######## design 1 ########
**Design 1: sequential cells colored by netlist name**

(2 px per um) Other sequential cells in the stronger gray, the rest of the logic in the fainter gray.
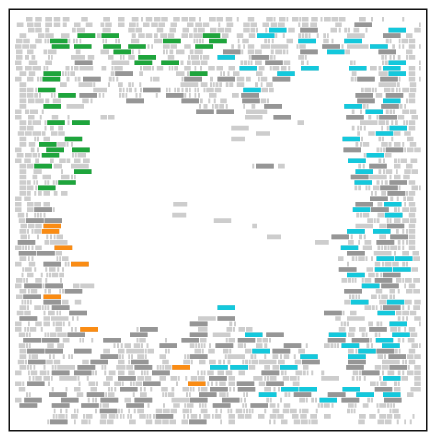
**Design 1: gate families picked out**

(1.5 px per um)
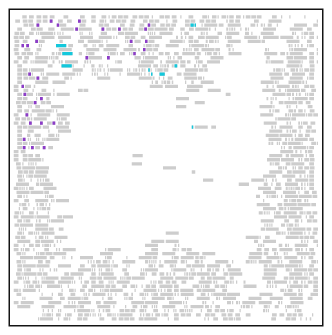
--- src/rtl/axi_arb2_pkg.sv ---
// Shared types and AXI constants for the two-requester AXI front end.
package axi_arb_pkg;
    typedef enum logic [2:0] {
        ST_IDLE,
        ST_AR,
        ST_R,
        ST_WR,
        ST_B
    } state_e;

    localparam logic [1:0] AXI_BURST_INCR = 2'b01;
    localparam logic [1:0] AXI_RESP_OKAY  = 2'b00;
    localparam logic [2:0] SIZE_8B        = 3'd3;
endpackage

--- src/rtl/axi_arb2_if.sv ---
// Single-beat AXI4 bus between the arbiter (master) and the memory model (slave).
interface axi_arb2_if #(
    parameter int ADDR_W = 32,
    parameter int DATA_W = 64
);
    logic                  arvalid, arready;
    logic [ADDR_W-1:0]     araddr;
    logic [3:0]            arid;
    logic [7:0]            arlen;
    logic [2:0]            arsize;
    logic [1:0]            arburst;
    logic                  rvalid, rready;
    logic [DATA_W-1:0]     rdata;
    logic [1:0]            rresp;
    logic                  rlast;
    logic                  awvalid, awready;
    logic [ADDR_W-1:0]     awaddr;
    logic [3:0]            awid;
    logic [7:0]            awlen;
    logic [2:0]            awsize;
    logic [1:0]            awburst;
    logic                  wvalid, wready;
    logic [DATA_W-1:0]     wdata;
    logic [DATA_W/8-1:0]   wstrb;
    logic                  wlast;
    logic                  bvalid, bready;
    logic [1:0]            bresp;

    modport master (
        output arvalid, araddr, arid, arlen, arsize, arburst,
        output rready,
        output awvalid, awaddr, awid, awlen, awsize, awburst,
        output wvalid, wdata, wstrb, wlast,
        output bready,
        input  arready, rvalid, rdata, rresp, rlast,
        input  awready, wready, bvalid, bresp
    );

    modport slave (
        input  arvalid, araddr, arid, arlen, arsize, arburst,
        input  rready,
        input  awvalid, awaddr, awid, awlen, awsize, awburst,
        input  wvalid, wdata, wstrb, wlast,
        input  bready,
        output arready, rvalid, rdata, rresp, rlast,
        output awready, wready, bvalid, bresp
    );
endinterface

--- src/rtl/axi_arb2_rr.sv ---
// Two-way round-robin picker; bit 0 = IFU, bit 1 = LSU. The pointer starts at
// "IFU last" so the LSU wins the first tie.
module rr_arb2 (
    input  logic       clk,
    input  logic       rst_n,
    input  logic [1:0] req_i,
    input  logic       upd_i,
    output logic [1:0] gnt_o,
    output logic       last_o
);
    logic last_q;

    always_comb begin
        gnt_o = req_i;
        if (req_i == 2'b11) gnt_o = last_q ? 2'b01 : 2'b10;
    end

    always_ff @(posedge clk or negedge rst_n) begin
        if (!rst_n)                last_q <= 1'b0;
        else if (upd_i && |gnt_o)  last_q <= gnt_o[1];
    end

    assign last_o = last_q;
endmodule

--- src/rtl/axi_arb2.sv ---
// Shares one AXI4 slave port between IFU reads and LSU reads/writes,
// one single-beat transaction at a time, round-robin granted.
module axi_arb2 import axi_arb_pkg::*; #(
    parameter int         ADDR_W = 32,
    parameter int         DATA_W = 64,
    parameter logic [3:0] IF_ID  = 4'd0,
    parameter logic [3:0] LS_ID  = 4'd1
) (
    input  logic                aclk,
    input  logic                aresetn,
    input  logic                if_req,
    input  logic [ADDR_W-1:0]   if_addr,
    output logic                if_ack,
    output logic                if_done,
    output logic [DATA_W-1:0]   if_rdata,
    output logic                if_err,
    input  logic                ls_req,
    input  logic                ls_wen,
    input  logic [ADDR_W-1:0]   ls_addr,
    input  logic [DATA_W-1:0]   ls_wdata,
    input  logic [DATA_W/8-1:0] ls_wstrb,
    output logic                ls_ack,
    output logic                ls_done,
    output logic [DATA_W-1:0]   ls_rdata,
    output logic                ls_err,
    axi_arb2_if.master          axi
);
    localparam int STRB_W = DATA_W / 8;

    state_e              state_q;
    logic [ADDR_W-1:0]   addr_q;
    logic [3:0]          id_q;
    logic [DATA_W-1:0]   wdata_q;
    logic [STRB_W-1:0]   wstrb_q;
    logic                arvalid_q, rready_q, awvalid_q, wvalid_q, bready_q;
    logic                aw_ok_q, w_ok_q;
    logic                if_ack_q, ls_ack_q, if_done_q, ls_done_q, if_err_q, ls_err_q;
    logic [DATA_W-1:0]   if_rdata_q, ls_rdata_q;

    logic [1:0] gnt;
    logic       owner_ls;
    logic       aw_hs, w_hs, rerr;

    // The arbiter pointer is updated at grant, so it also names the current owner.
    rr_arb2 u_rr (
        .clk    (aclk),
        .rst_n  (aresetn),
        .req_i  ({ls_req, if_req}),
        .upd_i  (state_q == ST_IDLE),
        .gnt_o  (gnt),
        .last_o (owner_ls)
    );

    assign aw_hs = awvalid_q & axi.awready;
    assign w_hs  = wvalid_q & axi.wready;
    assign rerr  = (axi.rresp != AXI_RESP_OKAY) || !axi.rlast;

    always_ff @(posedge aclk or negedge aresetn) begin
        if (!aresetn) begin
            state_q    <= ST_IDLE;
            addr_q     <= '0;
            id_q       <= '0;
            wdata_q    <= '0;
            wstrb_q    <= '0;
            arvalid_q  <= 1'b0;
            rready_q   <= 1'b0;
            awvalid_q  <= 1'b0;
            wvalid_q   <= 1'b0;
            bready_q   <= 1'b0;
            aw_ok_q    <= 1'b0;
            w_ok_q     <= 1'b0;
            if_ack_q   <= 1'b0;
            ls_ack_q   <= 1'b0;
            if_done_q  <= 1'b0;
            ls_done_q  <= 1'b0;
            if_err_q   <= 1'b0;
            ls_err_q   <= 1'b0;
            if_rdata_q <= '0;
            ls_rdata_q <= '0;
        end else begin
            if_ack_q  <= 1'b0;
            ls_ack_q  <= 1'b0;
            if_done_q <= 1'b0;
            ls_done_q <= 1'b0;
            if_err_q  <= 1'b0;
            ls_err_q  <= 1'b0;
            case (state_q)
                ST_IDLE: begin
                    if (gnt[1]) begin
                        addr_q   <= ls_addr;
                        wdata_q  <= ls_wdata;
                        wstrb_q  <= ls_wstrb;
                        id_q     <= LS_ID;
                        ls_ack_q <= 1'b1;
                        if (ls_wen) begin
                            state_q   <= ST_WR;
                            awvalid_q <= 1'b1;
                            wvalid_q  <= 1'b1;
                            aw_ok_q   <= 1'b0;
                            w_ok_q    <= 1'b0;
                        end else begin
                            state_q   <= ST_AR;
                            arvalid_q <= 1'b1;
                        end
                    end else if (gnt[0]) begin
                        addr_q    <= if_addr;
                        id_q      <= IF_ID;
                        if_ack_q  <= 1'b1;
                        state_q   <= ST_AR;
                        arvalid_q <= 1'b1;
                    end
                end
                ST_AR: begin
                    if (axi.arready) begin
                        arvalid_q <= 1'b0;
                        rready_q  <= 1'b1;
                        state_q   <= ST_R;
                    end
                end
                ST_R: begin
                    if (axi.rvalid) begin
                        rready_q <= 1'b0;
                        state_q  <= ST_IDLE;
                        if (owner_ls) begin
                            ls_rdata_q <= axi.rdata;
                            ls_done_q  <= 1'b1;
                            ls_err_q   <= rerr;
                        end else begin
                            if_rdata_q <= axi.rdata;
                            if_done_q  <= 1'b1;
                            if_err_q   <= rerr;
                        end
                    end
                end
                ST_WR: begin
                    // AW and W complete independently; B follows once both are in.
                    if (aw_hs) begin
                        awvalid_q <= 1'b0;
                        aw_ok_q   <= 1'b1;
                    end
                    if (w_hs) begin
                        wvalid_q <= 1'b0;
                        w_ok_q   <= 1'b1;
                    end
                    if ((aw_ok_q || aw_hs) && (w_ok_q || w_hs)) begin
                        bready_q <= 1'b1;
                        state_q  <= ST_B;
                    end
                end
                ST_B: begin
                    if (axi.bvalid) begin
                        bready_q  <= 1'b0;
                        ls_done_q <= 1'b1;
                        ls_err_q  <= (axi.bresp != AXI_RESP_OKAY);
                        state_q   <= ST_IDLE;
                    end
                end
                default: state_q <= ST_IDLE;
            endcase
        end
    end

    assign axi.arvalid = arvalid_q;
    assign axi.araddr  = addr_q;
    assign axi.arid    = id_q;
    assign axi.arlen   = 8'd0;
    assign axi.arsize  = SIZE_8B;
    assign axi.arburst = AXI_BURST_INCR;
    assign axi.rready  = rready_q;
    assign axi.awvalid = awvalid_q;
    assign axi.awaddr  = addr_q;
    assign axi.awid    = LS_ID;
    assign axi.awlen   = 8'd0;
    assign axi.awsize  = SIZE_8B;
    assign axi.awburst = AXI_BURST_INCR;
    assign axi.wvalid  = wvalid_q;
    assign axi.wdata   = wdata_q;
    assign axi.wstrb   = wstrb_q;
    assign axi.wlast   = wvalid_q;
    assign axi.bready  = bready_q;

    assign if_ack   = if_ack_q;
    assign if_done  = if_done_q;
    assign if_rdata = if_rdata_q;
    assign if_err   = if_err_q;
    assign ls_ack   = ls_ack_q;
    assign ls_done  = ls_done_q;
    assign ls_rdata = ls_rdata_q;
    assign ls_err   = ls_err_q;
endmodule

--- src/flat_wrapper.sv ---
// flat-port wrapper written by rule: the top's interface ports become plain ports
module axi_arb2_flat import axi_arb_pkg::*;
#(
    parameter int         ADDR_W = 32,
    parameter int         DATA_W = 64,
    parameter logic [3:0] IF_ID  = 4'd0,
    parameter logic [3:0] LS_ID  = 4'd1
)
  (aclk, aresetn, if_req, if_addr, if_ack, if_done, if_rdata, if_err, ls_req, ls_wen, ls_addr, ls_wdata, ls_wstrb, ls_ack, ls_done, ls_rdata, ls_err, axi_arvalid, axi_araddr, axi_arid, axi_arlen, axi_arsize, axi_arburst, axi_rready, axi_awvalid, axi_awaddr, axi_awid, axi_awlen, axi_awsize, axi_awburst, axi_wvalid, axi_wdata, axi_wstrb, axi_wlast, axi_bready, axi_arready, axi_rvalid, axi_rdata, axi_rresp, axi_rlast, axi_awready, axi_wready, axi_bvalid, axi_bresp);
  axi_arb2_if #(.ADDR_W(ADDR_W), .DATA_W(DATA_W)) axi_i ();
  input  logic aclk;
  input  logic aresetn;
  input  logic if_req;
  input  logic [ADDR_W-1:0] if_addr;
  output logic if_ack;
  output logic if_done;
  output logic [DATA_W-1:0] if_rdata;
  output logic if_err;
  input  logic ls_req;
  input  logic ls_wen;
  input  logic [ADDR_W-1:0] ls_addr;
  input  logic [DATA_W-1:0] ls_wdata;
  input  logic [DATA_W/8-1:0] ls_wstrb;
  output logic ls_ack;
  output logic ls_done;
  output logic [DATA_W-1:0] ls_rdata;
  output logic ls_err;
  output wire logic [$bits(axi_i.arvalid)-1:0] axi_arvalid;
  output wire logic [$bits(axi_i.araddr)-1:0] axi_araddr;
  output wire logic [$bits(axi_i.arid)-1:0] axi_arid;
  output wire logic [$bits(axi_i.arlen)-1:0] axi_arlen;
  output wire logic [$bits(axi_i.arsize)-1:0] axi_arsize;
  output wire logic [$bits(axi_i.arburst)-1:0] axi_arburst;
  output wire logic [$bits(axi_i.rready)-1:0] axi_rready;
  output wire logic [$bits(axi_i.awvalid)-1:0] axi_awvalid;
  output wire logic [$bits(axi_i.awaddr)-1:0] axi_awaddr;
  output wire logic [$bits(axi_i.awid)-1:0] axi_awid;
  output wire logic [$bits(axi_i.awlen)-1:0] axi_awlen;
  output wire logic [$bits(axi_i.awsize)-1:0] axi_awsize;
  output wire logic [$bits(axi_i.awburst)-1:0] axi_awburst;
  output wire logic [$bits(axi_i.wvalid)-1:0] axi_wvalid;
  output wire logic [$bits(axi_i.wdata)-1:0] axi_wdata;
  output wire logic [$bits(axi_i.wstrb)-1:0] axi_wstrb;
  output wire logic [$bits(axi_i.wlast)-1:0] axi_wlast;
  output wire logic [$bits(axi_i.bready)-1:0] axi_bready;
  input wire logic [$bits(axi_i.arready)-1:0] axi_arready;
  input wire logic [$bits(axi_i.rvalid)-1:0] axi_rvalid;
  input wire logic [$bits(axi_i.rdata)-1:0] axi_rdata;
  input wire logic [$bits(axi_i.rresp)-1:0] axi_rresp;
  input wire logic [$bits(axi_i.rlast)-1:0] axi_rlast;
  input wire logic [$bits(axi_i.awready)-1:0] axi_awready;
  input wire logic [$bits(axi_i.wready)-1:0] axi_wready;
  input wire logic [$bits(axi_i.bvalid)-1:0] axi_bvalid;
  input wire logic [$bits(axi_i.bresp)-1:0] axi_bresp;
  assign axi_arvalid = axi_i.arvalid;
  assign axi_araddr = axi_i.araddr;
  assign axi_arid = axi_i.arid;
  assign axi_arlen = axi_i.arlen;
  assign axi_arsize = axi_i.arsize;
  assign axi_arburst = axi_i.arburst;
  assign axi_rready = axi_i.rready;
  assign axi_awvalid = axi_i.awvalid;
  assign axi_awaddr = axi_i.awaddr;
  assign axi_awid = axi_i.awid;
  assign axi_awlen = axi_i.awlen;
  assign axi_awsize = axi_i.awsize;
  assign axi_awburst = axi_i.awburst;
  assign axi_wvalid = axi_i.wvalid;
  assign axi_wdata = axi_i.wdata;
  assign axi_wstrb = axi_i.wstrb;
  assign axi_wlast = axi_i.wlast;
  assign axi_bready = axi_i.bready;
  assign axi_i.arready = axi_arready;
  assign axi_i.rvalid = axi_rvalid;
  assign axi_i.rdata = axi_rdata;
  assign axi_i.rresp = axi_rresp;
  assign axi_i.rlast = axi_rlast;
  assign axi_i.awready = axi_awready;
  assign axi_i.wready = axi_wready;
  assign axi_i.bvalid = axi_bvalid;
  assign axi_i.bresp = axi_bresp;
  axi_arb2 #(.ADDR_W(ADDR_W), .DATA_W(DATA_W), .IF_ID(IF_ID), .LS_ID(LS_ID)) u_core (.aclk(aclk), .aresetn(aresetn), .if_req(if_req), .if_addr(if_addr), .if_ack(if_ack), .if_done(if_done), .if_rdata(if_rdata), .if_err(if_err), .ls_req(ls_req), .ls_wen(ls_wen), .ls_addr(ls_addr), .ls_wdata(ls_wdata), .ls_wstrb(ls_wstrb), .ls_ack(ls_ack), .ls_done(ls_done), .ls_rdata(ls_rdata), .ls_err(ls_err), .axi(axi_i));
endmodule
--- config.mk ---
export PLATFORM = sky130hd
export DESIGN_NAME = axi_arb2_flat
export DESIGN_NICKNAME = d
export VERILOG_FILES = /design/src/rtl/axi_arb2_pkg.sv /design/src/rtl/axi_arb2_if.sv /design/src/rtl/axi_arb2_rr.sv /design/src/rtl/axi_arb2.sv /design/src/flat_wrapper.sv
export SDC_FILE = /design/constraint.sdc
export NUM_CORES = 1
export LEC_CHECK = 0
export ABC_AREA = 1
export CAP_MARGIN = 10
export CORE_AREA = 2 2 206 208
export CTS_CLUSTER_DIAMETER = 200
export DETAILED_ROUTE_END_ITERATION = 8
export DIE_AREA = 0 0 208 210
export PLACE_DENSITY = 0.64
export SYNTH_ARGS = -nofsm -noshare
export SYNTH_HDL_FRONTEND = slang
export SYNTH_SLANG_ARGS = --single-unit
--- constraint.sdc ---
create_clock -name aclk -period 2.5 [get_ports aclk]
set_input_delay 0.5 -clock aclk [delete_from_list [all_inputs] [get_ports aclk]]
set_output_delay 0.5 -clock aclk [all_outputs]
set_load 0.005 [all_outputs]
==> impl_metrics.py <==
# Metrics from the implementation run
metrics = {
    "worst_setup_path": {
        "crit_chain": "clkdlybuf4s50_1",
        "reg2reg_depth": 8,
        "crit_start": "u_core.axi.arid[0]$_DFFE_PN0P_",
    },
    "yosys": {
        "synth_warnings": 0,
        "top_area_cell": "dfrtp_1",
    },
    "final_timing": {
        "hold_viol_final": 0,
        "maxSlewViolCount": 0,
    },
    "clocking": {
        "clk_root_buffer_cell": "clkbuf_16",
        "cts_buffer_depth": 3,
        "cts.htree.levels": 1,
        "numClockSinks": 249,
        "cts.repair.resized": 0,
    },
    "pwr": {
        "power.leakage_nw": 7.89,
        "pg_seq_mw": 7.09,
        "pg_comb_mw": 8.48,
    },
    "route": {
        "drt_pre_antenna_iters": 5,
        "via_per_inst": 4.15,
        "first_iter_violations": 408,
        "drtAntennaViolNets": 0,
    },
    "floorplan": {
        "io_pins": 525,
        "die-width_um": 208,
        "rows": 75,
    },
    "status": {
        "status": "finished, final reports clean",
    },
    "layout": {
        "syn2layout_area_growth_pct": 55.5,
    },
    "job": {
        "tool_warnings": 26,
    },
    "placed_design": {
        "port_buffers": 491,
        "place_ws_ns": 0.378,
    },
}
Notes on 'sequential cells colored by netlist name' of design 1 above:
Key: `u_core.axi.wstrb` = orange [flops 8]; `u_core.axi.araddr` = green [flops 32, where upper left]; `u_core.if_rdata` = cyan [flops 64]
Another 145 sequential cells are not colored.

Notes on 'gate families picked out' of design 1 above:
Key: AND and OR gates = purple [cells 32, most used or2_2]; NOR gates = cyan [cells 10, most used nor2_1, where top center]

## per-layer routing
metal | track usage | up-vias | part of all wire
met4 | 0.0428 | 0 | 0.023
met5 | 0 | - | 0
met1 | 0.183 | 4121 | 0.42
li1 | - | 4303 | -
met2 | 0.239 | 357 | 0.48
met3 | 0.0380 | 46 | 0.077
## cells in the mapped netlist, types with 4 or more instances
cell	n
o21ai_2	36
nor2_1	4
or2_2	32
o211ai_2	29
inv_1	77
nand3_1	6
nand2_1	441
dfrtp_1	249
buf_4	70
o21ai_1	92
o21ai_0	5
buf_2	22
buf_6	20
clkbuf_1	6
## layout make-up
cell class / instances / area [sq um] / share of cell area
multi-input cells: 698 / 3390 / 0.203
clock inverters: 10 / 118 / 0.00705
flip-flops and latches: 249 / 6230 / 0.373
well taps: 539 / 674 / 0.0404
inverters: 81 / 309 / 0.0185
clock buffers: 38 / 787 / 0.0472
repair buffers: 514 / 5180 / 0.311
## cells by family after synthesis
| family | after synthesis | synth area share |
|---|---|---|
| other | 2 | 0.000700 |
| and+or+nand+nor | 495 | 0.189 |
| buffers and inverters | 203 | 0.116 |
| AOI/OAI and AO/OA | 170 | 0.113 |
| DFF | 249 | 0.581 |

######## design 2 ########
**Design 2: sequential cells colored by netlist name**

(2 px per um) Other sequential cells in the stronger gray, the rest of the logic in the fainter gray.
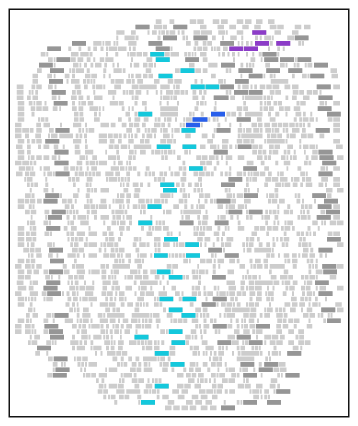
### src/rtl/muldiv_unit.sv
`default_nettype none
// +--------------------------------------------------------------------------+
// | muldiv_unit : iterative RV32M multiply/divide unit (radix-2, IDLE/CALC/DONE) |
// | Optional macro MULDIV_FAST_MUL_EN : single-cycle 33x33 multiply path.      |
// | Revision    : 1.0                                                         |
// +--------------------------------------------------------------------------+
module muldiv_unit #(
  parameter int XLEN  = 32,
  parameter int CNT_W = 5
) (
  input  logic            clk,
  input  logic            reset,
  input  logic            start,
  input  logic [2:0]      funct3,
  input  logic [XLEN-1:0] operand_a,
  input  logic [XLEN-1:0] operand_b,
  input  logic [4:0]      rd_addr,
  input  logic            flush,
  output logic            busy,
  output logic            done,
  output logic [XLEN-1:0] result,
  output logic [4:0]      wb_addr,
  output logic            wb_en
);

  localparam logic [1:0] c_IDLE = 2'd0;
  localparam logic [1:0] c_CALC = 2'd1;
  localparam logic [1:0] c_DONE = 2'd2;

  localparam logic [XLEN-1:0] c_MIN_INT = {1'b1, {(XLEN-1){1'b0}}};
  localparam logic [XLEN-1:0] c_ALL_ONE = {XLEN{1'b1}};
  localparam logic [XLEN-1:0] c_ZERO    = {XLEN{1'b0}};

  logic [1:0]       r_state;
  logic [CNT_W-1:0] r_cnt;
  logic [2:0]       r_f3;
  logic [4:0]       r_rd;
  // Shared datapath: multiply keeps {product_hi, product_lo/multiplier},
  // divide keeps {partial remainder, dividend/quotient}.
  logic [XLEN-1:0]  r_hi;
  logic [XLEN-1:0]  r_lo;
  logic [XLEN-1:0]  r_b;
  logic             r_neg_q;
  logic             r_neg_r;
  logic             r_done;
  logic             r_wb_en;
  logic [XLEN-1:0]  r_result;
  logic [4:0]       r_wb_addr;

  logic             w_a_signed;
  logic             w_b_signed;
  logic             w_sa;
  logic             w_sb;
  logic [XLEN-1:0]  w_mag_a;
  logic [XLEN-1:0]  w_mag_b;
  logic             w_div0;
  logic             w_ovf;
  logic [XLEN:0]    w_mul_sum;
  logic [XLEN:0]    w_div_shift;
  logic [XLEN+1:0]  w_div_diff;
  logic             w_div_ok;
  logic [2*XLEN-1:0] w_prod;
  logic [2*XLEN-1:0] w_prod_fix;
  logic [XLEN-1:0]  w_quo_fix;
  logic [XLEN-1:0]  w_rem_fix;
  logic [XLEN-1:0]  w_res;

  // Divides: DIV/REM signed (funct3[0]=0). Multiplies: b signed only for MUL/MULH.
  assign w_a_signed = funct3[2] ? ~funct3[0] : (funct3[1:0] != 2'b11);
  assign w_b_signed = funct3[2] ? ~funct3[0] : ~funct3[1];
  assign w_sa       = w_a_signed & operand_a[XLEN-1];
  assign w_sb       = w_b_signed & operand_b[XLEN-1];
  assign w_mag_a    = w_sa ? (c_ZERO - operand_a) : operand_a;
  assign w_mag_b    = w_sb ? (c_ZERO - operand_b) : operand_b;
  assign w_div0     = funct3[2] & (operand_b == c_ZERO);
  assign w_ovf      = funct3[2] & ~funct3[0] & (operand_a == c_MIN_INT) & (operand_b == c_ALL_ONE);

`ifdef MULDIV_FAST_MUL_EN
  logic [XLEN:0]        w_fa;
  logic [XLEN:0]        w_fb;
  logic [2*XLEN+1:0]    w_fast_prod;

  assign w_fa        = {w_sa, operand_a};
  assign w_fb        = {w_sb, operand_b};
  assign w_fast_prod = $signed(w_fa) * $signed(w_fb);
`endif

  assign w_mul_sum   = r_lo[0] ? ({1'b0, r_hi} + {1'b0, r_b}) : {1'b0, r_hi};
  assign w_div_shift = {r_hi, r_lo[XLEN-1]};
  assign w_div_diff  = {1'b0, w_div_shift} - {2'b00, r_b};
  assign w_div_ok    = ~w_div_diff[XLEN+1];

  assign w_prod      = {r_hi, r_lo};
  assign w_prod_fix  = r_neg_q ? ({(2*XLEN){1'b0}} - w_prod) : w_prod;
  assign w_quo_fix   = r_neg_q ? (c_ZERO - r_lo) : r_lo;
  assign w_rem_fix   = r_neg_r ? (c_ZERO - r_hi) : r_hi;

  always_comb begin
    w_res = c_ZERO;
    case (r_f3)
      3'b000:                 w_res = w_prod_fix[XLEN-1:0];
      3'b001, 3'b010, 3'b011: w_res = w_prod_fix[2*XLEN-1:XLEN];
      3'b100, 3'b101:         w_res = w_quo_fix;
      default:                w_res = w_rem_fix;
    endcase
  end

  always_ff @(posedge clk) begin
    if (reset) begin
      r_state   <= c_IDLE;
      r_cnt     <= '0;
      r_f3      <= 3'b000;
      r_rd      <= 5'd0;
      r_hi      <= c_ZERO;
      r_lo      <= c_ZERO;
      r_b       <= c_ZERO;
      r_neg_q   <= 1'b0;
      r_neg_r   <= 1'b0;
      r_done    <= 1'b0;
      r_wb_en   <= 1'b0;
      r_result  <= c_ZERO;
      r_wb_addr <= 5'd0;
    end else begin
      r_done  <= 1'b0;
      r_wb_en <= 1'b0;
      if (flush) begin
        r_state <= c_IDLE;
      end else begin
        case (r_state)
          c_IDLE: begin
            if (start) begin
              r_f3  <= funct3;
              r_rd  <= rd_addr;
              r_cnt <= '0;
              if (w_div0) begin
                // Architectural results are returned raw, without sign fixup.
                r_lo    <= c_ALL_ONE;
                r_hi    <= operand_a;
                r_neg_q <= 1'b0;
                r_neg_r <= 1'b0;
                r_state <= c_DONE;
              end else if (w_ovf) begin
                r_lo    <= c_MIN_INT;
                r_hi    <= c_ZERO;
                r_neg_q <= 1'b0;
                r_neg_r <= 1'b0;
                r_state <= c_DONE;
`ifdef MULDIV_FAST_MUL_EN
              end else if (!funct3[2]) begin
                r_hi    <= w_fast_prod[2*XLEN-1:XLEN];
                r_lo    <= w_fast_prod[XLEN-1:0];
                r_neg_q <= 1'b0;
                r_neg_r <= 1'b0;
                r_state <= c_DONE;
`endif
              end else begin
                r_hi    <= c_ZERO;
                r_lo    <= w_mag_a;
                r_b     <= w_mag_b;
                r_neg_q <= w_sa ^ w_sb;
                r_neg_r <= w_sa;
                r_state <= c_CALC;
              end
            end
          end
          c_CALC: begin
            if (r_f3[2]) begin
              r_hi <= w_div_ok ? w_div_diff[XLEN-1:0] : w_div_shift[XLEN-1:0];
              r_lo <= {r_lo[XLEN-2:0], w_div_ok};
            end else begin
              r_hi <= w_mul_sum[XLEN:1];
              r_lo <= {w_mul_sum[0], r_lo[XLEN-1:1]};
            end
            r_cnt <= r_cnt + 1'b1;
            if (r_cnt == {CNT_W{1'b1}}) begin
              r_state <= c_DONE;
            end
          end
          c_DONE: begin
            r_result  <= w_res;
            r_wb_addr <= r_rd;
            r_done    <= 1'b1;
            r_wb_en   <= |r_rd;
            r_state   <= c_IDLE;
          end
          default: r_state <= c_IDLE;
        endcase
      end
    end
  end

  assign busy    = (r_state != c_IDLE);
  assign done    = r_done;
  assign wb_en   = r_wb_en;
  assign result  = r_result;
  assign wb_addr = r_wb_addr;

endmodule
`default_nettype wire

### config.mk
export PLATFORM = sky130hd
export DESIGN_NAME = muldiv_unit
export DESIGN_NICKNAME = d
export VERILOG_FILES = /design/src/rtl/muldiv_unit.sv
export SDC_FILE = /design/constraint.sdc
export NUM_CORES = 1
export LEC_CHECK = 0
export CORE_AREA = 2 2 167 201
export DETAILED_ROUTE_END_ITERATION = 16
export DIE_AREA = 0 0 169 203
export SLEW_MARGIN = 15
export SYNTH_ARGS = -nofsm -noshare
export SYNTH_HDL_FRONTEND = slang
export SYNTH_SLANG_ARGS = --single-unit
export TNS_END_PERCENT = 20
### constraint.sdc
create_clock -name clk -period 9.7 [get_ports clk]
set_clock_uncertainty 0.15 [all_clocks]
set_input_delay 1.94 -clock clk [delete_from_list [all_inputs] [get_ports clk]]
set_output_delay 1.94 -clock clk [all_outputs]
set_load 0.005 [all_outputs]
==> impl_metrics.py <==
# Metrics from the implementation run
metrics = {
    "status": {
        "status": "finished, final reports clean",
    },
    "job": {
        "tool_warnings": 27,
        "cap_violations": 0,
    },
    "clocking": {
        "cts.htree.levels": 4,
    },
    "floorplan": {
        "die_h_um": 203,
        "floorplan.core_util": 0.446,
    },
    "grt": {
        "met3_usage": 0.0431,
        "grt_use_total": 0.294,
        "grt_max_degree": 77,
    },
    "route": {
        "wl_met3_um": 3320,
        "met2_length_um": 24000,
        "drc": 0,
        "first_iter_violations": 1463,
    },
    "yosys": {
        "top_area_frac": 0.212,
        "yosys_cells": 2006,
        "postSynth.asyncResetShare": 0,
        "synth_warnings": 0,
        "topCombFamilyByArea": "AND-OR/OR-AND gates",
        "post-synth-top-count-cell": "nor2_1",
        "synth_top_flop_cell": "dfxtp_1",
        "ys_sh_xor": 0.111,
        "syn-cell-area_sq_um": 14400,
    },
    "final_timing": {
        "setup_ws_ns": 3.90,
        "setup_viol": 0,
        "slew_headroom": 0.208,
        "maxSlewViolCount": 0,
        "rsz0062_at_grt": "no",
        "period_needed_ns": 5.80,
    },
    "worst_setup_path": {
        "cp.buffers_inverters": 1,
        "rr_endpoint": "result[12]$_SDFFE_PP0P_",
        "required_ns": 9.90,
    },
    "layout": {
        "syn2layout_area_growth_pct": 13.0,
        "utilization": 0.504,
        "register_area_sq_um": 3050,
        "combGateArea_sq_um": 10500,
        "drive_above_1_share": 0.0469,
    },
    "min_path": {
        "holdCritStartpoint": "result[18]$_SDFFE_PP0P_",
        "hold_path_class": "reg2reg",
    },
    "placed_design": {
        "port_buffers": 115,
        "place_ws_ns": 3.49,
        "place.gp.congestion": 0.977,
    },
}
About 'sequential cells colored by netlist name' of design 2:
Key: `r_hi` = cyan [flops 32, where a vertical strip down the middle]; `r_f3` = blue [flops 3]; `wb_addr` = purple [flops 5, where upper right]
Another 112 sequential cells are not colored.

[final cells by class]
type | instances | share of cell area
flip-flops and latches | 152 | 0.188
inverters | 64 | 0.0148
repair buffers | 141 | 0.0835
clock buffers | 19 | 0.0273
well taps | 407 | 0.0314
clock inverters | 13 | 0.00848
multi-input cells | 1635 | 0.647
[stage by stage]
step | hold slack [ns] | area, sq um
final | 0.302 | 16200
after global routing | 0.323 | 16200
after CTS | 0.307 | 16200
after detailed placement | 0.291 | 15600
after global placement | 0.285 | 15600
after floorplan | 0.290 | 14400
[worst register-to-register path, stage by stage, from the launching register on]
cell      delay [ns]
dfxtp_1         0.31
clkinv_1        0.42
ha_1            0.28
or4b_2          0.67
nor3_1          0.40
nand4_1         0.30
or3_1           0.72
o21ai_0         0.34
nor2_1          0.07
a311oi_1        0.26
a21oi_1         0.06
o21ai_0         0.47
a21oi_1         0.12
[cells in the final DEF, fill, tap and decap left out, drive strengths merged, types with 35 or more instances in the layout]
master         instances
nor2                 218
clkdlybuf4s50        114
o21ai                137
a21oi                175
dfxtp                152
nand3                 35
mux2i                 48
ha                    71
xnor2                110
nor3                  59
xor2                  72
a221oi                35
inv                   68
a211oi                82
nand2                211

######## design 3 ########
**Design 3: a small window of the routed layout**

Region (39, 52) to (64, 77) um. Cells in gray, sequential cells in the stronger gray; small squares are vias.
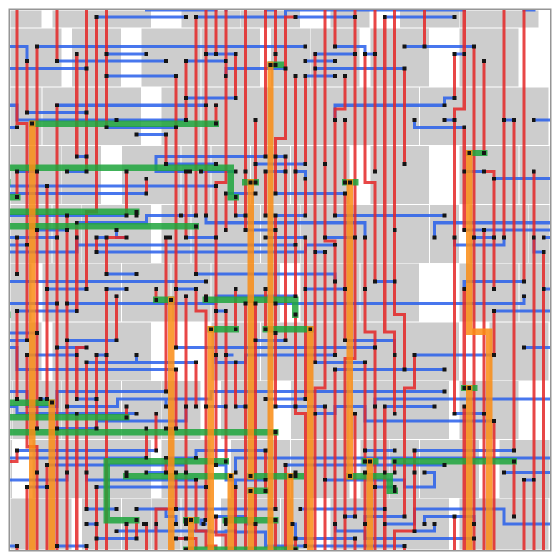
===== src/rtl/alu_pkg.sv =====
// Shared opcode encoding and saturation helper for the pipelined ALU.
package alu_pkg;

    // Widest operand the clamp helper supports. The helper takes a
    // sign-extended (nIO+1)-bit sum carried in this fixed width.
    localparam int MAX_W = 64;
    localparam int IDX_W = $clog2(MAX_W);

    typedef enum logic [2:0] {
        OP_ADD = 3'd0,
        OP_SUB = 3'd1,
        OP_MAX = 3'd2,
        OP_MIN = 3'd3,
        OP_SHL = 3'd4,
        OP_SAR = 3'd5,
        OP_ACC = 3'd6,
        OP_CLR = 3'd7
    } op_e;

    // Clamp a (w+1)-bit signed sum, sign-extended to MAX_W, into the
    // signed w-bit range. Bits w and w-1 disagree exactly when the sum
    // does not fit in w bits; bit w then gives the overflow direction.
    function automatic logic [MAX_W-1:0] sat_clamp(input logic [MAX_W-1:0] v,
                                                   input logic [IDX_W-1:0] w);
        logic [MAX_W-1:0] max_pos;
        max_pos = (MAX_W'(1) << (w - IDX_W'(1))) - MAX_W'(1);
        if (v[w] == v[w - IDX_W'(1)])
            sat_clamp = v;
        else if (v[w])
            sat_clamp = ~max_pos;
        else
            sat_clamp = max_pos;
    endfunction

endpackage


===== src/rtl/alu_sat_addsub.sv =====
// Signed add/subtract with overflow detect and optional saturation.
module alu_sat_addsub
    import alu_pkg::*;
#(
    parameter int nIO = 8,
    parameter int SAT = 0
) (
    input  logic [nIO-1:0] a,
    input  logic [nIO-1:0] b,
    input  logic           sub,
    output logic [nIO-1:0] s,
    output logic           ov
);

    logic [nIO:0]     sum;
    logic [MAX_W-1:0] clamped;

    // One extra bit holds the exact result of any nIO-bit add or subtract.
    always_comb begin
        // NOTE: every always_comb output gets a value on every path, so no latch is inferred.
        sum = sub ? ({a[nIO-1], a} - {b[nIO-1], b})
                  : ({a[nIO-1], a} + {b[nIO-1], b});
        ov      = sum[nIO] ^ sum[nIO-1];
        clamped = sat_clamp(MAX_W'(signed'(sum)), IDX_W'(nIO));
        s       = (SAT != 0) ? nIO'(clamped) : sum[nIO-1:0];
    end

endmodule


===== src/rtl/alu_pipe.sv =====
// Registered ALU with valid/ready handshake, signed accumulator and
// sticky overflow flag. One output register stage, one-cycle latency.
module alu_pipe
    import alu_pkg::*;
#(
    parameter int nIO     = 8,
    parameter int nOP     = 3,
    parameter int SHL_AMT = 2,
    parameter int SHR_AMT = 3,
    parameter int SAT     = 0
) (
    input  logic           clk,
    input  logic           rst,
    input  logic           in_valid,
    output logic           in_ready,
    input  logic [nIO-1:0] A,
    input  logic [nIO-1:0] B,
    input  logic [nOP-1:0] OP,
    output logic           out_valid,
    input  logic           out_ready,
    output logic [nIO-1:0] Z,
    output logic           OV,
    output logic           ov_sticky,
    output logic [nIO-1:0] acc
);

    logic           accept;
    logic [nIO-1:0] addsub_s;
    logic           addsub_ov;
    logic [nIO-1:0] acc_s;
    logic           acc_ov;
    logic [nIO-1:0] z_next;
    logic           ov_next;

    // The output register can take a new result when empty or draining.
    assign in_ready = ~out_valid | out_ready;
    assign accept   = in_valid & in_ready;

    alu_sat_addsub #(.nIO(nIO), .SAT(SAT)) u_addsub (
        .a   (A),
        .b   (B),
        .sub (OP == nOP'(OP_SUB)),
        .s   (addsub_s),
        .ov  (addsub_ov)
    );

    alu_sat_addsub #(.nIO(nIO), .SAT(SAT)) u_acc (
        .a   (acc),
        .b   (A),
        .sub (1'b0),
        .s   (acc_s),
        .ov  (acc_ov)
    );

    // Select the result and its overflow flag for the current opcode.
    always_comb begin
        z_next  = '0;
        ov_next = 1'b0;
        case (OP)
            nOP'(OP_ADD),
            nOP'(OP_SUB): begin
                z_next  = addsub_s;
                ov_next = addsub_ov;
            end
            nOP'(OP_MAX): z_next = ($signed(A) > $signed(B)) ? A : B;
            nOP'(OP_MIN): z_next = ($signed(A) < $signed(B)) ? A : B;
            nOP'(OP_SHL): z_next = A <<< SHL_AMT;
            nOP'(OP_SAR): z_next = $unsigned($signed(B) >>> SHR_AMT);
            nOP'(OP_ACC): begin
                z_next  = acc_s;
                ov_next = acc_ov;
            end
            default:      z_next = '0;
        endcase
    end

    // Output register, accumulator and sticky flag; rst overrides everything.
    always_ff @(posedge clk) begin
        // NOTE: sequential state uses non-blocking assignments so every register samples pre-edge values.
        if (rst) begin
            out_valid <= 1'b0;
            Z         <= '0;
            OV        <= 1'b0;
            ov_sticky <= 1'b0;
            acc       <= '0;
        end else if (accept) begin
            out_valid <= 1'b1;
            Z         <= z_next;
            OV        <= ov_next;
            if (OP == nOP'(OP_CLR))
                ov_sticky <= 1'b0;
            else if (ov_next)
                ov_sticky <= 1'b1;
            if (OP == nOP'(OP_ACC))
                acc <= acc_s;
        end else if (out_ready) begin
            out_valid <= 1'b0;
        end
    end

endmodule


===== config.mk =====
export PLATFORM = sky130hd
export DESIGN_NAME = alu_pipe
export DESIGN_NICKNAME = d
export VERILOG_FILES = /design/src/rtl/alu_pkg.sv /design/src/rtl/alu_sat_addsub.sv /design/src/rtl/alu_pipe.sv
export SDC_FILE = /design/constraint.sdc
export NUM_CORES = 1
export LEC_CHECK = 0
export CAP_MARGIN = 25
export CORE_AREA = 4 4 65 82
export DETAILED_ROUTE_END_ITERATION = 12
export DIE_AREA = 0 0 69 86
export PLACE_DENSITY = 0.79
export SETUP_SLACK_MARGIN = 0.4
export SYNTH_ARGS = -nofsm -noshare
export SYNTH_HDL_FRONTEND = slang
export SYNTH_SLANG_ARGS = --single-unit

===== constraint.sdc =====
create_clock -name clk -period 2.3 [get_ports clk]
set_input_delay 0.23 -clock clk [delete_from_list [all_inputs] [get_ports clk]]
set_output_delay 0.23 -clock clk [all_outputs]
set_load 0.1 [all_outputs]

==> impl_metrics.py <==
# Metrics from the implementation run
metrics = {
    "pwr": {
        "power_clock_mw": 0.248,
        "pg_comb_mw": 1.05,
        "pg_seq_mw": 0.357,
    },
    "layout": {
        "syn2layout_area_growth_pct": 73.8,
        "fin_nets": 516,
    },
    "floorplan": {
        "die_h_um": 86,
    },
    "route": {
        "via_per_inst": 6.48,
        "drt_pre_antenna_iters": 5,
        "via_count": 3404,
    },
    "final_timing": {
        "setup_viol": 0,
        "maxSlewViolCount": 0,
        "slew_headroom": 0.628,
    },
    "status": {
        "status": "finished, final reports clean",
    },
    "worst_setup_path": {
        "worstSetupPathType": "reg2reg",
        "cp.buffers_inverters": 2,
        "cpMostUsedCell": "a31oi_1",
    },
    "yosys": {
        "synth_top_flop_cell": "dfxtp_1",
        "edf_count": 0,
        "synthMuxAreaShare": 0.0577,
        "compound_area_frac": 0.310,
        "yosys_cells": 323,
    },
    "placed_design": {
        "place_ws_ns": -0.441,
        "port_buffers": 42,
    },
    "clocking": {
        "numClockSinks": 19,
    },
}
About 'a small window of the routed layout' of design 3:
Key: metal 3 = green; metal 4 = orange; metal 2 = red; metal 1 = blue
Sequential cells in the window: 0. Most frequent: buf_4 (24), nor2_1 (4). 69 logic cells have their middle in the window.

-- per-layer routing --
| layer | routed length [um] | share of wire | GRT usage |
|---|---|---|---|
| met1 | 4080 | 0.34 | 0.351 |
| met2 | 5960 | 0.50 | 0.572 |
| met3 | 863 | 0.073 | 0.0281 |
| met4 | 921 | 0.078 | 0.179 |
| met5 | 0 | 0 | 0 |
-- per-stage QoR --
step	util	setup TNS, ns	area, sq um	cells	total power [mW]
6_report	0.896	0	4140	525	1.65
5_1_grt	0.896	0	4140	525	1.71
2_1_floorplan	-	0	2570	323	0.886
4_1_cts	0.836	0	3860	510	1.50
3_5_place_dp	0.757	-4.06	3500	487	1.19
3_3_place_gp	0.757	-3.55	3500	487	1.17
-- worst paths after layout --
kind / start / end / slack (ns) / depth (start not counted)
hold / removal: ov_sticky$_SDFFE_PP0P_ / ov_sticky$_SDFFE_PP0P_ / 0.48 / 2
hold reg to reg: ov_sticky$_SDFFE_PP0P_ / ov_sticky$_SDFFE_PP0P_ / 0.48 / 2
setup / recovery: acc[0]$_SDFFE_PP0P_ / OV$_SDFFE_PP0P_ / 0.18 / 11
setup reg to reg: acc[0]$_SDFFE_PP0P_ / OV$_SDFFE_PP0P_ / 0.18 / 11

######## design 4 ########
**Design 4: met1 routing**

(1.5 px per um)
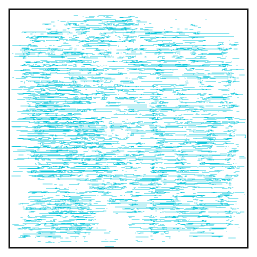
**Design 4: a small window of the routed layout**

Region (106, 106) to (131, 131) um. Cells in gray, sequential cells in the stronger gray; small squares are vias.
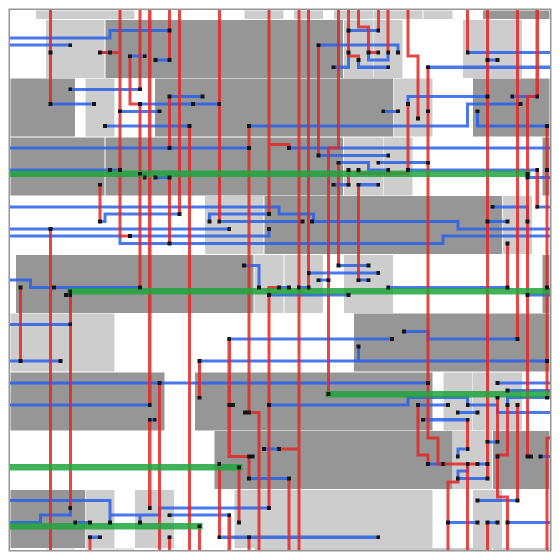
**Design 4: gate families picked out**

(1.5 px per um)
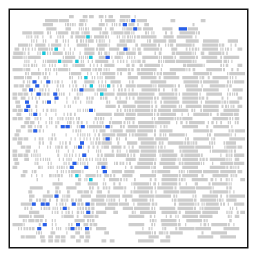
## config.mk

```make
export PLATFORM = sky130hd
export DESIGN_NAME = fir_out_scaler
export DESIGN_NICKNAME = d
export VERILOG_FILES = /design/src/rtl/fir_pkg.sv /design/src/rtl/sync_fifo.sv /design/src/rtl/fir_out_scaler.sv
export SDC_FILE = /design/constraint.sdc
export NUM_CORES = 1
export LEC_CHECK = 0
export ABC_AREA = 1
export CORE_MARGIN = 1
export CORE_UTILIZATION = 50
export CTS_CLUSTER_SIZE = 28
export DETAILED_ROUTE_END_ITERATION = 16
export PLACE_DENSITY = 0.7
export REMOVE_ABC_BUFFERS = 1
export SETUP_SLACK_MARGIN = 0.15
export SYNTH_ARGS = -nofsm -noshare
export SYNTH_HDL_FRONTEND = slang
export SYNTH_SLANG_ARGS = --single-unit
```

## constraint.sdc

```tcl
create_clock -name clk -period 5.5 [get_ports clk]
set_input_delay 1.375 -clock clk [delete_from_list [all_inputs] [get_ports clk]]
set_output_delay 1.375 -clock clk [all_outputs]
set_load 0.05 [all_outputs]
```

## src/rtl/fir_pkg.sv

```systemverilog
// Shared definitions for the 18x54 transposed FIR chain and its output stages.
package fir_pkg;

  localparam int FIR_XW    = 18;
  localparam int FIR_YW    = 54;
  localparam int FIR_ORDER = 5;

  // Clip limits of a signed w-bit sample, usable for any output width
  function automatic longint sat_max(input int w);
    return (longint'(1) << (w - 1)) - 1;
  endfunction

  function automatic longint sat_min(input int w);
    return -(longint'(1) << (w - 1));
  endfunction

  localparam longint SAT_MAX = sat_max(FIR_XW);
  localparam longint SAT_MIN = sat_min(FIR_XW);

  typedef struct packed {
    logic [FIR_XW-1:0] data;
    logic              valid;
  } fir_stream_t;

endpackage

```

## src/rtl/sync_fifo.sv

```systemverilog
// Show-ahead synchronous FIFO with occupancy count, sync reset and flush.
// The head register keeps its last value once the FIFO drains.
module sync_fifo #(
  parameter int WIDTH = 18,
  parameter int DEPTH = 8,
  localparam int AW = $clog2(DEPTH)
) (
  input  logic             clk,
  input  logic             rst,
  input  logic             flush,
  input  logic             wr_en,
  input  logic [WIDTH-1:0] wr_data,
  input  logic             rd_en,
  output logic [WIDTH-1:0] rd_data,
  output logic             rd_valid,
  output logic [AW:0]      count
);

  localparam int CW = AW + 1;
  localparam logic [CW-1:0] FULL = CW'(DEPTH);

  logic [WIDTH-1:0] mem_q [DEPTH];
  logic [AW-1:0]    wr_ptr_q, wr_ptr_d;
  logic [AW-1:0]    rd_ptr_q, rd_ptr_d;
  logic [CW-1:0]    count_q, count_d;
  logic [WIDTH-1:0] head_q, head_d;
  logic             push, pop;

  always_comb begin
    pop      = rd_en && (count_q != '0);
    push     = wr_en && ((count_q != FULL) || pop);
    wr_ptr_d = wr_ptr_q + AW'(push);
    rd_ptr_d = rd_ptr_q + AW'(pop);
    count_d  = count_q + CW'(push) - CW'(pop);
    head_d   = head_q;
    // A write into an otherwise empty FIFO bypasses straight to the head
    if (count_d != '0) begin
      if ((count_q - CW'(pop)) == '0) begin
        head_d = wr_data;
      end else begin
        head_d = mem_q[rd_ptr_d];
      end
    end
  end

  always_ff @(posedge clk) begin
    if (push) begin
      mem_q[wr_ptr_q] <= wr_data;
    end
  end

  always_ff @(posedge clk) begin
    if (rst || flush) begin
      wr_ptr_q <= '0;
      rd_ptr_q <= '0;
      count_q  <= '0;
      head_q   <= '0;
    end else begin
      wr_ptr_q <= wr_ptr_d;
      rd_ptr_q <= rd_ptr_d;
      count_q  <= count_d;
      head_q   <= head_d;
    end
  end

  assign rd_data  = head_q;
  assign rd_valid = (count_q != '0);
  assign count    = count_q;

endmodule

```

## src/rtl/fir_out_scaler.sv

```systemverilog
// Rounds and saturates the FIR accumulator to an output sample, drops the
// pipeline-fill samples, and buffers results on a valid/ready stream.
module fir_out_scaler
  import fir_pkg::*;
#(
  parameter int WIDTH_IN   = FIR_YW,
  parameter int WIDTH_OUT  = FIR_XW,
  parameter int SHIFT      = 8,
  parameter int SKIP       = FIR_ORDER + 1,
  parameter int FIFO_DEPTH = 8
) (
  input  logic                 clk,
  input  logic                 rst,
  input  logic                 ena,
  input  logic                 flush,
  input  logic [WIDTH_IN-1:0]  in_data,
  input  logic                 in_valid,
  output logic                 in_ready,
  output logic [WIDTH_OUT-1:0] out_data,
  output logic                 out_valid,
  input  logic                 out_ready,
  output logic                 ovf,
  output logic [15:0]          sat_cnt
);

  localparam int WI  = WIDTH_IN + 1;
  localparam int AW  = $clog2(FIFO_DEPTH);
  localparam int CW  = AW + 2;
  localparam int SKW = (SKIP > 0) ? $clog2(SKIP + 1) : 1;

  localparam logic signed [WI-1:0] ROUND_K = WI'(1) << (SHIFT - 1);
  localparam logic signed [WI-1:0] SAT_HI  = WI'(sat_max(WIDTH_OUT));
  localparam logic signed [WI-1:0] SAT_LO  = WI'(sat_min(WIDTH_OUT));

  logic signed [WI-1:0] in_ext;
  logic signed [WI-1:0] s1_data_q, s1_data_d;
  logic                 s1_valid_q, s1_valid_d;
  logic [WIDTH_OUT-1:0] s2_data_q, s2_data_d;
  logic                 s2_valid_q, s2_valid_d;
  logic [SKW-1:0]       skip_q, skip_d;
  logic                 ovf_q, ovf_d;
  logic [15:0]          sat_cnt_q, sat_cnt_d;
  logic [WIDTH_OUT-1:0] clip_val;
  logic                 clip;
  logic                 accept;
  logic                 fifo_wr;
  logic [AW:0]          fifo_count;
  logic [CW-1:0]        credit;

  // Credits count everything already in flight, so the FIFO can never be
  // written while full even though pops only free space a cycle later.
  always_comb begin
    in_ext   = $signed({in_data[WIDTH_IN-1], in_data});
    credit   = CW'(fifo_count) + CW'(s1_valid_q) + CW'(s2_valid_q);
    in_ready = !flush && (credit < CW'(FIFO_DEPTH));
    accept   = in_valid && in_ready && ena;

    clip     = 1'b0;
    clip_val = s1_data_q[WIDTH_OUT-1:0];
    if (s1_data_q > SAT_HI) begin
      clip     = 1'b1;
      clip_val = SAT_HI[WIDTH_OUT-1:0];
    end else if (s1_data_q < SAT_LO) begin
      clip     = 1'b1;
      clip_val = SAT_LO[WIDTH_OUT-1:0];
    end

    s1_valid_d = s1_valid_q;
    s1_data_d  = s1_data_q;
    s2_valid_d = s2_valid_q;
    s2_data_d  = s2_data_q;
    skip_d     = skip_q;
    sat_cnt_d  = sat_cnt_q;
    ovf_d      = ovf_q || (in_valid && ena && !in_ready);
    fifo_wr    = 1'b0;

    if (ena) begin
      s1_valid_d = accept;
      if (accept) begin
        s1_data_d = (in_ext + ROUND_K) >>> SHIFT;
      end
      s2_valid_d = s1_valid_q;
      if (s1_valid_q) begin
        s2_data_d = clip_val;
      end
      if (s1_valid_q && clip && (sat_cnt_q != 16'hFFFF)) begin
        sat_cnt_d = sat_cnt_q + 16'd1;
      end
      // Fill samples still leave stage 2 normally but never reach the FIFO
      if (s2_valid_q) begin
        if (skip_q != '0) begin
          skip_d = skip_q - SKW'(1);
        end else begin
          fifo_wr = 1'b1;
        end
      end
    end
  end

  always_ff @(posedge clk) begin
    if (rst) begin
      s1_valid_q <= 1'b0;
      s1_data_q  <= '0;
      s2_valid_q <= 1'b0;
      s2_data_q  <= '0;
      skip_q     <= SKW'(SKIP);
      ovf_q      <= 1'b0;
      sat_cnt_q  <= '0;
    end else if (flush) begin
      s1_valid_q <= 1'b0;
      s1_data_q  <= '0;
      s2_valid_q <= 1'b0;
      s2_data_q  <= '0;
      skip_q     <= SKW'(SKIP);
      ovf_q      <= 1'b0;
      sat_cnt_q  <= sat_cnt_q;
    end else begin
      s1_valid_q <= s1_valid_d;
      s1_data_q  <= s1_data_d;
      s2_valid_q <= s2_valid_d;
      s2_data_q  <= s2_data_d;
      skip_q     <= skip_d;
      ovf_q      <= ovf_d;
      sat_cnt_q  <= sat_cnt_d;
    end
  end

  sync_fifo #(
    .WIDTH (WIDTH_OUT),
    .DEPTH (FIFO_DEPTH)
  ) u_fifo (
    .clk      (clk),
    .rst      (rst),
    .flush    (flush),
    .wr_en    (fifo_wr),
    .wr_data  (s2_data_q),
    .rd_en    (out_ready),
    .rd_data  (out_data),
    .rd_valid (out_valid),
    .count    (fifo_count)
  );

  assign ovf     = ovf_q;
  assign sat_cnt = sat_cnt_q;

endmodule
```

==> impl_metrics.py <==
# Metrics from the implementation run
metrics = {
    "yosys": {
        "yosys_cells": 1421,
        "syn_area_per_cell_sq_um": 8.57,
        "synthMuxAreaShare": 0,
        "top_area_frac": 0.355,
    },
    "route": {
        "drc": 0,
        "drt-met1-wl_um": 13900,
    },
    "clocking": {
        "clk_pin_slew_worst_paths_ns": 0.06,
        "post_cts_buffers": 0,
    },
    "pwr": {
        "power_clock_mw": 1.80,
        "p_int_mw": 3.79,
        "p_clk_frac": 0.297,
    },
    "placed_design": {
        "dp_cells": 1790,
        "place_ws_ns": 0.861,
    },
    "final_timing": {
        "slew_headroom": 0.333,
        "timing.hold.ws_ns": 0.462,
        "finalCritPeriodShare": 0.846,
    },
    "floorplan": {
        "coreArea_sq_um": 23700,
        "floorplan.core_util": 0.514,
        "dieArea_sq_um": 25000,
    },
    "layout": {
        "drive_above_1_share": 0.0670,
        "flops": 259,
        "utilization": 0.603,
        "sh_comb_area": 0.344,
        "register_area_sq_um": 6630,
    },
    "status": {
        "status": "finished, final reports clean",
    },
}
## Picture notes: 'met1 routing' of design 4
The layer holds 45% of the routed length. The wires run mostly horizontal. 1472 nets have wire on it. The longest straight run is 43.2 um. The layer carries 13900 um of wire.

## Picture notes: 'a small window of the routed layout' of design 4
Key: metal 2 = red; metal 1 = blue; metal 3 = green
Sequential cells in the window: 10. 31 logic cells have their middle in the window. Netlist names of flops here include `u_fifo.mem_q` (9), `u_fifo.rd_ptr_q` (1). Most frequent: edfxtp_1 (9), nor2_1 (8), o21ai_0 (4).

## Picture notes: 'gate families picked out' of design 4
Key: XOR/XNOR gates = blue [cells 47, most used xnor2_1]; AND-OR and OR-AND gates = cyan [cells 12, most used o21a_1]

==> state kept, by name, summed over array words and instances (netlist names) <==
register,cells
ovf,1
s1_data_q,47
s1_valid_q,1
s2_data_q,18
s2_valid_q,1
sat_cnt,16
skip_q,3
u_fifo.count,4
u_fifo.mem_q,144
u_fifo.rd_data,18
u_fifo.rd_ptr_q,3
u_fifo.wr_ptr_q,3
==> synthesized netlist by cell type (all sizes together), types with 4 or more instances <==
| library cell | count |
|---|---|
| buf | 14 |
| o21ai | 170 |
| nand3 | 70 |
| clkbuf | 44 |
| edfxtp | 144 |
| a21oi | 66 |
| xor2 | 21 |
| or2 | 4 |
| inv | 104 |
| o21a | 11 |
| nor3 | 19 |
| dfxtp | 115 |
| nor2 | 312 |
| nand4 | 21 |
| ha | 19 |
| nand2 | 220 |
| xnor2 | 26 |
| o22ai | 35 |
==> worst max-delay path, stage by stage <==
cell             delay [ns]
clkdlybuf4s50_1        0.61
a21oi_2                0.23
nand3_1                0.17
inv_1                  0.09
clkdlybuf4s50_1        0.80
==> routing by layer <==
metal,GRT usage,vias up
met3,0.0326,60
met1,0.334,4620
met4,0.0810,0
met2,0.430,280
met5,0,-
li1,-,4938

######## design 5 ########
`config.mk`:
```
export PLATFORM = sky130hd
export DESIGN_NAME = interrupt_arbiter
export DESIGN_NICKNAME = d
export VERILOG_FILES = /design/src/rtl/interrupt_arbiter.sv
export SDC_FILE = /design/constraint.sdc
export NUM_CORES = 1
export LEC_CHECK = 0
export CORE_AREA = 2 2 165 167
export CTS_CLUSTER_DIAMETER = 80
export DETAILED_ROUTE_END_ITERATION = 12
export DIE_AREA = 0 0 167 169
export SYNTH_ARGS = -nofsm -noshare
export SYNTH_HDL_FRONTEND = slang
export SYNTH_SLANG_ARGS = --single-unit
export TNS_END_PERCENT = 30
```
`constraint.sdc`:
```
create_clock -name clk -period 2.4 [get_ports clk]
set_clock_uncertainty 0.15 [all_clocks]
set_input_delay 0.24 -clock clk [delete_from_list [all_inputs] [get_ports clk]]
set_output_delay 0.24 -clock clk [all_outputs]
set_load 0.02 [all_outputs]
```
`src/rtl/interrupt_arbiter.sv`:
```
// interrupt_arbiter: trap arbiter between the CSR file (mie/mip) and fetch redirect.
// It latches interrupt sources into pending bits and applies the per-source and global
// enables. It waits for a safe pipeline point, then issues a registered one-cycle trap
// request. Further traps are held off until the CSR unit acknowledges.
// A W-stage exception always beats a pending interrupt.
// Optional feature macro: IRQ_EDGE_EN. When it is defined, EDGE_MASK selects edge-triggered
// sources, which keep src_q history and are cleared when their trap is claimed. When it is
// undefined, every source is level-triggered and no history flops are built.
`timescale 1ns/1ps

module interrupt_arbiter #(
  parameter int              NSRC      = 8,
  parameter logic [NSRC-1:0] EDGE_MASK = '0,
  localparam int             CW        = (NSRC > 1) ? $clog2(NSRC) : 1
) (
  input  logic            clk,
  input  logic            reset,
  input  logic [NSRC-1:0] src_i,
  input  logic [NSRC-1:0] src_en,
  input  logic            mie,
  input  logic            exc_w,
  input  logic [63:0]     exc_pc,
  input  logic            stall,
  input  logic            jump,
  input  logic [63:0]     pc_m,
  input  logic [63:0]     pc_e,
  input  logic [63:0]     pc_d,
  input  logic [63:0]     pc_f,
  input  logic            vld_m,
  input  logic            vld_e,
  input  logic            vld_d,
  input  logic            trap_ack,
  output logic            trap_o,
  output logic            is_exc_o,
  output logic [CW-1:0]   cause_o,
  output logic [63:0]     return_pc_o,
  output logic [NSRC-1:0] pending_o
);

`ifdef IRQ_EDGE_EN
  localparam logic EDGE_ON = 1'b1;
`else
  localparam logic EDGE_ON = 1'b0;
`endif

  // Effective edge selection: all-zero when the edge feature is compiled out.
  localparam logic [NSRC-1:0] EDGE_BITS = EDGE_MASK & {NSRC{EDGE_ON}};

  typedef enum logic [1:0] {
    IDLE     = 2'd0,
    ARM      = 2'd1,
    TRAP     = 2'd2,
    WAIT_ACK = 2'd3
  } state_t;

  state_t          state_reg;
  logic            trap_reg;
  logic            is_exc_reg;
  logic [CW-1:0]   cause_reg;
  logic [63:0]     return_pc_reg;
  logic [NSRC-1:0] pending_reg;
  logic [NSRC-1:0] pending_next;

  logic [NSRC-1:0] eligible;
  logic [NSRC-1:0] claim;
  logic [CW-1:0]   winner;
  logic [63:0]     int_pc;
  logic            blocked;
  logic            arbitrating;
  logic            decide_exc;
  logic            decide_int;

  assign eligible    = pending_reg & src_en;
  // Isolate the lowest set bit: index 0 is the highest priority.
  assign claim       = eligible & (~eligible + NSRC'(1));
  assign blocked     = ~mie | stall | jump;
  assign arbitrating = (state_reg == IDLE) || (state_reg == ARM);
  assign decide_exc  = arbitrating & exc_w;
  assign decide_int  = arbitrating & ~exc_w & (|eligible) & ~blocked;

  // Encode the one-hot claim into the winning source index.
  always_comb begin
    winner = '0;
    for (int i = 0; i < NSRC; i++) begin
      if (claim[i]) winner = winner | CW'(i);
    end
  end

  // Interrupt return PC: the oldest in-flight valid instruction, otherwise the fetch PC.
  always_comb begin
    if (vld_m)      int_pc = pc_m;
    else if (vld_e) int_pc = pc_e;
    else if (vld_d) int_pc = pc_d;
    else            int_pc = pc_f;
  end

  // Per-source pending update. Edge sources keep their bit until claimed, and a fresh
  // rising edge in the claim cycle wins over the clear.
  genvar gi;
  generate
    for (gi = 0; gi < NSRC; gi++) begin : g_src
      if (EDGE_BITS[gi]) begin : g_edge
        logic src_q_reg;
        // Previous-cycle copy of the raw line for rising-edge detection.
        always_ff @(posedge clk) begin
          if (reset) src_q_reg <= 1'b0;
          else       src_q_reg <= src_i[gi];
        end
        assign pending_next[gi] = (pending_reg[gi] & ~(decide_int & claim[gi]))
                                | (src_i[gi] & ~src_q_reg);
      end else begin : g_level
        assign pending_next[gi] = src_i[gi];
      end
    end
  endgenerate

  // Pending bits (mip view), one cycle behind the raw lines.
  always_ff @(posedge clk) begin
    if (reset) pending_reg <= '0;
    else       pending_reg <= pending_next;
  end

  // Trap FSM with registered trap outputs, held stable from TRAP through WAIT_ACK.
  always_ff @(posedge clk) begin
    if (reset) begin
      state_reg     <= IDLE;
      trap_reg      <= 1'b0;
      is_exc_reg    <= 1'b0;
      cause_reg     <= '0;
      return_pc_reg <= '0;
    end else begin
      trap_reg <= 1'b0;
      case (state_reg)
        IDLE, ARM: begin
          if (decide_exc) begin
            state_reg     <= TRAP;
            trap_reg      <= 1'b1;
            is_exc_reg    <= 1'b1;
            cause_reg     <= '0;
            return_pc_reg <= exc_pc;
          end else if (decide_int) begin
            state_reg     <= TRAP;
            trap_reg      <= 1'b1;
            is_exc_reg    <= 1'b0;
            cause_reg     <= winner;
            return_pc_reg <= int_pc;
          end else if (|eligible) begin
            state_reg <= ARM;
          end else begin
            state_reg <= IDLE;
          end
        end
        // An ack coinciding with the request pulse is deliberately not sampled.
        TRAP: state_reg <= WAIT_ACK;
        WAIT_ACK: begin
          if (trap_ack) state_reg <= IDLE;
        end
        default: state_reg <= IDLE;
      endcase
    end
  end

  assign trap_o      = trap_reg;
  assign is_exc_o    = is_exc_reg;
  assign cause_o     = cause_reg;
  assign return_pc_o = return_pc_reg;
  assign pending_o   = pending_reg;

endmodule

```
**Design 5: met1 routing**

(1.5 px per um)
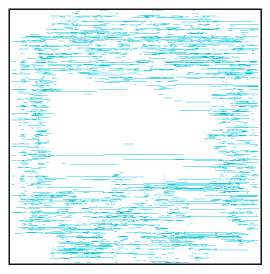
1266 nets have wire on it. The layer carries 11300 um of wire. The layer holds 42% of the routed length.

**Design 5: gate families picked out**

(1.5 px per um)
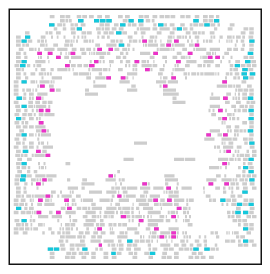
Key: AND-OR and OR-AND gates = magenta [cells 67, most used a32o_1, where all over the die]; multiplexers = cyan [cells 64, most used mux2_2, where all over the die]

==> impl_metrics.py <==
# Metrics from the implementation run
metrics = {
    "worst_setup_path": {
        "worst-path-stages": 5,
        "reg2reg_depth": 5,
    },
    "floorplan": {
        "coreArea_sq_um": 26500,
        "rows": 60,
        "die-width_um": 167,
        "floorplan.core_util": 0.216,
    },
    "yosys": {
        "synth_cell_type_count": 36,
        "post-synth-top-count-cell": "a21oi_1",
        "synth_warnings": 0,
    },
    "status": {
        "status": "finished, final reports clean",
    },
    "min_path": {
        "worstHoldPathCells": 2,
    },
    "grt": {
        "met1_usage": 0.217,
    },
    "job": {
        "tool_warnings": 26,
        "cap_violations": 0,
    },
    "layout": {
        "fillers": 2688,
        "stdcell_area_sq_um": 10800,
    },
    "placed_design": {
        "place.gp.congestion": 0.850,
    },
    "route": {
        "met2_length_um": 13200,
    },
    "pwr": {
        "ir_worst_vdd_mv": 0.296,
    },
    "final_timing": {
        "hold_viol_final": 0,
        "period_needed_ns": 2.08,
    },
}
**Design 5: track usage over the die**

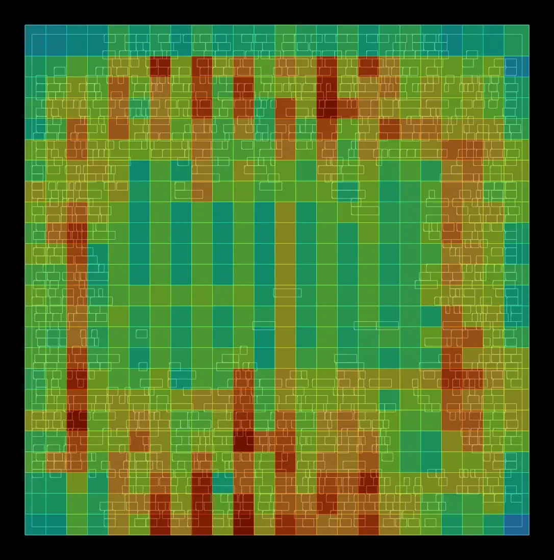
Final Util: 0.407
Overall Global Routing Usage: 0.183
GRT busiest layer: met2

[worst paths after layout]
path	startpoint	end	slack, ns
setup / recovery	state_reg[1]$_SDFFE_PP0P_	return_pc_o[6]$_SDFFE_PP0P_	0.32
hold reg to reg	is_exc_o$_SDFFE_PP0P_	is_exc_o$_SDFFE_PP0P_	0.34
setup reg to reg	state_reg[1]$_SDFFE_PP0P_	return_pc_o[6]$_SDFFE_PP0P_	0.32
hold / removal	src_i[4]	pending_o[4]$_SDFF_PP0_	0.30
[power groups by stage]
stage | Combinational, mW | Clock, mW | Sequential, mW
2_1_floorplan | 0.656 | 0 | 1.59
3_3_place_gp | 1.77 | 0 | 1.48
3_5_place_dp | 1.78 | 0 | 1.49
4_1_cts | 1.79 | 1.56 | 1.46
5_1_grt | 1.91 | 1.62 | 1.47
6_report | 1.77 | 1.51 | 1.46
[final cells by class]
class	count	area share
flip-flops and latches	79	0.147
inverters	3	0.00104
multi-input cells	558	0.347
clock inverters	7	0.00905
clock buffers	9	0.0209
well taps	341	0.0396
repair buffers	462	0.436

######## design 6 ########
**Design 6: gate families picked out**

(2 px per um)
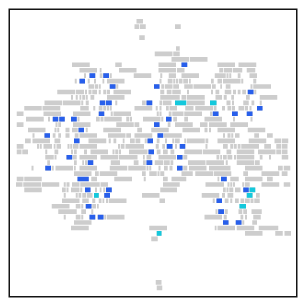
**Design 6: sequential cells colored by netlist name**

(3 px per um) Other sequential cells in the stronger gray, the rest of the logic in the fainter gray.
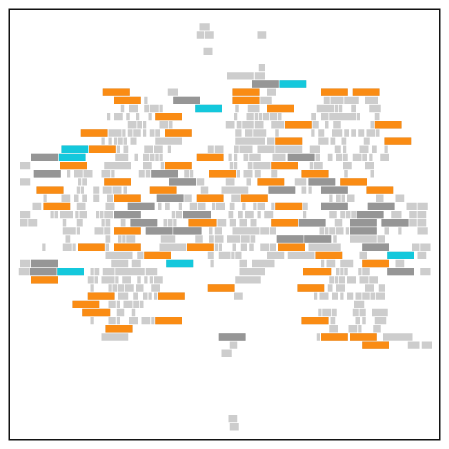
**src/rtl/elevator_pkg.sv**
```systemverilog
// elevator_pkg
//   Shared definitions for the elevator call panel: floor encodings, the
//   button bit map used by btn_raw/req/lamp, and the per-floor service mask.
package elevator_pkg;

    localparam int NUM_BTN = 7;

    localparam logic [1:0] GROUND_FLR  = 2'b00;
    localparam logic [1:0] FIRST_FLR   = 2'b01;
    localparam logic [1:0] SECOND_FLR  = 2'b10;
    localparam logic [1:0] ILLEGAL_FLR = 2'b11;

    localparam int BTN_G_UP  = 0;
    localparam int BTN_1_UP  = 1;
    localparam int BTN_1_DN  = 2;
    localparam int BTN_2_DN  = 3;
    localparam int BTN_CAR_G = 4;
    localparam int BTN_CAR_1 = 5;
    localparam int BTN_CAR_2 = 6;

    // Requests cleared when the car is serviced at a floor. Hall up and down
    // at the first floor clear together (no direction filtering). The
    // illegal encoding maps to an empty mask so nothing is ever cleared.
    function automatic logic [NUM_BTN-1:0] flr_mask(input logic [1:0] floor);
        logic [NUM_BTN-1:0] m;
        m = '0;
        case (floor)
            GROUND_FLR: begin
                m[BTN_G_UP]  = 1'b1;
                m[BTN_CAR_G] = 1'b1;
            end
            FIRST_FLR: begin
                m[BTN_1_UP]  = 1'b1;
                m[BTN_1_DN]  = 1'b1;
                m[BTN_CAR_1] = 1'b1;
            end
            SECOND_FLR: begin
                m[BTN_2_DN]  = 1'b1;
                m[BTN_CAR_2] = 1'b1;
            end
            default: m = '0;
        endcase
        return m;
    endfunction

endpackage

```
**src/rtl/btn_debounce.sv**
```systemverilog
// btn_debounce
//   One button channel: 2-flop synchroniser, saturating debounce counter
//   and rising-edge detect of the debounced state.
//   Ports:
//     clk, rst_n  - clock, asynchronous active-low reset
//     btn_raw     - raw asynchronous button level
//     press       - one-cycle pulse when a debounced press is accepted
module btn_debounce #(
    parameter int DEBOUNCE_CYCLES = 4,
    parameter int CNT_W           = 8
) (
    input  logic clk,
    input  logic rst_n,
    input  logic btn_raw,
    output logic press
);

    localparam logic [CNT_W-1:0] CNT_MAX = CNT_W'(DEBOUNCE_CYCLES);

    logic             sync_p0;
    logic             sync_p1;
    logic [CNT_W-1:0] cnt;
    logic [CNT_W-1:0] cnt_nxt;
    logic             deb;
    logic             deb_d;

    always_comb begin
        cnt_nxt = '0;
        if (sync_p1) begin
            cnt_nxt = (cnt == CNT_MAX) ? CNT_MAX : cnt + CNT_W'(1);
        end
    end

    always_ff @(posedge clk or negedge rst_n) begin
        if (!rst_n) begin
            sync_p0 <= 1'b0;
            sync_p1 <= 1'b0;
            cnt     <= '0;
            deb     <= 1'b0;
            deb_d   <= 1'b0;
        end else begin
            // synchroniser stage
            sync_p0 <= btn_raw;
            sync_p1 <= sync_p0;
            // debounce stage: state goes high on the same edge the count
            // reaches its limit, and drops as soon as the input drops
            cnt     <= cnt_nxt;
            deb     <= sync_p1 && (cnt_nxt == CNT_MAX);
            deb_d   <= deb;
        end
    end

    // A held button keeps deb high, so only its first cycle is a press.
    assign press = deb && !deb_d;

endmodule

```
**src/rtl/elevator_call_panel.sv**
```systemverilog
// elevator_call_panel
//   Front end between the call buttons and the elevator controller.
//   Debounces the 7 buttons, latches presses as pending requests and clears
//   them when the car is stopped with its door open at the matching floor.
//   Ports:
//     clk, rst_n    - clock, asynchronous active-low reset
//     btn_raw[6:0]  - raw buttons (bit map in elevator_pkg)
//     current_flr   - car floor from controller (11 is illegal)
//     is_moving     - car moving
//     is_door_close - door closed
//     req[6:0]      - pending requests
//     lamp[6:0]     - button lamps, identical to req
//     req_any       - OR of req, registered alongside req
//     serviced      - one-cycle pulse when service cleared a pending bit
//     flr_err       - sticky illegal-floor flag
module elevator_call_panel
    import elevator_pkg::*;
#(
    parameter int DEBOUNCE_CYCLES = 4,
    parameter int CNT_W           = 8
) (
    input  logic               clk,
    input  logic               rst_n,
    input  logic [NUM_BTN-1:0] btn_raw,
    input  logic [1:0]         current_flr,
    input  logic               is_moving,
    input  logic               is_door_close,
    output logic [NUM_BTN-1:0] req,
    output logic [NUM_BTN-1:0] lamp,
    output logic               req_any,
    output logic               serviced,
    output logic               flr_err
);

    logic [NUM_BTN-1:0] press;
    logic [NUM_BTN-1:0] mask;
    logic [NUM_BTN-1:0] clr;
    logic [NUM_BTN-1:0] req_nxt;
    logic               svc;

    for (genvar i = 0; i < NUM_BTN; i++) begin : g_btn
        btn_debounce #(
            .DEBOUNCE_CYCLES(DEBOUNCE_CYCLES),
            .CNT_W          (CNT_W)
        ) u_deb (
            .clk    (clk),
            .rst_n  (rst_n),
            .btn_raw(btn_raw[i]),
            .press  (press[i])
        );
    end

    assign svc  = !is_moving && !is_door_close && (current_flr != ILLEGAL_FLR);
    assign mask = flr_mask(current_flr);
    assign clr  = svc ? mask : '0;

    // Clear beats press, so a call for the floor being serviced is absorbed.
    assign req_nxt = (req | press) & ~clr;

    always_ff @(posedge clk or negedge rst_n) begin
        if (!rst_n) begin
            req      <= '0;
            req_any  <= 1'b0;
            serviced <= 1'b0;
            flr_err  <= 1'b0;
        end else begin
            req      <= req_nxt;
            req_any  <= |req_nxt;
            serviced <= |(req & clr);
            flr_err  <= flr_err || (current_flr == ILLEGAL_FLR);
        end
    end

    assign lamp = req;

endmodule

```
**config.mk**
```make
export PLATFORM = sky130hd
export DESIGN_NAME = elevator_call_panel
export DESIGN_NICKNAME = d
export VERILOG_FILES = /design/src/rtl/elevator_pkg.sv /design/src/rtl/btn_debounce.sv /design/src/rtl/elevator_call_panel.sv
export SDC_FILE = /design/constraint.sdc
export NUM_CORES = 1
export LEC_CHECK = 0
export CORE_MARGIN = 2
export CORE_UTILIZATION = 23
export DETAILED_ROUTE_END_ITERATION = 10
export GPL_TIMING_DRIVEN = 0
export SLEW_MARGIN = 20
export SYNTH_ARGS = -nofsm -noshare
export SYNTH_HDL_FRONTEND = slang
export SYNTH_SLANG_ARGS = --single-unit
```
**constraint.sdc**
```tcl
create_clock -name clk -period 1.7 [get_ports clk]
set_clock_uncertainty 0.05 [all_clocks]
set_input_delay 0.34 -clock clk [delete_from_list [all_inputs] [get_ports clk]]
set_output_delay 0.34 -clock clk [all_outputs]
set_load 0.005 [all_outputs]
```
==> impl_metrics.py <==
# Metrics from the implementation run
metrics = {
    "grt": {
        "antenna_found_initial": 0,
        "top_usage_layer": "met2",
        "grt_pass1_vias": 3124,
    },
    "route": {
        "wl_met3_um": 367,
        "drtAntennaViolNets": 0,
    },
    "layout": {
        "drive_above_1_share": 0.161,
        "inv_count": 33,
        "flops": 94,
        "stdcell_count": 757,
        "clock_tree_area_fraction": 0.0486,
        "layout.cells.most_common": "dfrtp_1",
    },
    "floorplan": {
        "die_h_um": 143,
        "io_pins": 30,
    },
    "yosys": {
        "edf_count": 0,
        "syn_inst": 434,
        "synthAdderAreaFrac": 0.0394,
    },
    "min_path": {
        "hold_path_class": "reg2reg",
    },
    "job": {
        "tool_warnings": 34,
    },
    "worst_setup_path": {
        "endpoint_kind": "flop",
        "rr_endpoint": "g_btn[0].u_deb.deb$_DFF_PN0_",
    },
    "status": {
        "status": "finished, final reports clean",
    },
    "pwr": {
        "power_frac_comb": 0.235,
        "swShare": 0.274,
        "sequentialPowerShare": 0.447,
    },
    "placed_design": {
        "place_ws_ns": -0.605,
    },
    "clocking": {
        "tritoncts": "built",
        "cts_buffer_depth": 2,
        "cts_buffers": 9,
    },
}
Notes on 'gate families picked out' of design 6 above:
Key: XOR/XNOR gates = blue [cells 47, most used xor2_1]; AND-OR and OR-AND gates = cyan [cells 7, most used a211o_1]

Notes on 'sequential cells colored by netlist name' of design 6 above:
Key: `g_btn.u_deb.cnt` = orange [flops 56]; `g_btn.u_deb.sync_p1` = cyan [flops 7]

==> critical path, cell delays in order (launching register included) <==
cell and delay, ns:
dfrtp_2 0.42, inv_1 0.06, ha_1 0.30, or4_4 0.54, o41ai_2 0.20
==> repair_timing <==
item,CTS,global route
cloned,0,0
hold buffers,1,0
pin swaps,5,5
buffers inserted,17,3
setup endpoints to repair,22,17
hold endpoints to repair,43,0
gates resized,32,34
==> how the worst max path moves through the flow <==
stage / from / endpoint / slack, ns
floorplan: g_btn[2].u_deb.cnt[0]$_DFF_PN0_ / g_btn[2].u_deb.deb$_DFF_PN0_ / 0.01
global placement: rst_n / g_btn[5].u_deb.sync_p0$_DFF_PN0_ / -3.41
CTS: g_btn[2].u_deb.cnt[0]$_DFF_PN0_ / g_btn[2].u_deb.deb$_DFF_PN0_ / 0.001
finish: g_btn[0].u_deb.cnt[0]$_DFF_PN0_ / g_btn[0].u_deb.deb$_DFF_PN0_ / 0.02
detailed placement: current_flr[1] / req_any$_DFF_PN0_ / -0.60
global route: g_btn[0].u_deb.cnt[0]$_DFF_PN0_ / g_btn[0].u_deb.deb$_DFF_PN0_ / -0.06

######## design 7 ########
**Design 7: track usage over the die**

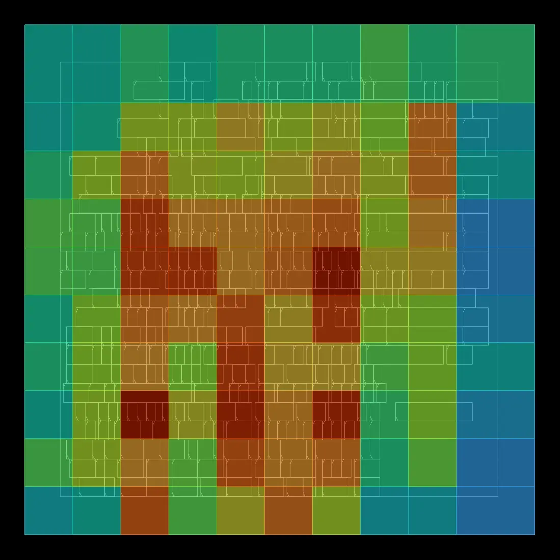
[config.mk]
export PLATFORM = sky130hd
export DESIGN_NAME = fu_issue_recv
export DESIGN_NICKNAME = d
export VERILOG_FILES = /design/src/rtl/fu_issue_recv.sv
export SDC_FILE = /design/constraint.sdc
export NUM_CORES = 1
export LEC_CHECK = 0
export ABC_AREA = 1
export CAP_MARGIN = 20
export CORE_MARGIN = 5
export CORE_UTILIZATION = 52
export CTS_BUF_LIST = sky130_fd_sc_hd__clkbuf_2
export DETAILED_ROUTE_END_ITERATION = 16
export GPL_TIMING_DRIVEN = 0
export PLACE_DENSITY = 0.9
export SLEW_MARGIN = 30
export SYNTH_ARGS = -nofsm -noshare
export SYNTH_HDL_FRONTEND = slang
export SYNTH_SLANG_ARGS = --single-unit
[constraint.sdc]
create_clock -name clock -period 3 [get_ports clock]
set_input_delay 0.45 -clock clock [delete_from_list [all_inputs] [get_ports clock]]
set_output_delay 0.45 -clock clock [all_outputs]
set_load 0.005 [all_outputs]
[src/rtl/fu_issue_recv.sv]
// fu_issue_recv: receive end of the RS-to-FU issue interface (two slots -> ALU0/ALU1/MULT/MEM).
// Build option: define FU_ISSUE_ONEHOT_CHK_EN to reject multi-hot grants (slot dropped, issue_err set).
package fu_issue_pkg;
  typedef enum logic [1:0] {
    NOP  = 2'd0,
    ALU  = 2'd1,
    MULT = 2'd2,
    MEM  = 2'd3
  } FUNC_UNIT;
endpackage

module fu_issue_recv
  import fu_issue_pkg::*;
#(
  parameter int WIDTH    = 16,
  parameter int IDX_W    = $clog2(WIDTH),
  parameter int MULT_LAT = 4
) (
  input  logic                 clock,
  input  logic                 reset,
  input  logic [2*WIDTH-1:0]   gnt_bus,
  input  FUNC_UNIT [1:0]       func_in,
  input  logic                 alu0_ready,
  input  logic                 alu1_ready,
  input  logic                 mem_ready,
  output logic                 alu0_valid,
  output logic                 alu1_valid,
  output logic                 mem_valid,
  output logic [IDX_W-1:0]     alu0_idx,
  output logic [IDX_W-1:0]     alu1_idx,
  output logic [IDX_W-1:0]     mem_idx,
  output logic                 mult_done_valid,
  output logic [IDX_W-1:0]     mult_done_idx,
  output logic                 ALU0_stall_out,
  output logic                 ALU1_stall_out,
  output logic                 mem_stall,
  output logic                 issue_err
);

  // Lowest set bit wins, so a multi-hot grant encodes deterministically.
  function automatic logic [IDX_W-1:0] f_lowest(input logic [WIDTH-1:0] v);
    logic [IDX_W-1:0] idx;
    idx = '0;
    for (int i = WIDTH-1; i >= 0; i--) begin
      if (v[i]) idx = IDX_W'(i);
    end
    return idx;
  endfunction

  logic [1:0]        r_alu_v;
  logic [IDX_W-1:0]  r_alu_idx [2];
  logic              r_mem_v;
  logic [IDX_W-1:0]  r_mem_idx;
  logic              r_mult_v   [MULT_LAT];
  logic [IDX_W-1:0]  r_mult_idx [MULT_LAT];
  logic              r_err;

  logic [WIDTH-1:0]  w_gnt [2];
  FUNC_UNIT          w_func [2];
  logic [IDX_W-1:0]  w_idx [2];
  logic [1:0]        w_act;
  logic [1:0]        w_ok;
  logic [1:0]        w_use;
  logic [1:0]        w_err_nognt;
  logic [1:0]        w_err_mh;
  logic              w_overlap;

  logic [1:0]        w_alu_rdy;
  logic [1:0]        w_free;
  logic              w_mem_stall;

  logic [1:0]        w_avail;
  logic [1:0]        w_alu_ld;
  logic [IDX_W-1:0]  w_alu_ld_idx [2];
  logic              w_mult_ld;
  logic [IDX_W-1:0]  w_mult_ld_idx;
  logic              w_mem_ld;
  logic [IDX_W-1:0]  w_mem_ld_idx;
  logic              w_mult_seen;
  logic              w_mem_seen;
  logic              w_err_set;

  for (genvar s = 0; s < 2; s++) begin : g_slot
    assign w_gnt[s]       = gnt_bus[s*WIDTH +: WIDTH];
    assign w_func[s]      = func_in[s];
    assign w_idx[s]       = f_lowest(w_gnt[s]);
    assign w_act[s]       = (|w_gnt[s]) & (w_func[s] != NOP);
    assign w_err_nognt[s] = (w_func[s] != NOP) & ~(|w_gnt[s]);
`ifdef FU_ISSUE_ONEHOT_CHK_EN
    assign w_ok[s]        = ((w_gnt[s] & (w_gnt[s] - WIDTH'(1))) == '0);
`else
    assign w_ok[s]        = 1'b1;
`endif
    assign w_use[s]       = w_act[s] & w_ok[s];
    assign w_err_mh[s]    = w_act[s] & ~w_ok[s];
  end

  assign w_overlap   = |(w_gnt[0] & w_gnt[1]);
  assign w_alu_rdy   = {alu1_ready, alu0_ready};
  assign w_free      = ~r_alu_v | w_alu_rdy;
  assign w_mem_stall = r_mem_v & ~mem_ready;

  // Slot0 is routed first; w_avail tracks which ALUs remain for slot1.
  always_comb begin
    w_avail         = w_free;
    w_alu_ld        = '0;
    w_alu_ld_idx[0] = '0;
    w_alu_ld_idx[1] = '0;
    w_mult_ld       = 1'b0;
    w_mult_ld_idx   = '0;
    w_mem_ld        = 1'b0;
    w_mem_ld_idx    = '0;
    w_mult_seen     = 1'b0;
    w_mem_seen      = 1'b0;
    w_err_set       = w_overlap;
    for (int s = 0; s < 2; s++) begin
      if (w_err_nognt[s] || w_err_mh[s]) w_err_set = 1'b1;
      if (w_use[s]) begin
        case (w_func[s])
          ALU: begin
            if (w_avail[0]) begin
              w_alu_ld[0]     = 1'b1;
              w_alu_ld_idx[0] = w_idx[s];
              w_avail[0]      = 1'b0;
            end else if (w_avail[1]) begin
              w_alu_ld[1]     = 1'b1;
              w_alu_ld_idx[1] = w_idx[s];
              w_avail[1]      = 1'b0;
            end else begin
              w_err_set = 1'b1;
            end
          end
          MULT: begin
            if (w_mult_seen) begin
              w_err_set = 1'b1;
            end else begin
              w_mult_ld     = 1'b1;
              w_mult_ld_idx = w_idx[s];
            end
            w_mult_seen = 1'b1;
          end
          MEM: begin
            if (w_mem_seen || w_mem_stall) begin
              w_err_set = 1'b1;
            end else begin
              w_mem_ld     = 1'b1;
              w_mem_ld_idx = w_idx[s];
            end
            w_mem_seen = 1'b1;
          end
          default: ;
        endcase
      end
    end
  end

  always_ff @(posedge clock) begin
    if (!reset) begin
      r_alu_v      <= '0;
      r_alu_idx[0] <= '0;
      r_alu_idx[1] <= '0;
      r_mem_v      <= 1'b0;
      r_mem_idx    <= '0;
      r_err        <= 1'b0;
      for (int i = 0; i < MULT_LAT; i++) begin
        r_mult_v[i]   <= 1'b0;
        r_mult_idx[i] <= '0;
      end
    end else begin
      // Load wins over drain so a draining ALU can be refilled in the same cycle.
      for (int k = 0; k < 2; k++) begin
        if (w_alu_ld[k]) begin
          r_alu_v[k]   <= 1'b1;
          r_alu_idx[k] <= w_alu_ld_idx[k];
        end else if (w_alu_rdy[k]) begin
          r_alu_v[k]   <= 1'b0;
        end
      end
      if (w_mem_ld) begin
        r_mem_v   <= 1'b1;
        r_mem_idx <= w_mem_ld_idx;
      end else if (mem_ready) begin
        r_mem_v   <= 1'b0;
      end
      r_mult_v[0]   <= w_mult_ld;
      r_mult_idx[0] <= w_mult_ld_idx;
      for (int i = 1; i < MULT_LAT; i++) begin
        r_mult_v[i]   <= r_mult_v[i-1];
        r_mult_idx[i] <= r_mult_idx[i-1];
      end
      if (w_err_set) r_err <= 1'b1;
    end
  end

  assign alu0_valid      = r_alu_v[0];
  assign alu1_valid      = r_alu_v[1];
  assign alu0_idx        = r_alu_idx[0];
  assign alu1_idx        = r_alu_idx[1];
  assign mem_valid       = r_mem_v;
  assign mem_idx         = r_mem_idx;
  assign mult_done_valid = r_mult_v[MULT_LAT-1];
  assign mult_done_idx   = r_mult_idx[MULT_LAT-1];
  assign ALU0_stall_out  = ~w_free[0] & ~w_free[1];
  assign ALU1_stall_out  = ~w_free[0] | ~w_free[1];
  assign mem_stall       = w_mem_stall;
  assign issue_err       = r_err;

endmodule

==> impl_metrics.py <==
# Metrics from the implementation run
metrics = {
    "min_path": {
        "hold_path_class": "reg2reg",
    },
    "placed_design": {
        "place_ws_ns": 0.450,
        "dp_cells": 426,
    },
    "yosys": {
        "topCombFamilyByArea": "simple AND/OR/NAND/NOR gates",
        "ys_area_sq_um": 2090,
        "yosys_cells": 313,
        "netlist_top_cells_count": "nand2_1 (85), inv_1 (68), nand3_1 (29)",
        "synthMuxAreaShare": 0,
    },
    "layout": {
        "stdcell_count": 434,
        "buffer_area_frac": 0.228,
        "sh_seq_area": 0.284,
        "layout.cells.most_common": "nand2_1",
    },
    "final_timing": {
        "slew_headroom": 0.648,
        "skew_ns": 0.0133,
        "rsz0062_at_grt": "no",
        "setup_ws_ns": 0.440,
    },
    "route": {
        "drc": 0,
        "first_iter_violations": 189,
    },
    "pwr": {
        "netSwitchingPower_mw": 0.285,
        "p_clk_frac": 0.234,
        "sequentialPowerShare": 0.537,
    },
    "worst_setup_path": {
        "worst_ep_arrival_time_ns": 2.11,
        "reg2reg_depth": 9,
    },
    "floorplan": {
        "die-width_um": 73.3,
        "die_h_um": 73.3,
    },
    "clocking": {
        "numClockSinks": 36,
    },
    "grt": {
        "antenna_found_initial": 0,
        "grt_use_total": 0.215,
    },
    "status": {
        "status": "finished, final reports clean",
    },
}
## Picture notes: 'track usage over the die' of design 7
met1 Use GR: 0.268
wire per inst: 12.7 um
Final Util: 0.715

[sequential cells by signal, summed over array words and instances, names as in the netlist]
| name | count |
|---|---|
| r_alu_v | 2 |
| mem_idx | 4 |
| r_mult_idx | 16 |
| mem_valid | 1 |
| r_mult_v | 4 |
| issue_err | 1 |
| r_alu_idx | 8 |
[cells by family after synthesis]
logic type,Yosys count
flops,36
simple gates,160
compound gates,37
buf+inv,80
[critical path: stages]
cell	delay, ns
clkdlybuf4s50_1	0.40
nor2_1	0.38
inv_1	0.17
nor2_1	0.17
clkdlybuf4s50_1	0.53
[power by group through the flow]
stage | registers (mW) | logic, mW | clock network [mW]
final | 0.517 | 0.221 | 0.225
after global routing | 0.519 | 0.242 | 0.243
after CTS | 0.517 | 0.219 | 0.230
after detailed placement | 0.528 | 0.218 | 0
after global placement | 0.527 | 0.213 | 0
after floorplan | 0.529 | 0.104 | 0
[through the flow]
step / area [sq um] / hold slack (ns) / total power [mW]
after global routing: 2820 / 0.437 / 1.01
after CTS: 2820 / 0.405 / 0.966
after detailed placement: 2780 / 0.396 / 0.745
final: 2820 / 0.409 / 0.964
after global placement: 2780 / 0.391 / 0.740
after floorplan: 2090 / 0.390 / 0.633

######## design 8 ########
**Design 8: track usage over the die**

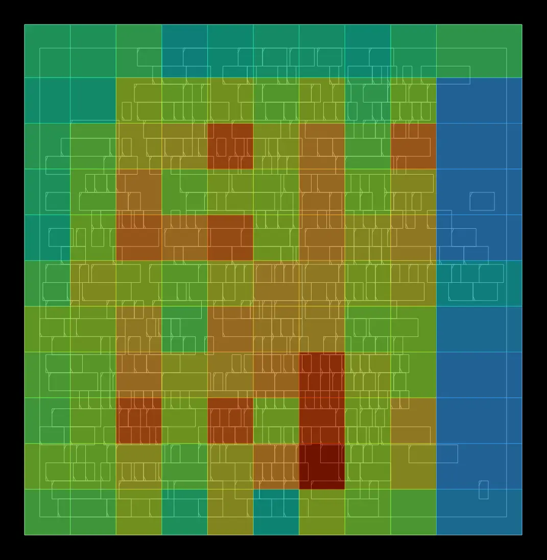
==> src/rtl/master_port.sv <==
// Bit-serial bus master port: serializes one read/write request MSB-first and collects read data.
// Optional read-wait timeout enabled by defining MASTER_PORT_TIMEOUT_EN.
module master_port #(
  parameter int unsigned ADDR_WIDTH     = 16,
  parameter int unsigned DATA_WIDTH     = 8,
  parameter int unsigned TIMEOUT_CYCLES = 64
) (
  input  logic                  clk,
  input  logic                  rst,
  input  logic                  req_valid,
  output logic                  req_ready,
  input  logic                  req_mode,
  input  logic [ADDR_WIDTH-1:0] req_addr,
  input  logic [DATA_WIDTH-1:0] req_wdata,
  output logic                  rsp_valid,
  output logic [DATA_WIDTH-1:0] rsp_rdata,
  output logic                  rsp_err,
  output logic                  mode,
  output logic                  wr_bus,
  output logic                  master_valid,
  input  logic                  slave_ready,
  input  logic                  rd_bus,
  input  logic                  slave_valid,
  output logic                  master_ready
);

  localparam int unsigned SW = ADDR_WIDTH + DATA_WIDTH;
  localparam int unsigned CW = $clog2(SW + 1);

  typedef enum logic [2:0] {
    S_IDLE    = 3'd0,
    S_ADDR    = 3'd1,
    S_DATA    = 3'd2,
    S_WAIT_RD = 3'd3,
    S_DONE    = 3'd4
  } state_e;

  state_e                state_q, state_d;
  logic [CW-1:0]         cnt_q, cnt_d;
  logic [SW-1:0]         sh_q, sh_d;
  logic [DATA_WIDTH-1:0] rd_sh_q, rd_sh_d;
  logic [DATA_WIDTH-1:0] rsp_rdata_q, rsp_rdata_d;
  logic                  mode_q, mode_d;
  logic                  wr_bus_q, wr_bus_d;
  logic                  mv_q, mv_d;
  logic                  mr_q, mr_d;
  logic                  rsp_valid_q, rsp_valid_d;
  logic                  rsp_err_q, rsp_err_d;
  logic                  beat, rx_bit;

`ifdef MASTER_PORT_TIMEOUT_EN
  localparam int unsigned TW = $clog2(TIMEOUT_CYCLES + 1);
  logic [TW-1:0]         wait_q, wait_d;
`endif

  assign beat   = mv_q && slave_ready;
  assign rx_bit = mr_q && slave_valid;

  // Next-state and registered-output decode
  always_comb begin
    state_d     = state_q;
    cnt_d       = cnt_q;
    sh_d        = sh_q;
    rd_sh_d     = rd_sh_q;
    rsp_rdata_d = rsp_rdata_q;
    mode_d      = mode_q;
    rsp_err_d   = 1'b0;
`ifdef MASTER_PORT_TIMEOUT_EN
    wait_d      = '0;
`endif

    unique case (state_q)
      S_IDLE: begin
        if (req_valid) begin
          mode_d  = req_mode;
          sh_d    = {req_addr, req_wdata};
          cnt_d   = '0;
          state_d = S_ADDR;
        end
      end
      S_ADDR: begin
        if (beat) begin
          sh_d = sh_q << 1;
          if (cnt_q == CW'(ADDR_WIDTH - 1)) begin
            cnt_d   = '0;
            state_d = mode_q ? S_DATA : S_WAIT_RD;
          end else begin
            cnt_d = cnt_q + CW'(1);
          end
        end
      end
      S_DATA: begin
        if (beat) begin
          sh_d = sh_q << 1;
          if (cnt_q == CW'(DATA_WIDTH - 1)) begin
            cnt_d   = '0;
            state_d = S_DONE;
          end else begin
            cnt_d = cnt_q + CW'(1);
          end
        end
      end
      S_WAIT_RD: begin
        if (rx_bit) begin
          rd_sh_d = (rd_sh_q << 1) | DATA_WIDTH'(rd_bus);
          if (cnt_q == CW'(DATA_WIDTH - 1)) begin
            cnt_d       = '0;
            rsp_rdata_d = rd_sh_d;
            state_d     = S_DONE;
          end else begin
            cnt_d = cnt_q + CW'(1);
          end
        end
`ifdef MASTER_PORT_TIMEOUT_EN
        else if (wait_q == TW'(TIMEOUT_CYCLES - 1)) begin
          cnt_d       = '0;
          rsp_rdata_d = '0;
          rsp_err_d   = 1'b1;
          state_d     = S_DONE;
        end else begin
          wait_d = wait_q + TW'(1);
        end
`endif
      end
      S_DONE:  state_d = S_IDLE;
      default: state_d = S_IDLE;
    endcase

    mv_d        = (state_d == S_ADDR) || (state_d == S_DATA);
    mr_d        = (state_d == S_WAIT_RD);
    wr_bus_d    = mv_d ? sh_d[SW-1] : 1'b0;
    rsp_valid_d = (state_d == S_DONE);
  end

  always_ff @(posedge clk) begin
    if (rst) begin
      state_q     <= S_IDLE;
      cnt_q       <= '0;
      sh_q        <= '0;
      rd_sh_q     <= '0;
      rsp_rdata_q <= '0;
      mode_q      <= 1'b0;
      wr_bus_q    <= 1'b0;
      mv_q        <= 1'b0;
      mr_q        <= 1'b0;
      rsp_valid_q <= 1'b0;
      rsp_err_q   <= 1'b0;
`ifdef MASTER_PORT_TIMEOUT_EN
      wait_q      <= '0;
`endif
    end else begin
      state_q     <= state_d;
      cnt_q       <= cnt_d;
      sh_q        <= sh_d;
      rd_sh_q     <= rd_sh_d;
      rsp_rdata_q <= rsp_rdata_d;
      mode_q      <= mode_d;
      wr_bus_q    <= wr_bus_d;
      mv_q        <= mv_d;
      mr_q        <= mr_d;
      rsp_valid_q <= rsp_valid_d;
      rsp_err_q   <= rsp_err_d;
`ifdef MASTER_PORT_TIMEOUT_EN
      wait_q      <= wait_d;
`endif
    end
  end

  // req_ready is decoded straight from state so the port is visibly ready right after reset
  assign req_ready    = (state_q == S_IDLE);
  assign rsp_valid    = rsp_valid_q;
  assign rsp_rdata    = rsp_rdata_q;
  assign mode         = mode_q;
  assign wr_bus       = wr_bus_q;
  assign master_valid = mv_q;
  assign master_ready = mr_q;
`ifdef MASTER_PORT_TIMEOUT_EN
  assign rsp_err      = rsp_err_q;
`else
  assign rsp_err      = 1'b0;
`endif

endmodule

==> config.mk <==
export PLATFORM = sky130hd
export DESIGN_NAME = master_port
export DESIGN_NICKNAME = d
export VERILOG_FILES = /design/src/rtl/master_port.sv
export SDC_FILE = /design/constraint.sdc
export NUM_CORES = 1
export LEC_CHECK = 0
export ABC_AREA = 1
export CORE_AREA = 2 2 73 75
export CTS_BUF_LIST = sky130_fd_sc_hd__clkbuf_8
export DETAILED_ROUTE_END_ITERATION = 16
export DIE_AREA = 0 0 75 77
export PLACE_DENSITY = 0.79
export SLEW_MARGIN = 40
export SYNTH_ARGS = -nofsm -noshare
export SYNTH_HDL_FRONTEND = slang
export SYNTH_SLANG_ARGS = --single-unit
==> constraint.sdc <==
create_clock -name clk -period 3.2 [get_ports clk]
set_input_delay 0.32 -clock clk [delete_from_list [all_inputs] [get_ports clk]]
set_output_delay 0.32 -clock clk [all_outputs]
set_load 0.01 [all_outputs]
==> impl_metrics.py <==
# Metrics from the implementation run
metrics = {
    "min_path": {
        "holdCritStartpoint": "sh_q[6]$_SDFFE_PP0P_",
    },
    "worst_setup_path": {
        "worst-path-stages": 11,
        "cp.buffers_inverters": 1,
        "slowest_delay_ns": 0.44,
        "crit_start": "cnt_q[0]$_SDFFE_PP0P_",
        "start_kind": "flop",
        "worstPathMaxFanout": 6,
    },
    "yosys": {
        "seq_area_frac_synth": 0.429,
        "ys_area_sq_um": 2430,
        "synth_top_flop_cell": "dfxtp_1",
        "edf_count": 0,
        "fp_nets": 382,
        "post-synth-top-count-cell": "nand2_1",
        "netlist_top_cells_count": "nand2_1 (94), dfxtp_1 (52), a21oi_1 (38), inv_1 (38), nor2_1 (32)",
        "numSynthFlops": 52,
    },
    "clocking": {
        "numClockSinks": 52,
        "clk_root_buffer_cell": "clkbuf_8",
        "cts_buffer_depth": 2,
        "post_cts_buffers": 0,
        "insertion_delay_ns": 0.30,
        "clk_pin_slew_worst_paths_ns": 0.09,
    },
    "pwr": {
        "powerDensity_nw_per_um2": 442,
        "sequentialPowerShare": 0.513,
    },
    "floorplan": {
        "rows": 26,
        "coreArea_sq_um": 4980,
    },
    "layout": {
        "antenna_cells": 0,
        "syn2layout_area_growth_pct": 24.1,
        "top_register": "sh_q",
    },
    "final_timing": {
        "period_needed_ns": 1.94,
        "skew_ns": 0.00914,
        "maxSlewViolCount": 0,
        "hold_viol_final": 0,
        "setup_ws_ns": 1.26,
        "finalCritPeriodShare": 0.608,
    },
    "placed_design": {
        "dp_cells": 450,
    },
    "route": {
        "drt_pre_antenna_iters": 4,
        "drc": 0,
        "wl_met3_um": 274,
    },
    "grt": {
        "grt_max_degree": 24,
        "grt_pass1_wl_um": 8760,
    },
    "status": {
        "status": "finished, final reports clean",
    },
}
Notes on 'track usage over the die' of design 8 above:
met1 Use GR: 0.260
wire per inst: 11.6 um
met2 Use GR: 0.300
Overall Global Routing Usage: 0.190
met3 usage: 0.0434

## kinds of logic after synthesis
family	after synthesis	synth area share
AOI/OAI and AO/OA	70	0.162
adders and majority gates	3	0.0155
buffers and inverters	55	0.0979
DFF	52	0.429
other	1	0.00154
and+or+nand+nor	167	0.294
## cell type report
type                       instances  area, sq um
sequential                        52         1040
timing repair buffer              46          455
inverter                          41          154
tap                               70         87.6
multi-input combinational        241         1150
clock inverter                     1         30.0
clock buffer                       7         96.3
fill                             477         1960
## power by group through the flow
stage | Clock (mW) | Sequential, mW | Combinational [mW]
floorplan | 0 | 0.696 | 0.0983
global placement | 0 | 0.698 | 0.155
detailed placement | 0 | 0.698 | 0.158
CTS | 0.497 | 0.683 | 0.159
global route | 0.522 | 0.686 | 0.178
finish | 0.491 | 0.683 | 0.158
## layout by cell type (no fill, tap or decap), drive strengths merged
cell type / count
clkdlybuf4s50: 44
clkbuf: 7
o31ai: 1
ha: 3
a31oi: 3
nand3b: 1
nand2: 98
inv: 41
nand4: 3
dfxtp: 52
o21a: 14
a211oi: 1
and2: 6
buf: 2
o21ai: 13
nand3: 26
nor2: 33
a21oi: 38
bufinv: 1
conb: 1

######## design 9 ########
File: config.mk
export PLATFORM = sky130hd
export DESIGN_NAME = reg_file_mp
export DESIGN_NICKNAME = d
export VERILOG_FILES = /design/src/rtl/reg_file_pkg.sv /design/src/rtl/reg_file_clr_fsm.sv /design/src/rtl/reg_file_mp.sv
export SDC_FILE = /design/constraint.sdc
export NUM_CORES = 1
export LEC_CHECK = 0
export ABC_AREA = 0
export CORE_MARGIN = 2
export CORE_UTILIZATION = 50
export CTS_CLUSTER_SIZE = 30
export DETAILED_ROUTE_END_ITERATION = 12
export PLACE_DENSITY = 0.7
export SYNTH_ARGS = -nofsm -noshare
export SYNTH_HDL_FRONTEND = slang
export SYNTH_SLANG_ARGS = --single-unit
File: constraint.sdc
create_clock -name clk -period 2.8 [get_ports clk]
set_clock_uncertainty 0.15 [all_clocks]
set_input_delay 0.7 -clock clk [delete_from_list [all_inputs] [get_ports clk]]
set_output_delay 0.7 -clock clk [all_outputs]
set_load 0.02 [all_outputs]
File: src/rtl/reg_file_pkg.sv
// Shared types and helpers for the multi-port register file and its clear engine.
package reg_file_pkg;

  typedef enum logic [1:0] {
    ST_IDLE  = 2'd0,
    ST_CLEAR = 2'd1,
    ST_DONE  = 2'd2
  } clr_state_e;

  // Widest word the merge helper handles; callers cast down to their own WIDTH.
  localparam int MAX_WIDTH = 256;
  localparam int MAX_BE    = MAX_WIDTH / 8;

  function automatic logic [MAX_WIDTH-1:0] be_merge(
    input logic [MAX_WIDTH-1:0] old_word,
    input logic [MAX_WIDTH-1:0] new_word,
    input logic [MAX_BE-1:0]    be
  );
    logic [MAX_WIDTH-1:0] merged;
    for (int k = 0; k < MAX_BE; k++) begin
      merged[8*k +: 8] = be[k] ? new_word[8*k +: 8] : old_word[8*k +: 8];
    end
    return merged;
  endfunction

endpackage

File: src/rtl/reg_file_clr_fsm.sv
// Clear-sweep engine: walks the array one entry per cycle and gates normal writes
// while a sweep (or its completion cycle) is in progress.
module reg_file_clr_fsm
  import reg_file_pkg::*;
#(
  parameter int DEPTH = 8,
  parameter int AW    = $clog2(DEPTH)
) (
  input  logic          clk_i,
  input  logic          reset_ni,
  input  logic          clr_start_i,
  input  logic          wr_i,
  output logic          wr_gate_o,
  output logic          clr_we_o,
  output logic [AW-1:0] clr_ptr_o,
  output logic          busy_o,
  output logic          clr_done_o,
  output logic          wr_err_o
);

  clr_state_e    state_q, state_d;
  logic [AW-1:0] ptr_q, ptr_d;
  logic          busy_q, busy_d;
  logic          done_q, done_d;
  logic          wr_err_q, wr_err_d;

  // Next-state logic for the sweep and the handshake flags.
  always_comb begin
    state_d   = state_q;
    ptr_d     = ptr_q;
    busy_d    = busy_q;
    done_d    = 1'b0;
    wr_gate_o = 1'b0;
    clr_we_o  = 1'b0;
    case (state_q)
      ST_IDLE: begin
        wr_gate_o = 1'b1;
        if (clr_start_i) begin
          state_d = ST_CLEAR;
          ptr_d   = '0;
          busy_d  = 1'b1;
        end else begin
          state_d = ST_IDLE;
        end
      end
      ST_CLEAR: begin
        clr_we_o = 1'b1;
        // The last entry is written on this cycle; the pointer never wraps.
        if (ptr_q == AW'(DEPTH - 1)) begin
          state_d = ST_DONE;
          busy_d  = 1'b0;
          done_d  = 1'b1;
        end else begin
          ptr_d = ptr_q + AW'(1);
        end
      end
      ST_DONE: begin
        state_d = ST_IDLE;
        busy_d  = 1'b0;
      end
      default: begin
        state_d = ST_IDLE;
        busy_d  = 1'b0;
      end
    endcase
    wr_err_d = wr_i && !wr_gate_o;
  end

  // State and flag registers.
  always_ff @(posedge clk_i or negedge reset_ni) begin
    if (!reset_ni) begin
      state_q  <= ST_IDLE;
      ptr_q    <= '0;
      busy_q   <= 1'b0;
      done_q   <= 1'b0;
      wr_err_q <= 1'b0;
    end else begin
      state_q  <= state_d;
      ptr_q    <= ptr_d;
      busy_q   <= busy_d;
      done_q   <= done_d;
      wr_err_q <= wr_err_d;
    end
  end

  assign clr_ptr_o  = ptr_q;
  assign busy_o     = busy_q;
  assign clr_done_o = done_q;
  assign wr_err_o   = wr_err_q;

endmodule

File: src/rtl/reg_file_mp.sv
// Parametrised register file: byte-enable write port, NRD combinational read ports,
// optional write bypass and hardwired-zero entry, plus a sequential clear engine.
module reg_file_mp
  import reg_file_pkg::*;
#(
  parameter int WIDTH    = 16,
  parameter int DEPTH    = 8,
  parameter int AW       = $clog2(DEPTH),
  parameter int NRD      = 2,
  parameter int ZERO_REG = 0,
  parameter int BYPASS   = 1
) (
  input  logic                 clk,
  input  logic                 reset,
  input  logic                 wr,
  input  logic [AW-1:0]        wr_addr,
  input  logic [WIDTH/8-1:0]   wr_be,
  input  logic [WIDTH-1:0]     d_in,
  input  logic [NRD*AW-1:0]    rd_addr,
  output logic [NRD*WIDTH-1:0] d_out,
  input  logic                 clr_start,
  output logic                 busy,
  output logic                 clr_done,
  output logic                 wr_err
);

  logic [WIDTH-1:0] mem_q [DEPTH];
  logic [WIDTH-1:0] mem_d [DEPTH];
  logic             wr_gate_s;
  logic             clr_we_s;
  logic [AW-1:0]    clr_ptr_s;
  logic             zero_hit_s;
  logic             wr_ok_s;
  logic [WIDTH-1:0] wr_merged_s;

  reg_file_clr_fsm #(
    .DEPTH (DEPTH),
    .AW    (AW)
  ) u_clr_fsm (
    .clk_i       (clk),
    .reset_ni    (reset),
    .clr_start_i (clr_start),
    .wr_i        (wr),
    .wr_gate_o   (wr_gate_s),
    .clr_we_o    (clr_we_s),
    .clr_ptr_o   (clr_ptr_s),
    .busy_o      (busy),
    .clr_done_o  (clr_done),
    .wr_err_o    (wr_err)
  );

  // Writes to the hardwired-zero entry are dropped without flagging an error.
  assign zero_hit_s  = (ZERO_REG != 0) && (wr_addr == '0);
  assign wr_ok_s     = wr && wr_gate_s && !zero_hit_s;
  assign wr_merged_s = WIDTH'(be_merge(MAX_WIDTH'(mem_q[wr_addr]),
                                       MAX_WIDTH'(d_in),
                                       MAX_BE'(wr_be)));

  // Per-entry next value: clear sweep or accepted write, never both at once.
  always_comb begin
    for (int i = 0; i < DEPTH; i++) begin
      if (clr_we_s && (clr_ptr_s == AW'(i))) begin
        mem_d[i] = '0;
      end else if (wr_ok_s && (wr_addr == AW'(i))) begin
        mem_d[i] = wr_merged_s;
      end else begin
        mem_d[i] = mem_q[i];
      end
    end
  end

  // Array storage.
  always_ff @(posedge clk or negedge reset) begin
    if (!reset) begin
      for (int i = 0; i < DEPTH; i++) begin
        mem_q[i] <= '0;
      end
    end else begin
      for (int i = 0; i < DEPTH; i++) begin
        mem_q[i] <= mem_d[i];
      end
    end
  end

  for (genvar gp = 0; gp < NRD; gp++) begin : g_rd
    logic [AW-1:0]    addr_s;
    logic [WIDTH-1:0] data_s;

    assign addr_s = rd_addr[gp*AW +: AW];

    // Read mux: zero entry wins over bypass, bypass wins over stored data.
    always_comb begin
      if ((ZERO_REG != 0) && (addr_s == '0)) begin
        data_s = '0;
      end else if ((BYPASS != 0) && wr_ok_s && (addr_s == wr_addr)) begin
        data_s = wr_merged_s;
      end else begin
        data_s = mem_q[addr_s];
      end
    end

    assign d_out[gp*WIDTH +: WIDTH] = data_s;
  end

endmodule

**Design 9: met1 routing**

(2 px per um)
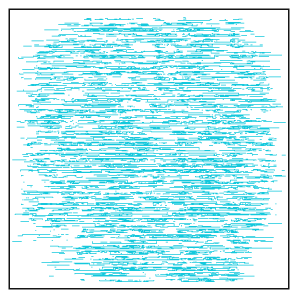
1042 nets have wire on it. The longest straight run is 44.6 um. The layer carries 13800 um of wire. The wires run mostly horizontal.

**Design 9: sequential cells colored by netlist name**

(3 px per um) Other sequential cells in the stronger gray, the rest of the logic in the fainter gray.
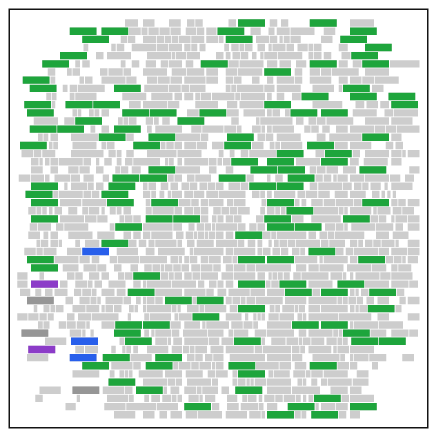
Key: `mem_q` = green [flops 128, where all over the die]; `u_clr_fsm.state_q` = purple [flops 2]; `u_clr_fsm.clr_ptr_o` = blue [flops 3]
Another 3 sequential cells are not colored.

==> impl_metrics.py <==
# Metrics from the implementation run
metrics = {
    "yosys": {
        "ys_area_sq_um": 9110,
        "topCombFamilyByArea": "multiplexers",
        "synthTopCellsByArea": "dfrtp_1 (37%), mux4_2 (17%), a22oi_1 (6.8%)",
        "ys_sh_simple": 0.0814,
        "syn_area_per_cell_sq_um": 10.8,
        "netlist_top_cells_count": "dfrtp_1 (136), a22oi_1 (83), o21ai_0 (75)",
        "synth_top_flop_cell": "dfrtp_1",
        "ys_sh_xor": 0.00577,
        "synthAdderAreaFrac": 0.00824,
        "yosys_cells": 846,
    },
    "placed_design": {
        "dp_cells": 1216,
        "place_ws_ns": -1.05,
        "dp.final_hpwl_um": 23600,
    },
    "route": {
        "via_count": 9533,
        "first_iter_violations": 1284,
        "drtAntennaViolNets": 0,
    },
    "job": {
        "tool_warnings": 35,
    },
    "floorplan": {
        "die_h_um": 139,
        "rows": 49,
    },
    "layout": {
        "register_area_sq_um": 3400,
        "combGateArea_sq_um": 5980,
        "nMultiInputCombCells": 613,
        "fin_nets": 1118,
        "nClkBuffers": 18,
        "sh_seq_area": 0.249,
        "stdcell_area_sq_um": 13700,
        "utilization": 0.764,
        "clock_tree_area_fraction": 0.0459,
        "drive_above_1_share": 0.481,
        "sh_comb_area": 0.437,
        "inv_count": 11,
    },
    "status": {
        "status": "finished, violations left",
        "violations": "negative setup slack",
    },
    "clocking": {
        "cts.htree.levels": 4,
        "cts_buffer_depth": 2,
        "post_cts_buffers": 48,
        "insertion_delay_ns": 0.44,
    },
    "final_timing": {
        "max_freq_ghz": 0.328,
        "setup_viol": 32,
        "setup_ws_ns": -0.245,
        "slew_headroom": 0.488,
        "hold_viol_final": 0,
    },
    "worst_setup_path": {
        "worst_ep_arrival_time_ns": 2.19,
        "r2r_slack_ns": 0.66,
    },
    "grt": {
        "grt_max_degree": 137,
    },
}
**Design 9: track usage over the die**

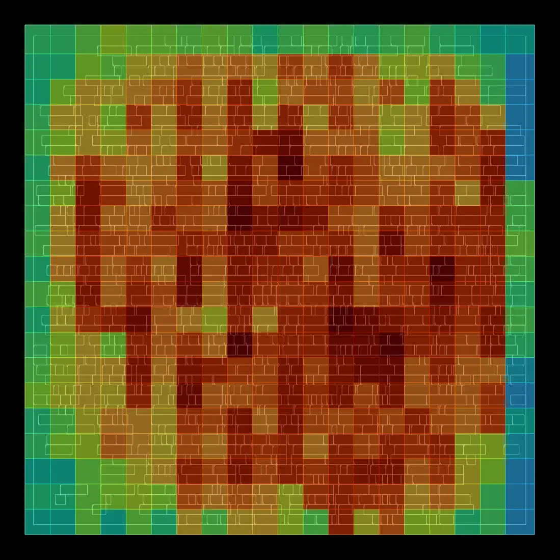
Overall Global Routing Usage: 0.406
met1 Use GR: 0.523

[sequential cells by signal, indices dropped and copies added (netlist names)]
signal and flops:
mem_q 128, u_clr_fsm.busy_o 1, u_clr_fsm.clr_done_o 1, u_clr_fsm.clr_ptr_o 3
u_clr_fsm.state_q 2, u_clr_fsm.wr_err_o 1
[report_power, final]
part           total (mW)  internal, mW  leakage, nW  switching, mW
sequential           3.38          2.60         1.84          0.784
clock                2.45          1.50        0.293          0.956
combinational        4.57          2.33         3.74           2.23
[worst max-delay path, stage by stage]
cell,delay (ns)
buf_16,0.14
buf_12,0.15
buf_8,0.12
buf_4,0.13
mux2i_1,0.12
a22oi_1,0.28
a31oi_4,0.15
buf_6,0.15
o21ai_4,0.11
buf_6,0.13
[cells by family after synthesis]
| logic type | after synthesis |
|---|---|
| flops | 136 |
| fa+ha+maj | 6 |
| simple gates | 156 |
| mux | 145 |
| compound gates | 300 |
| buf+inv | 97 |
| xor+xnor | 6 |
[metal layers]
layer  GRT usage  vias to the layer above  wire length, um  share of wire
met3       0.120                      275             5370           0.14
met2       0.607                      909            17500           0.44
met1       0.523                     4601            13800           0.35
met4       0.248                        0             3060          0.077
li1            -                     3748                -              -
met5           0                        -                0              0

######## design 10 ########
### src/rtl/sfr_pkg.sv
// Shared types and defaults for the SFR access arbiter.
package sfr_pkg;

    typedef enum logic [1:0] {
        IDLE   = 2'd0,
        ACCESS = 2'd1,
        RDWAIT = 2'd2,
        LOCKED = 2'd3
    } arb_state_e;

    localparam logic REQ_CPU    = 1'b0;
    localparam logic REQ_PERIPH = 1'b1;

    localparam int SFR_WIDTH_DFLT  = 32;
    localparam int ADDR_WIDTH_DFLT = 8;

endpackage

### src/rtl/sfr_rr_arb2.sv
// Two-way round-robin picker: on a tie the port that was not granted last wins.
module sfr_rr_arb2
    import sfr_pkg::*;
(
    input  logic [1:0] valid,
    input  logic [1:0] eligible,
    input  logic       rr_last,
    output logic [1:0] grant_oh,
    output logic       grant_idx
);

    logic [1:0] cand_s;

    // Candidate filtering and tie-break
    always_comb begin
        cand_s    = valid & eligible;
        grant_oh  = 2'b00;
        grant_idx = REQ_CPU;
        case (cand_s)
            2'b01: begin
                grant_oh  = 2'b01;
                grant_idx = REQ_CPU;
            end
            2'b10: begin
                grant_oh  = 2'b10;
                grant_idx = REQ_PERIPH;
            end
            2'b11: begin
                grant_idx = ~rr_last;
                grant_oh  = rr_last ? 2'b01 : 2'b10;
            end
            default: begin
                grant_oh  = 2'b00;
                grant_idx = REQ_CPU;
            end
        endcase
    end

endmodule

### src/rtl/sfr_access_arb.sv
// Shares the single SFR map port between CPU (port 0) and peripheral path (port 1),
// with round-robin arbitration, fixed-latency read return and a timed lock mode.
module sfr_access_arb
    import sfr_pkg::*;
#(
    parameter int SFR_WIDTH  = SFR_WIDTH_DFLT,
    parameter int ADDR_WIDTH = ADDR_WIDTH_DFLT,
    parameter int LOCK_TMO   = 16
) (
    input  logic                    sys_clk,
    input  logic                    sys_rst,
    input  logic                    sys_clk_en,
    input  logic [1:0]              req_valid,
    input  logic [1:0]              req_we,
    input  logic [1:0]              req_lock,
    input  logic [2*ADDR_WIDTH-1:0] req_addr,
    input  logic [2*SFR_WIDTH-1:0]  req_wdata,
    output logic [1:0]              req_ready,
    output logic [1:0]              rsp_valid,
    output logic [SFR_WIDTH-1:0]    rsp_rdata,
    output logic                    lock_err,
    output logic                    sfr_wen,
    output logic                    sfr_ren,
    output logic [ADDR_WIDTH-1:0]   sfr_addr,
    output logic [SFR_WIDTH-1:0]    sfr_din,
    input  logic [SFR_WIDTH-1:0]    sfr_dout
);

    localparam int TMO_W = $clog2(LOCK_TMO);
    localparam logic [TMO_W-1:0] TMO_LAST = TMO_W'(LOCK_TMO - 1);

    arb_state_e             state_q, state_d;
    logic                   rr_last_q, rr_last_d;
    logic                   owner_q, owner_d;
    logic                   we_q, we_d;
    logic                   lock_q, lock_d;
    logic [ADDR_WIDTH-1:0]  addr_q, addr_d;
    logic [SFR_WIDTH-1:0]   wdata_q, wdata_d;
    logic [TMO_W-1:0]       tmo_q, tmo_d;
    logic                   lock_err_q, lock_err_d;

    logic [1:0] eligible_s;
    logic [1:0] grant_oh_s;
    logic       grant_idx_s;
    logic       grant_any_s;
    logic [1:0] owner_oh_s;
    logic       act_s;

    sfr_rr_arb2 u_arb (
        .valid     (req_valid),
        .eligible  (eligible_s),
        .rr_last   (rr_last_q),
        .grant_oh  (grant_oh_s),
        .grant_idx (grant_idx_s)
    );

    assign grant_any_s = |grant_oh_s;
    assign owner_oh_s  = owner_q ? 2'b10 : 2'b01;
    // Pulses and handshakes are suppressed while stalled or in reset.
    assign act_s       = sys_clk_en & ~sys_rst;

    // Only IDLE accepts anyone; LOCKED accepts the owner alone.
    always_comb begin
        eligible_s = 2'b00;
        case (state_q)
            IDLE:    eligible_s = 2'b11;
            LOCKED:  eligible_s = owner_oh_s;
            default: eligible_s = 2'b00;
        endcase
    end

    // Next-state, request capture and lock timeout
    always_comb begin
        state_d    = state_q;
        rr_last_d  = rr_last_q;
        owner_d    = owner_q;
        we_d       = we_q;
        lock_d     = lock_q;
        addr_d     = addr_q;
        wdata_d    = wdata_q;
        tmo_d      = tmo_q;
        lock_err_d = 1'b0;
        case (state_q)
            IDLE: begin
                if (grant_any_s) begin
                    state_d = ACCESS;
                end else begin
                    state_d = IDLE;
                end
            end
            ACCESS: begin
                if (we_q) begin
                    state_d = lock_q ? LOCKED : IDLE;
                end else begin
                    state_d = RDWAIT;
                end
            end
            RDWAIT: begin
                state_d = lock_q ? LOCKED : IDLE;
            end
            LOCKED: begin
                if (grant_any_s) begin
                    state_d = ACCESS;
                end else if (tmo_q == TMO_LAST) begin
                    state_d    = IDLE;
                    tmo_d      = {TMO_W{1'b0}};
                    owner_d    = REQ_CPU;
                    lock_d     = 1'b0;
                    lock_err_d = 1'b1;
                end else begin
                    tmo_d = tmo_q + TMO_W'(1);
                end
            end
            default: begin
                state_d = IDLE;
            end
        endcase

        if (grant_any_s) begin
            rr_last_d = grant_idx_s;
            owner_d   = grant_idx_s;
            we_d      = req_we[grant_idx_s];
            lock_d    = req_lock[grant_idx_s];
            addr_d    = grant_idx_s ? req_addr[2*ADDR_WIDTH-1:ADDR_WIDTH]
                                    : req_addr[ADDR_WIDTH-1:0];
            wdata_d   = grant_idx_s ? req_wdata[2*SFR_WIDTH-1:SFR_WIDTH]
                                    : req_wdata[SFR_WIDTH-1:0];
            tmo_d     = {TMO_W{1'b0}};
        end else begin
            rr_last_d = rr_last_d;
        end
    end

    // State registers; clock enable low freezes everything
    always_ff @(posedge sys_clk) begin
        if (sys_rst) begin
            state_q    <= IDLE;
            rr_last_q  <= REQ_PERIPH;
            owner_q    <= REQ_CPU;
            we_q       <= 1'b0;
            lock_q     <= 1'b0;
            addr_q     <= {ADDR_WIDTH{1'b0}};
            wdata_q    <= {SFR_WIDTH{1'b0}};
            tmo_q      <= {TMO_W{1'b0}};
            lock_err_q <= 1'b0;
        end else if (sys_clk_en) begin
            state_q    <= state_d;
            rr_last_q  <= rr_last_d;
            owner_q    <= owner_d;
            we_q       <= we_d;
            lock_q     <= lock_d;
            addr_q     <= addr_d;
            wdata_q    <= wdata_d;
            tmo_q      <= tmo_d;
            lock_err_q <= lock_err_d;
        end
    end

    assign req_ready = grant_oh_s & {2{act_s}};
    assign rsp_valid = (act_s && ((state_q == ACCESS && we_q) || state_q == RDWAIT))
                       ? owner_oh_s : 2'b00;
    assign rsp_rdata = (act_s && state_q == RDWAIT) ? sfr_dout : {SFR_WIDTH{1'b0}};
    assign sfr_wen   = act_s & (state_q == ACCESS) & we_q;
    assign sfr_ren   = act_s & (state_q == ACCESS) & ~we_q;
    assign sfr_addr  = addr_q;
    assign sfr_din   = wdata_q;
    assign lock_err  = act_s & lock_err_q;

endmodule

### config.mk
export PLATFORM = sky130hd
export DESIGN_NAME = sfr_access_arb
export DESIGN_NICKNAME = d
export VERILOG_FILES = /design/src/rtl/sfr_pkg.sv /design/src/rtl/sfr_rr_arb2.sv /design/src/rtl/sfr_access_arb.sv
export SDC_FILE = /design/constraint.sdc
export NUM_CORES = 1
export LEC_CHECK = 0
export ABC_AREA = 1
export CORE_ASPECT_RATIO = 2
export CORE_MARGIN = 2
export CORE_UTILIZATION = 25
export CTS_CLUSTER_SIZE = 12
export DETAILED_ROUTE_END_ITERATION = 8
export GPL_ROUTABILITY_DRIVEN = 0
export REMOVE_ABC_BUFFERS = 1
export SETUP_SLACK_MARGIN = 0.02
export SKIP_CTS_REPAIR_TIMING = 1
export SLEW_MARGIN = 20
export SYNTH_ARGS = -nofsm -noshare
export SYNTH_HDL_FRONTEND = slang
export SYNTH_HIERARCHICAL = 1
export SYNTH_SLANG_ARGS = --single-unit
### constraint.sdc
create_clock -name sys_clk -period 4.4 [get_ports sys_clk]
set_input_delay 1.1 -clock sys_clk [delete_from_list [all_inputs] [get_ports sys_clk]]
set_output_delay 1.1 -clock sys_clk [all_outputs]
set_load 0.1 [all_outputs]
**Design 10: met1 routing**

(2 px per um)
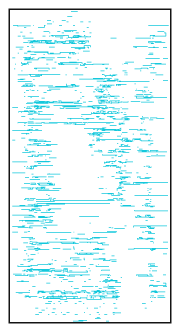
The longest straight run is 36.1 um. The wires run mostly horizontal. 610 nets have wire on it.

**Design 10: track usage over the die**

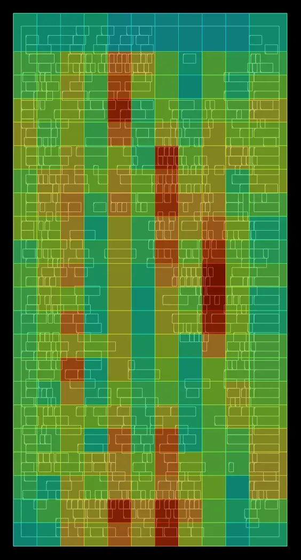
wire per inst: 13.9 um
met2 Use GR: 0.329
met3 usage: 0.0457
Overall Global Routing Usage: 0.163
met1 Use GR: 0.142

==> impl_metrics.py <==
# Metrics from the implementation run
metrics = {
    "status": {
        "status": "finished, final reports clean",
    },
    "clocking": {
        "insertion_delay_ns": 0.29,
        "cts.htree.levels": 2,
    },
    "yosys": {
        "syn_inst": 417,
        "netlist_top_cells_count": "nand2_1 (118), nand3_1 (58), inv_1 (54)",
        "topCombFamilyByArea": "simple AND/OR/NAND/NOR gates",
        "ys_sh_simple": 0.333,
        "syn_area_per_cell_sq_um": 6.93,
        "synth_cell_type_count": 19,
    },
    "grt": {
        "grt_max_degree": 45,
        "top_usage_layer": "met2",
    },
    "worst_setup_path": {
        "endpoint": "rsp_rdata[21]",
        "r2r_slack_ns": 1.68,
        "reg2reg_depth": 10,
        "required_ns": 3.30,
    },
    "layout": {
        "nClkBuffers": 6,
        "fin_nets": 731,
    },
    "pwr": {
        "p_int_mw": 1.06,
        "powerDensity_nw_per_um2": 332,
    },
    "placed_design": {
        "dp_cells": 739,
    },
    "min_path": {
        "hold_path_class": "reg2reg",
    },
    "final_timing": {
        "maxSlewViolCount": 0,
        "skew_ns": 0.00697,
    },
    "floorplan": {
        "floorplan.core_util": 0.256,
    },
}
==> power groups by stage <==
stage | Clock, mW | Sequential [mW] | Combinational [mW]
global placement | 0 | 0.551 | 0.833
detailed placement | 0 | 0.554 | 0.836
finish | 0.453 | 0.543 | 0.832
CTS | 0.469 | 0.544 | 0.839
global route | 0.484 | 0.549 | 0.880
floorplan | 0 | 0.876 | 0.222
==> cell usage in the layout (no fill, tap or decap), drive strengths merged <==
| master | instances |
|---|---|
| clkdlybuf4s50 | 160 |
| nand2 | 118 |
| nand3 | 58 |
| inv | 56 |
| dfxtp | 51 |
| nor2 | 49 |
| buf | 45 |
| o211a | 41 |
| a21oi | 8 |
| ha | 6 |
| clkbuf | 6 |
| nor3 | 2 |
| o211ai | 1 |
| nand3b | 1 |
| or2 | 1 |
| clkinv | 1 |
| bufinv | 1 |
==> worst reg2reg max path: cells and delay by family (launching register included) <==
kind                     cells  cell delay (ns)
AND-OR/OR-AND                2             0.36
adder cells (fa/ha/maj)      1             0.35
buffers and inverters        2             0.45
flip-flops                   1             0.40
AND/OR/NAND/NOR              5             1.05


==> screenshots <==
Met1 routing.
Plate I
(1.5 px per um)
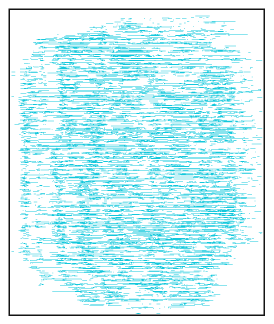
Plate II
(4 px per um)
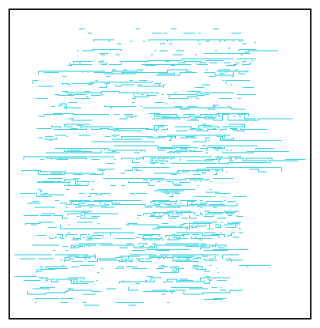
Plate III
(4 px per um)
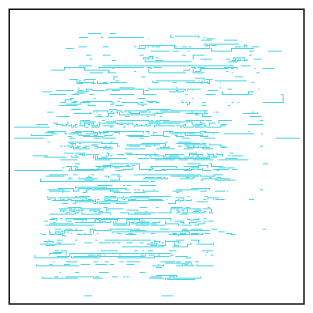
Plate IV
(2 px per um)
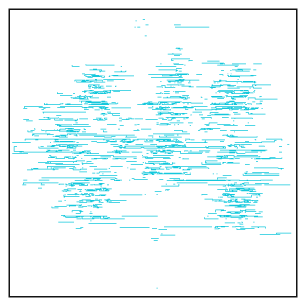
Plate V
(3 px per um)
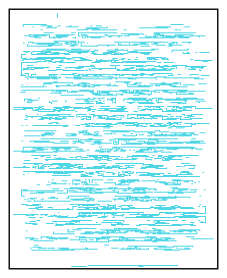
Plate VI
(1.5 px per um)
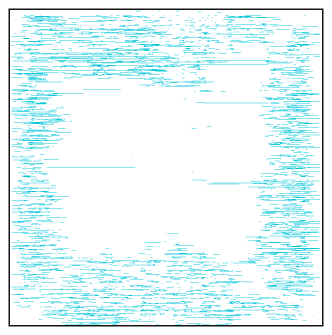
| picture | from |
|---|---|
| Plate III | design 7 |
| Plate II | design 8 |
| Plate IV | design 6 |
| Plate V | design 3 |
| Plate VI | design 1 |
| Plate I | design 2 |
The one with the largest die is Plate VI.


==> gallery <==
Gate families picked out.
(a)
(4 px per um)
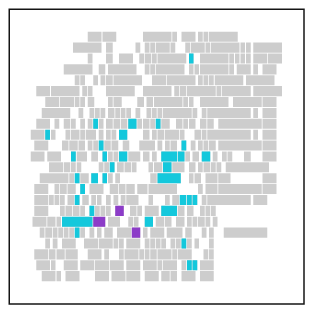
(b)
(2 px per um)
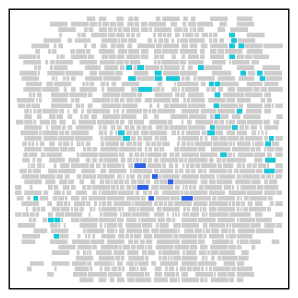
(c)
(1.5 px per um)
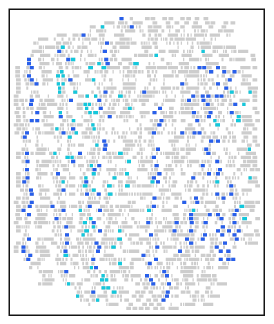
(d)
(4 px per um)
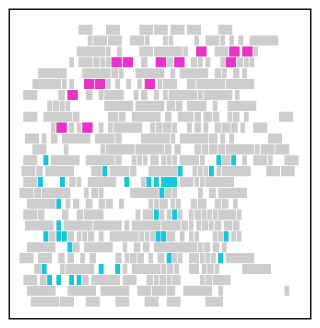
(e)
(3 px per um)
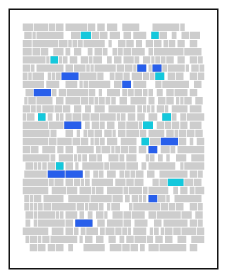
(f)
(2 px per um)
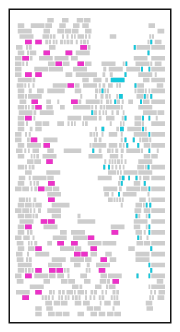
- most cells: (c)
(d) -> design 8
(f) -> design 10
(e) -> design 3
(a) -> design 7
(b) -> design 9
(c) -> design 2

Key to (a):
Key: NOR gates = cyan [cells 33, most used nor2_1]; AND and OR gates = purple [cells 3]

Power is estimated from default activity; no workload was simulated.
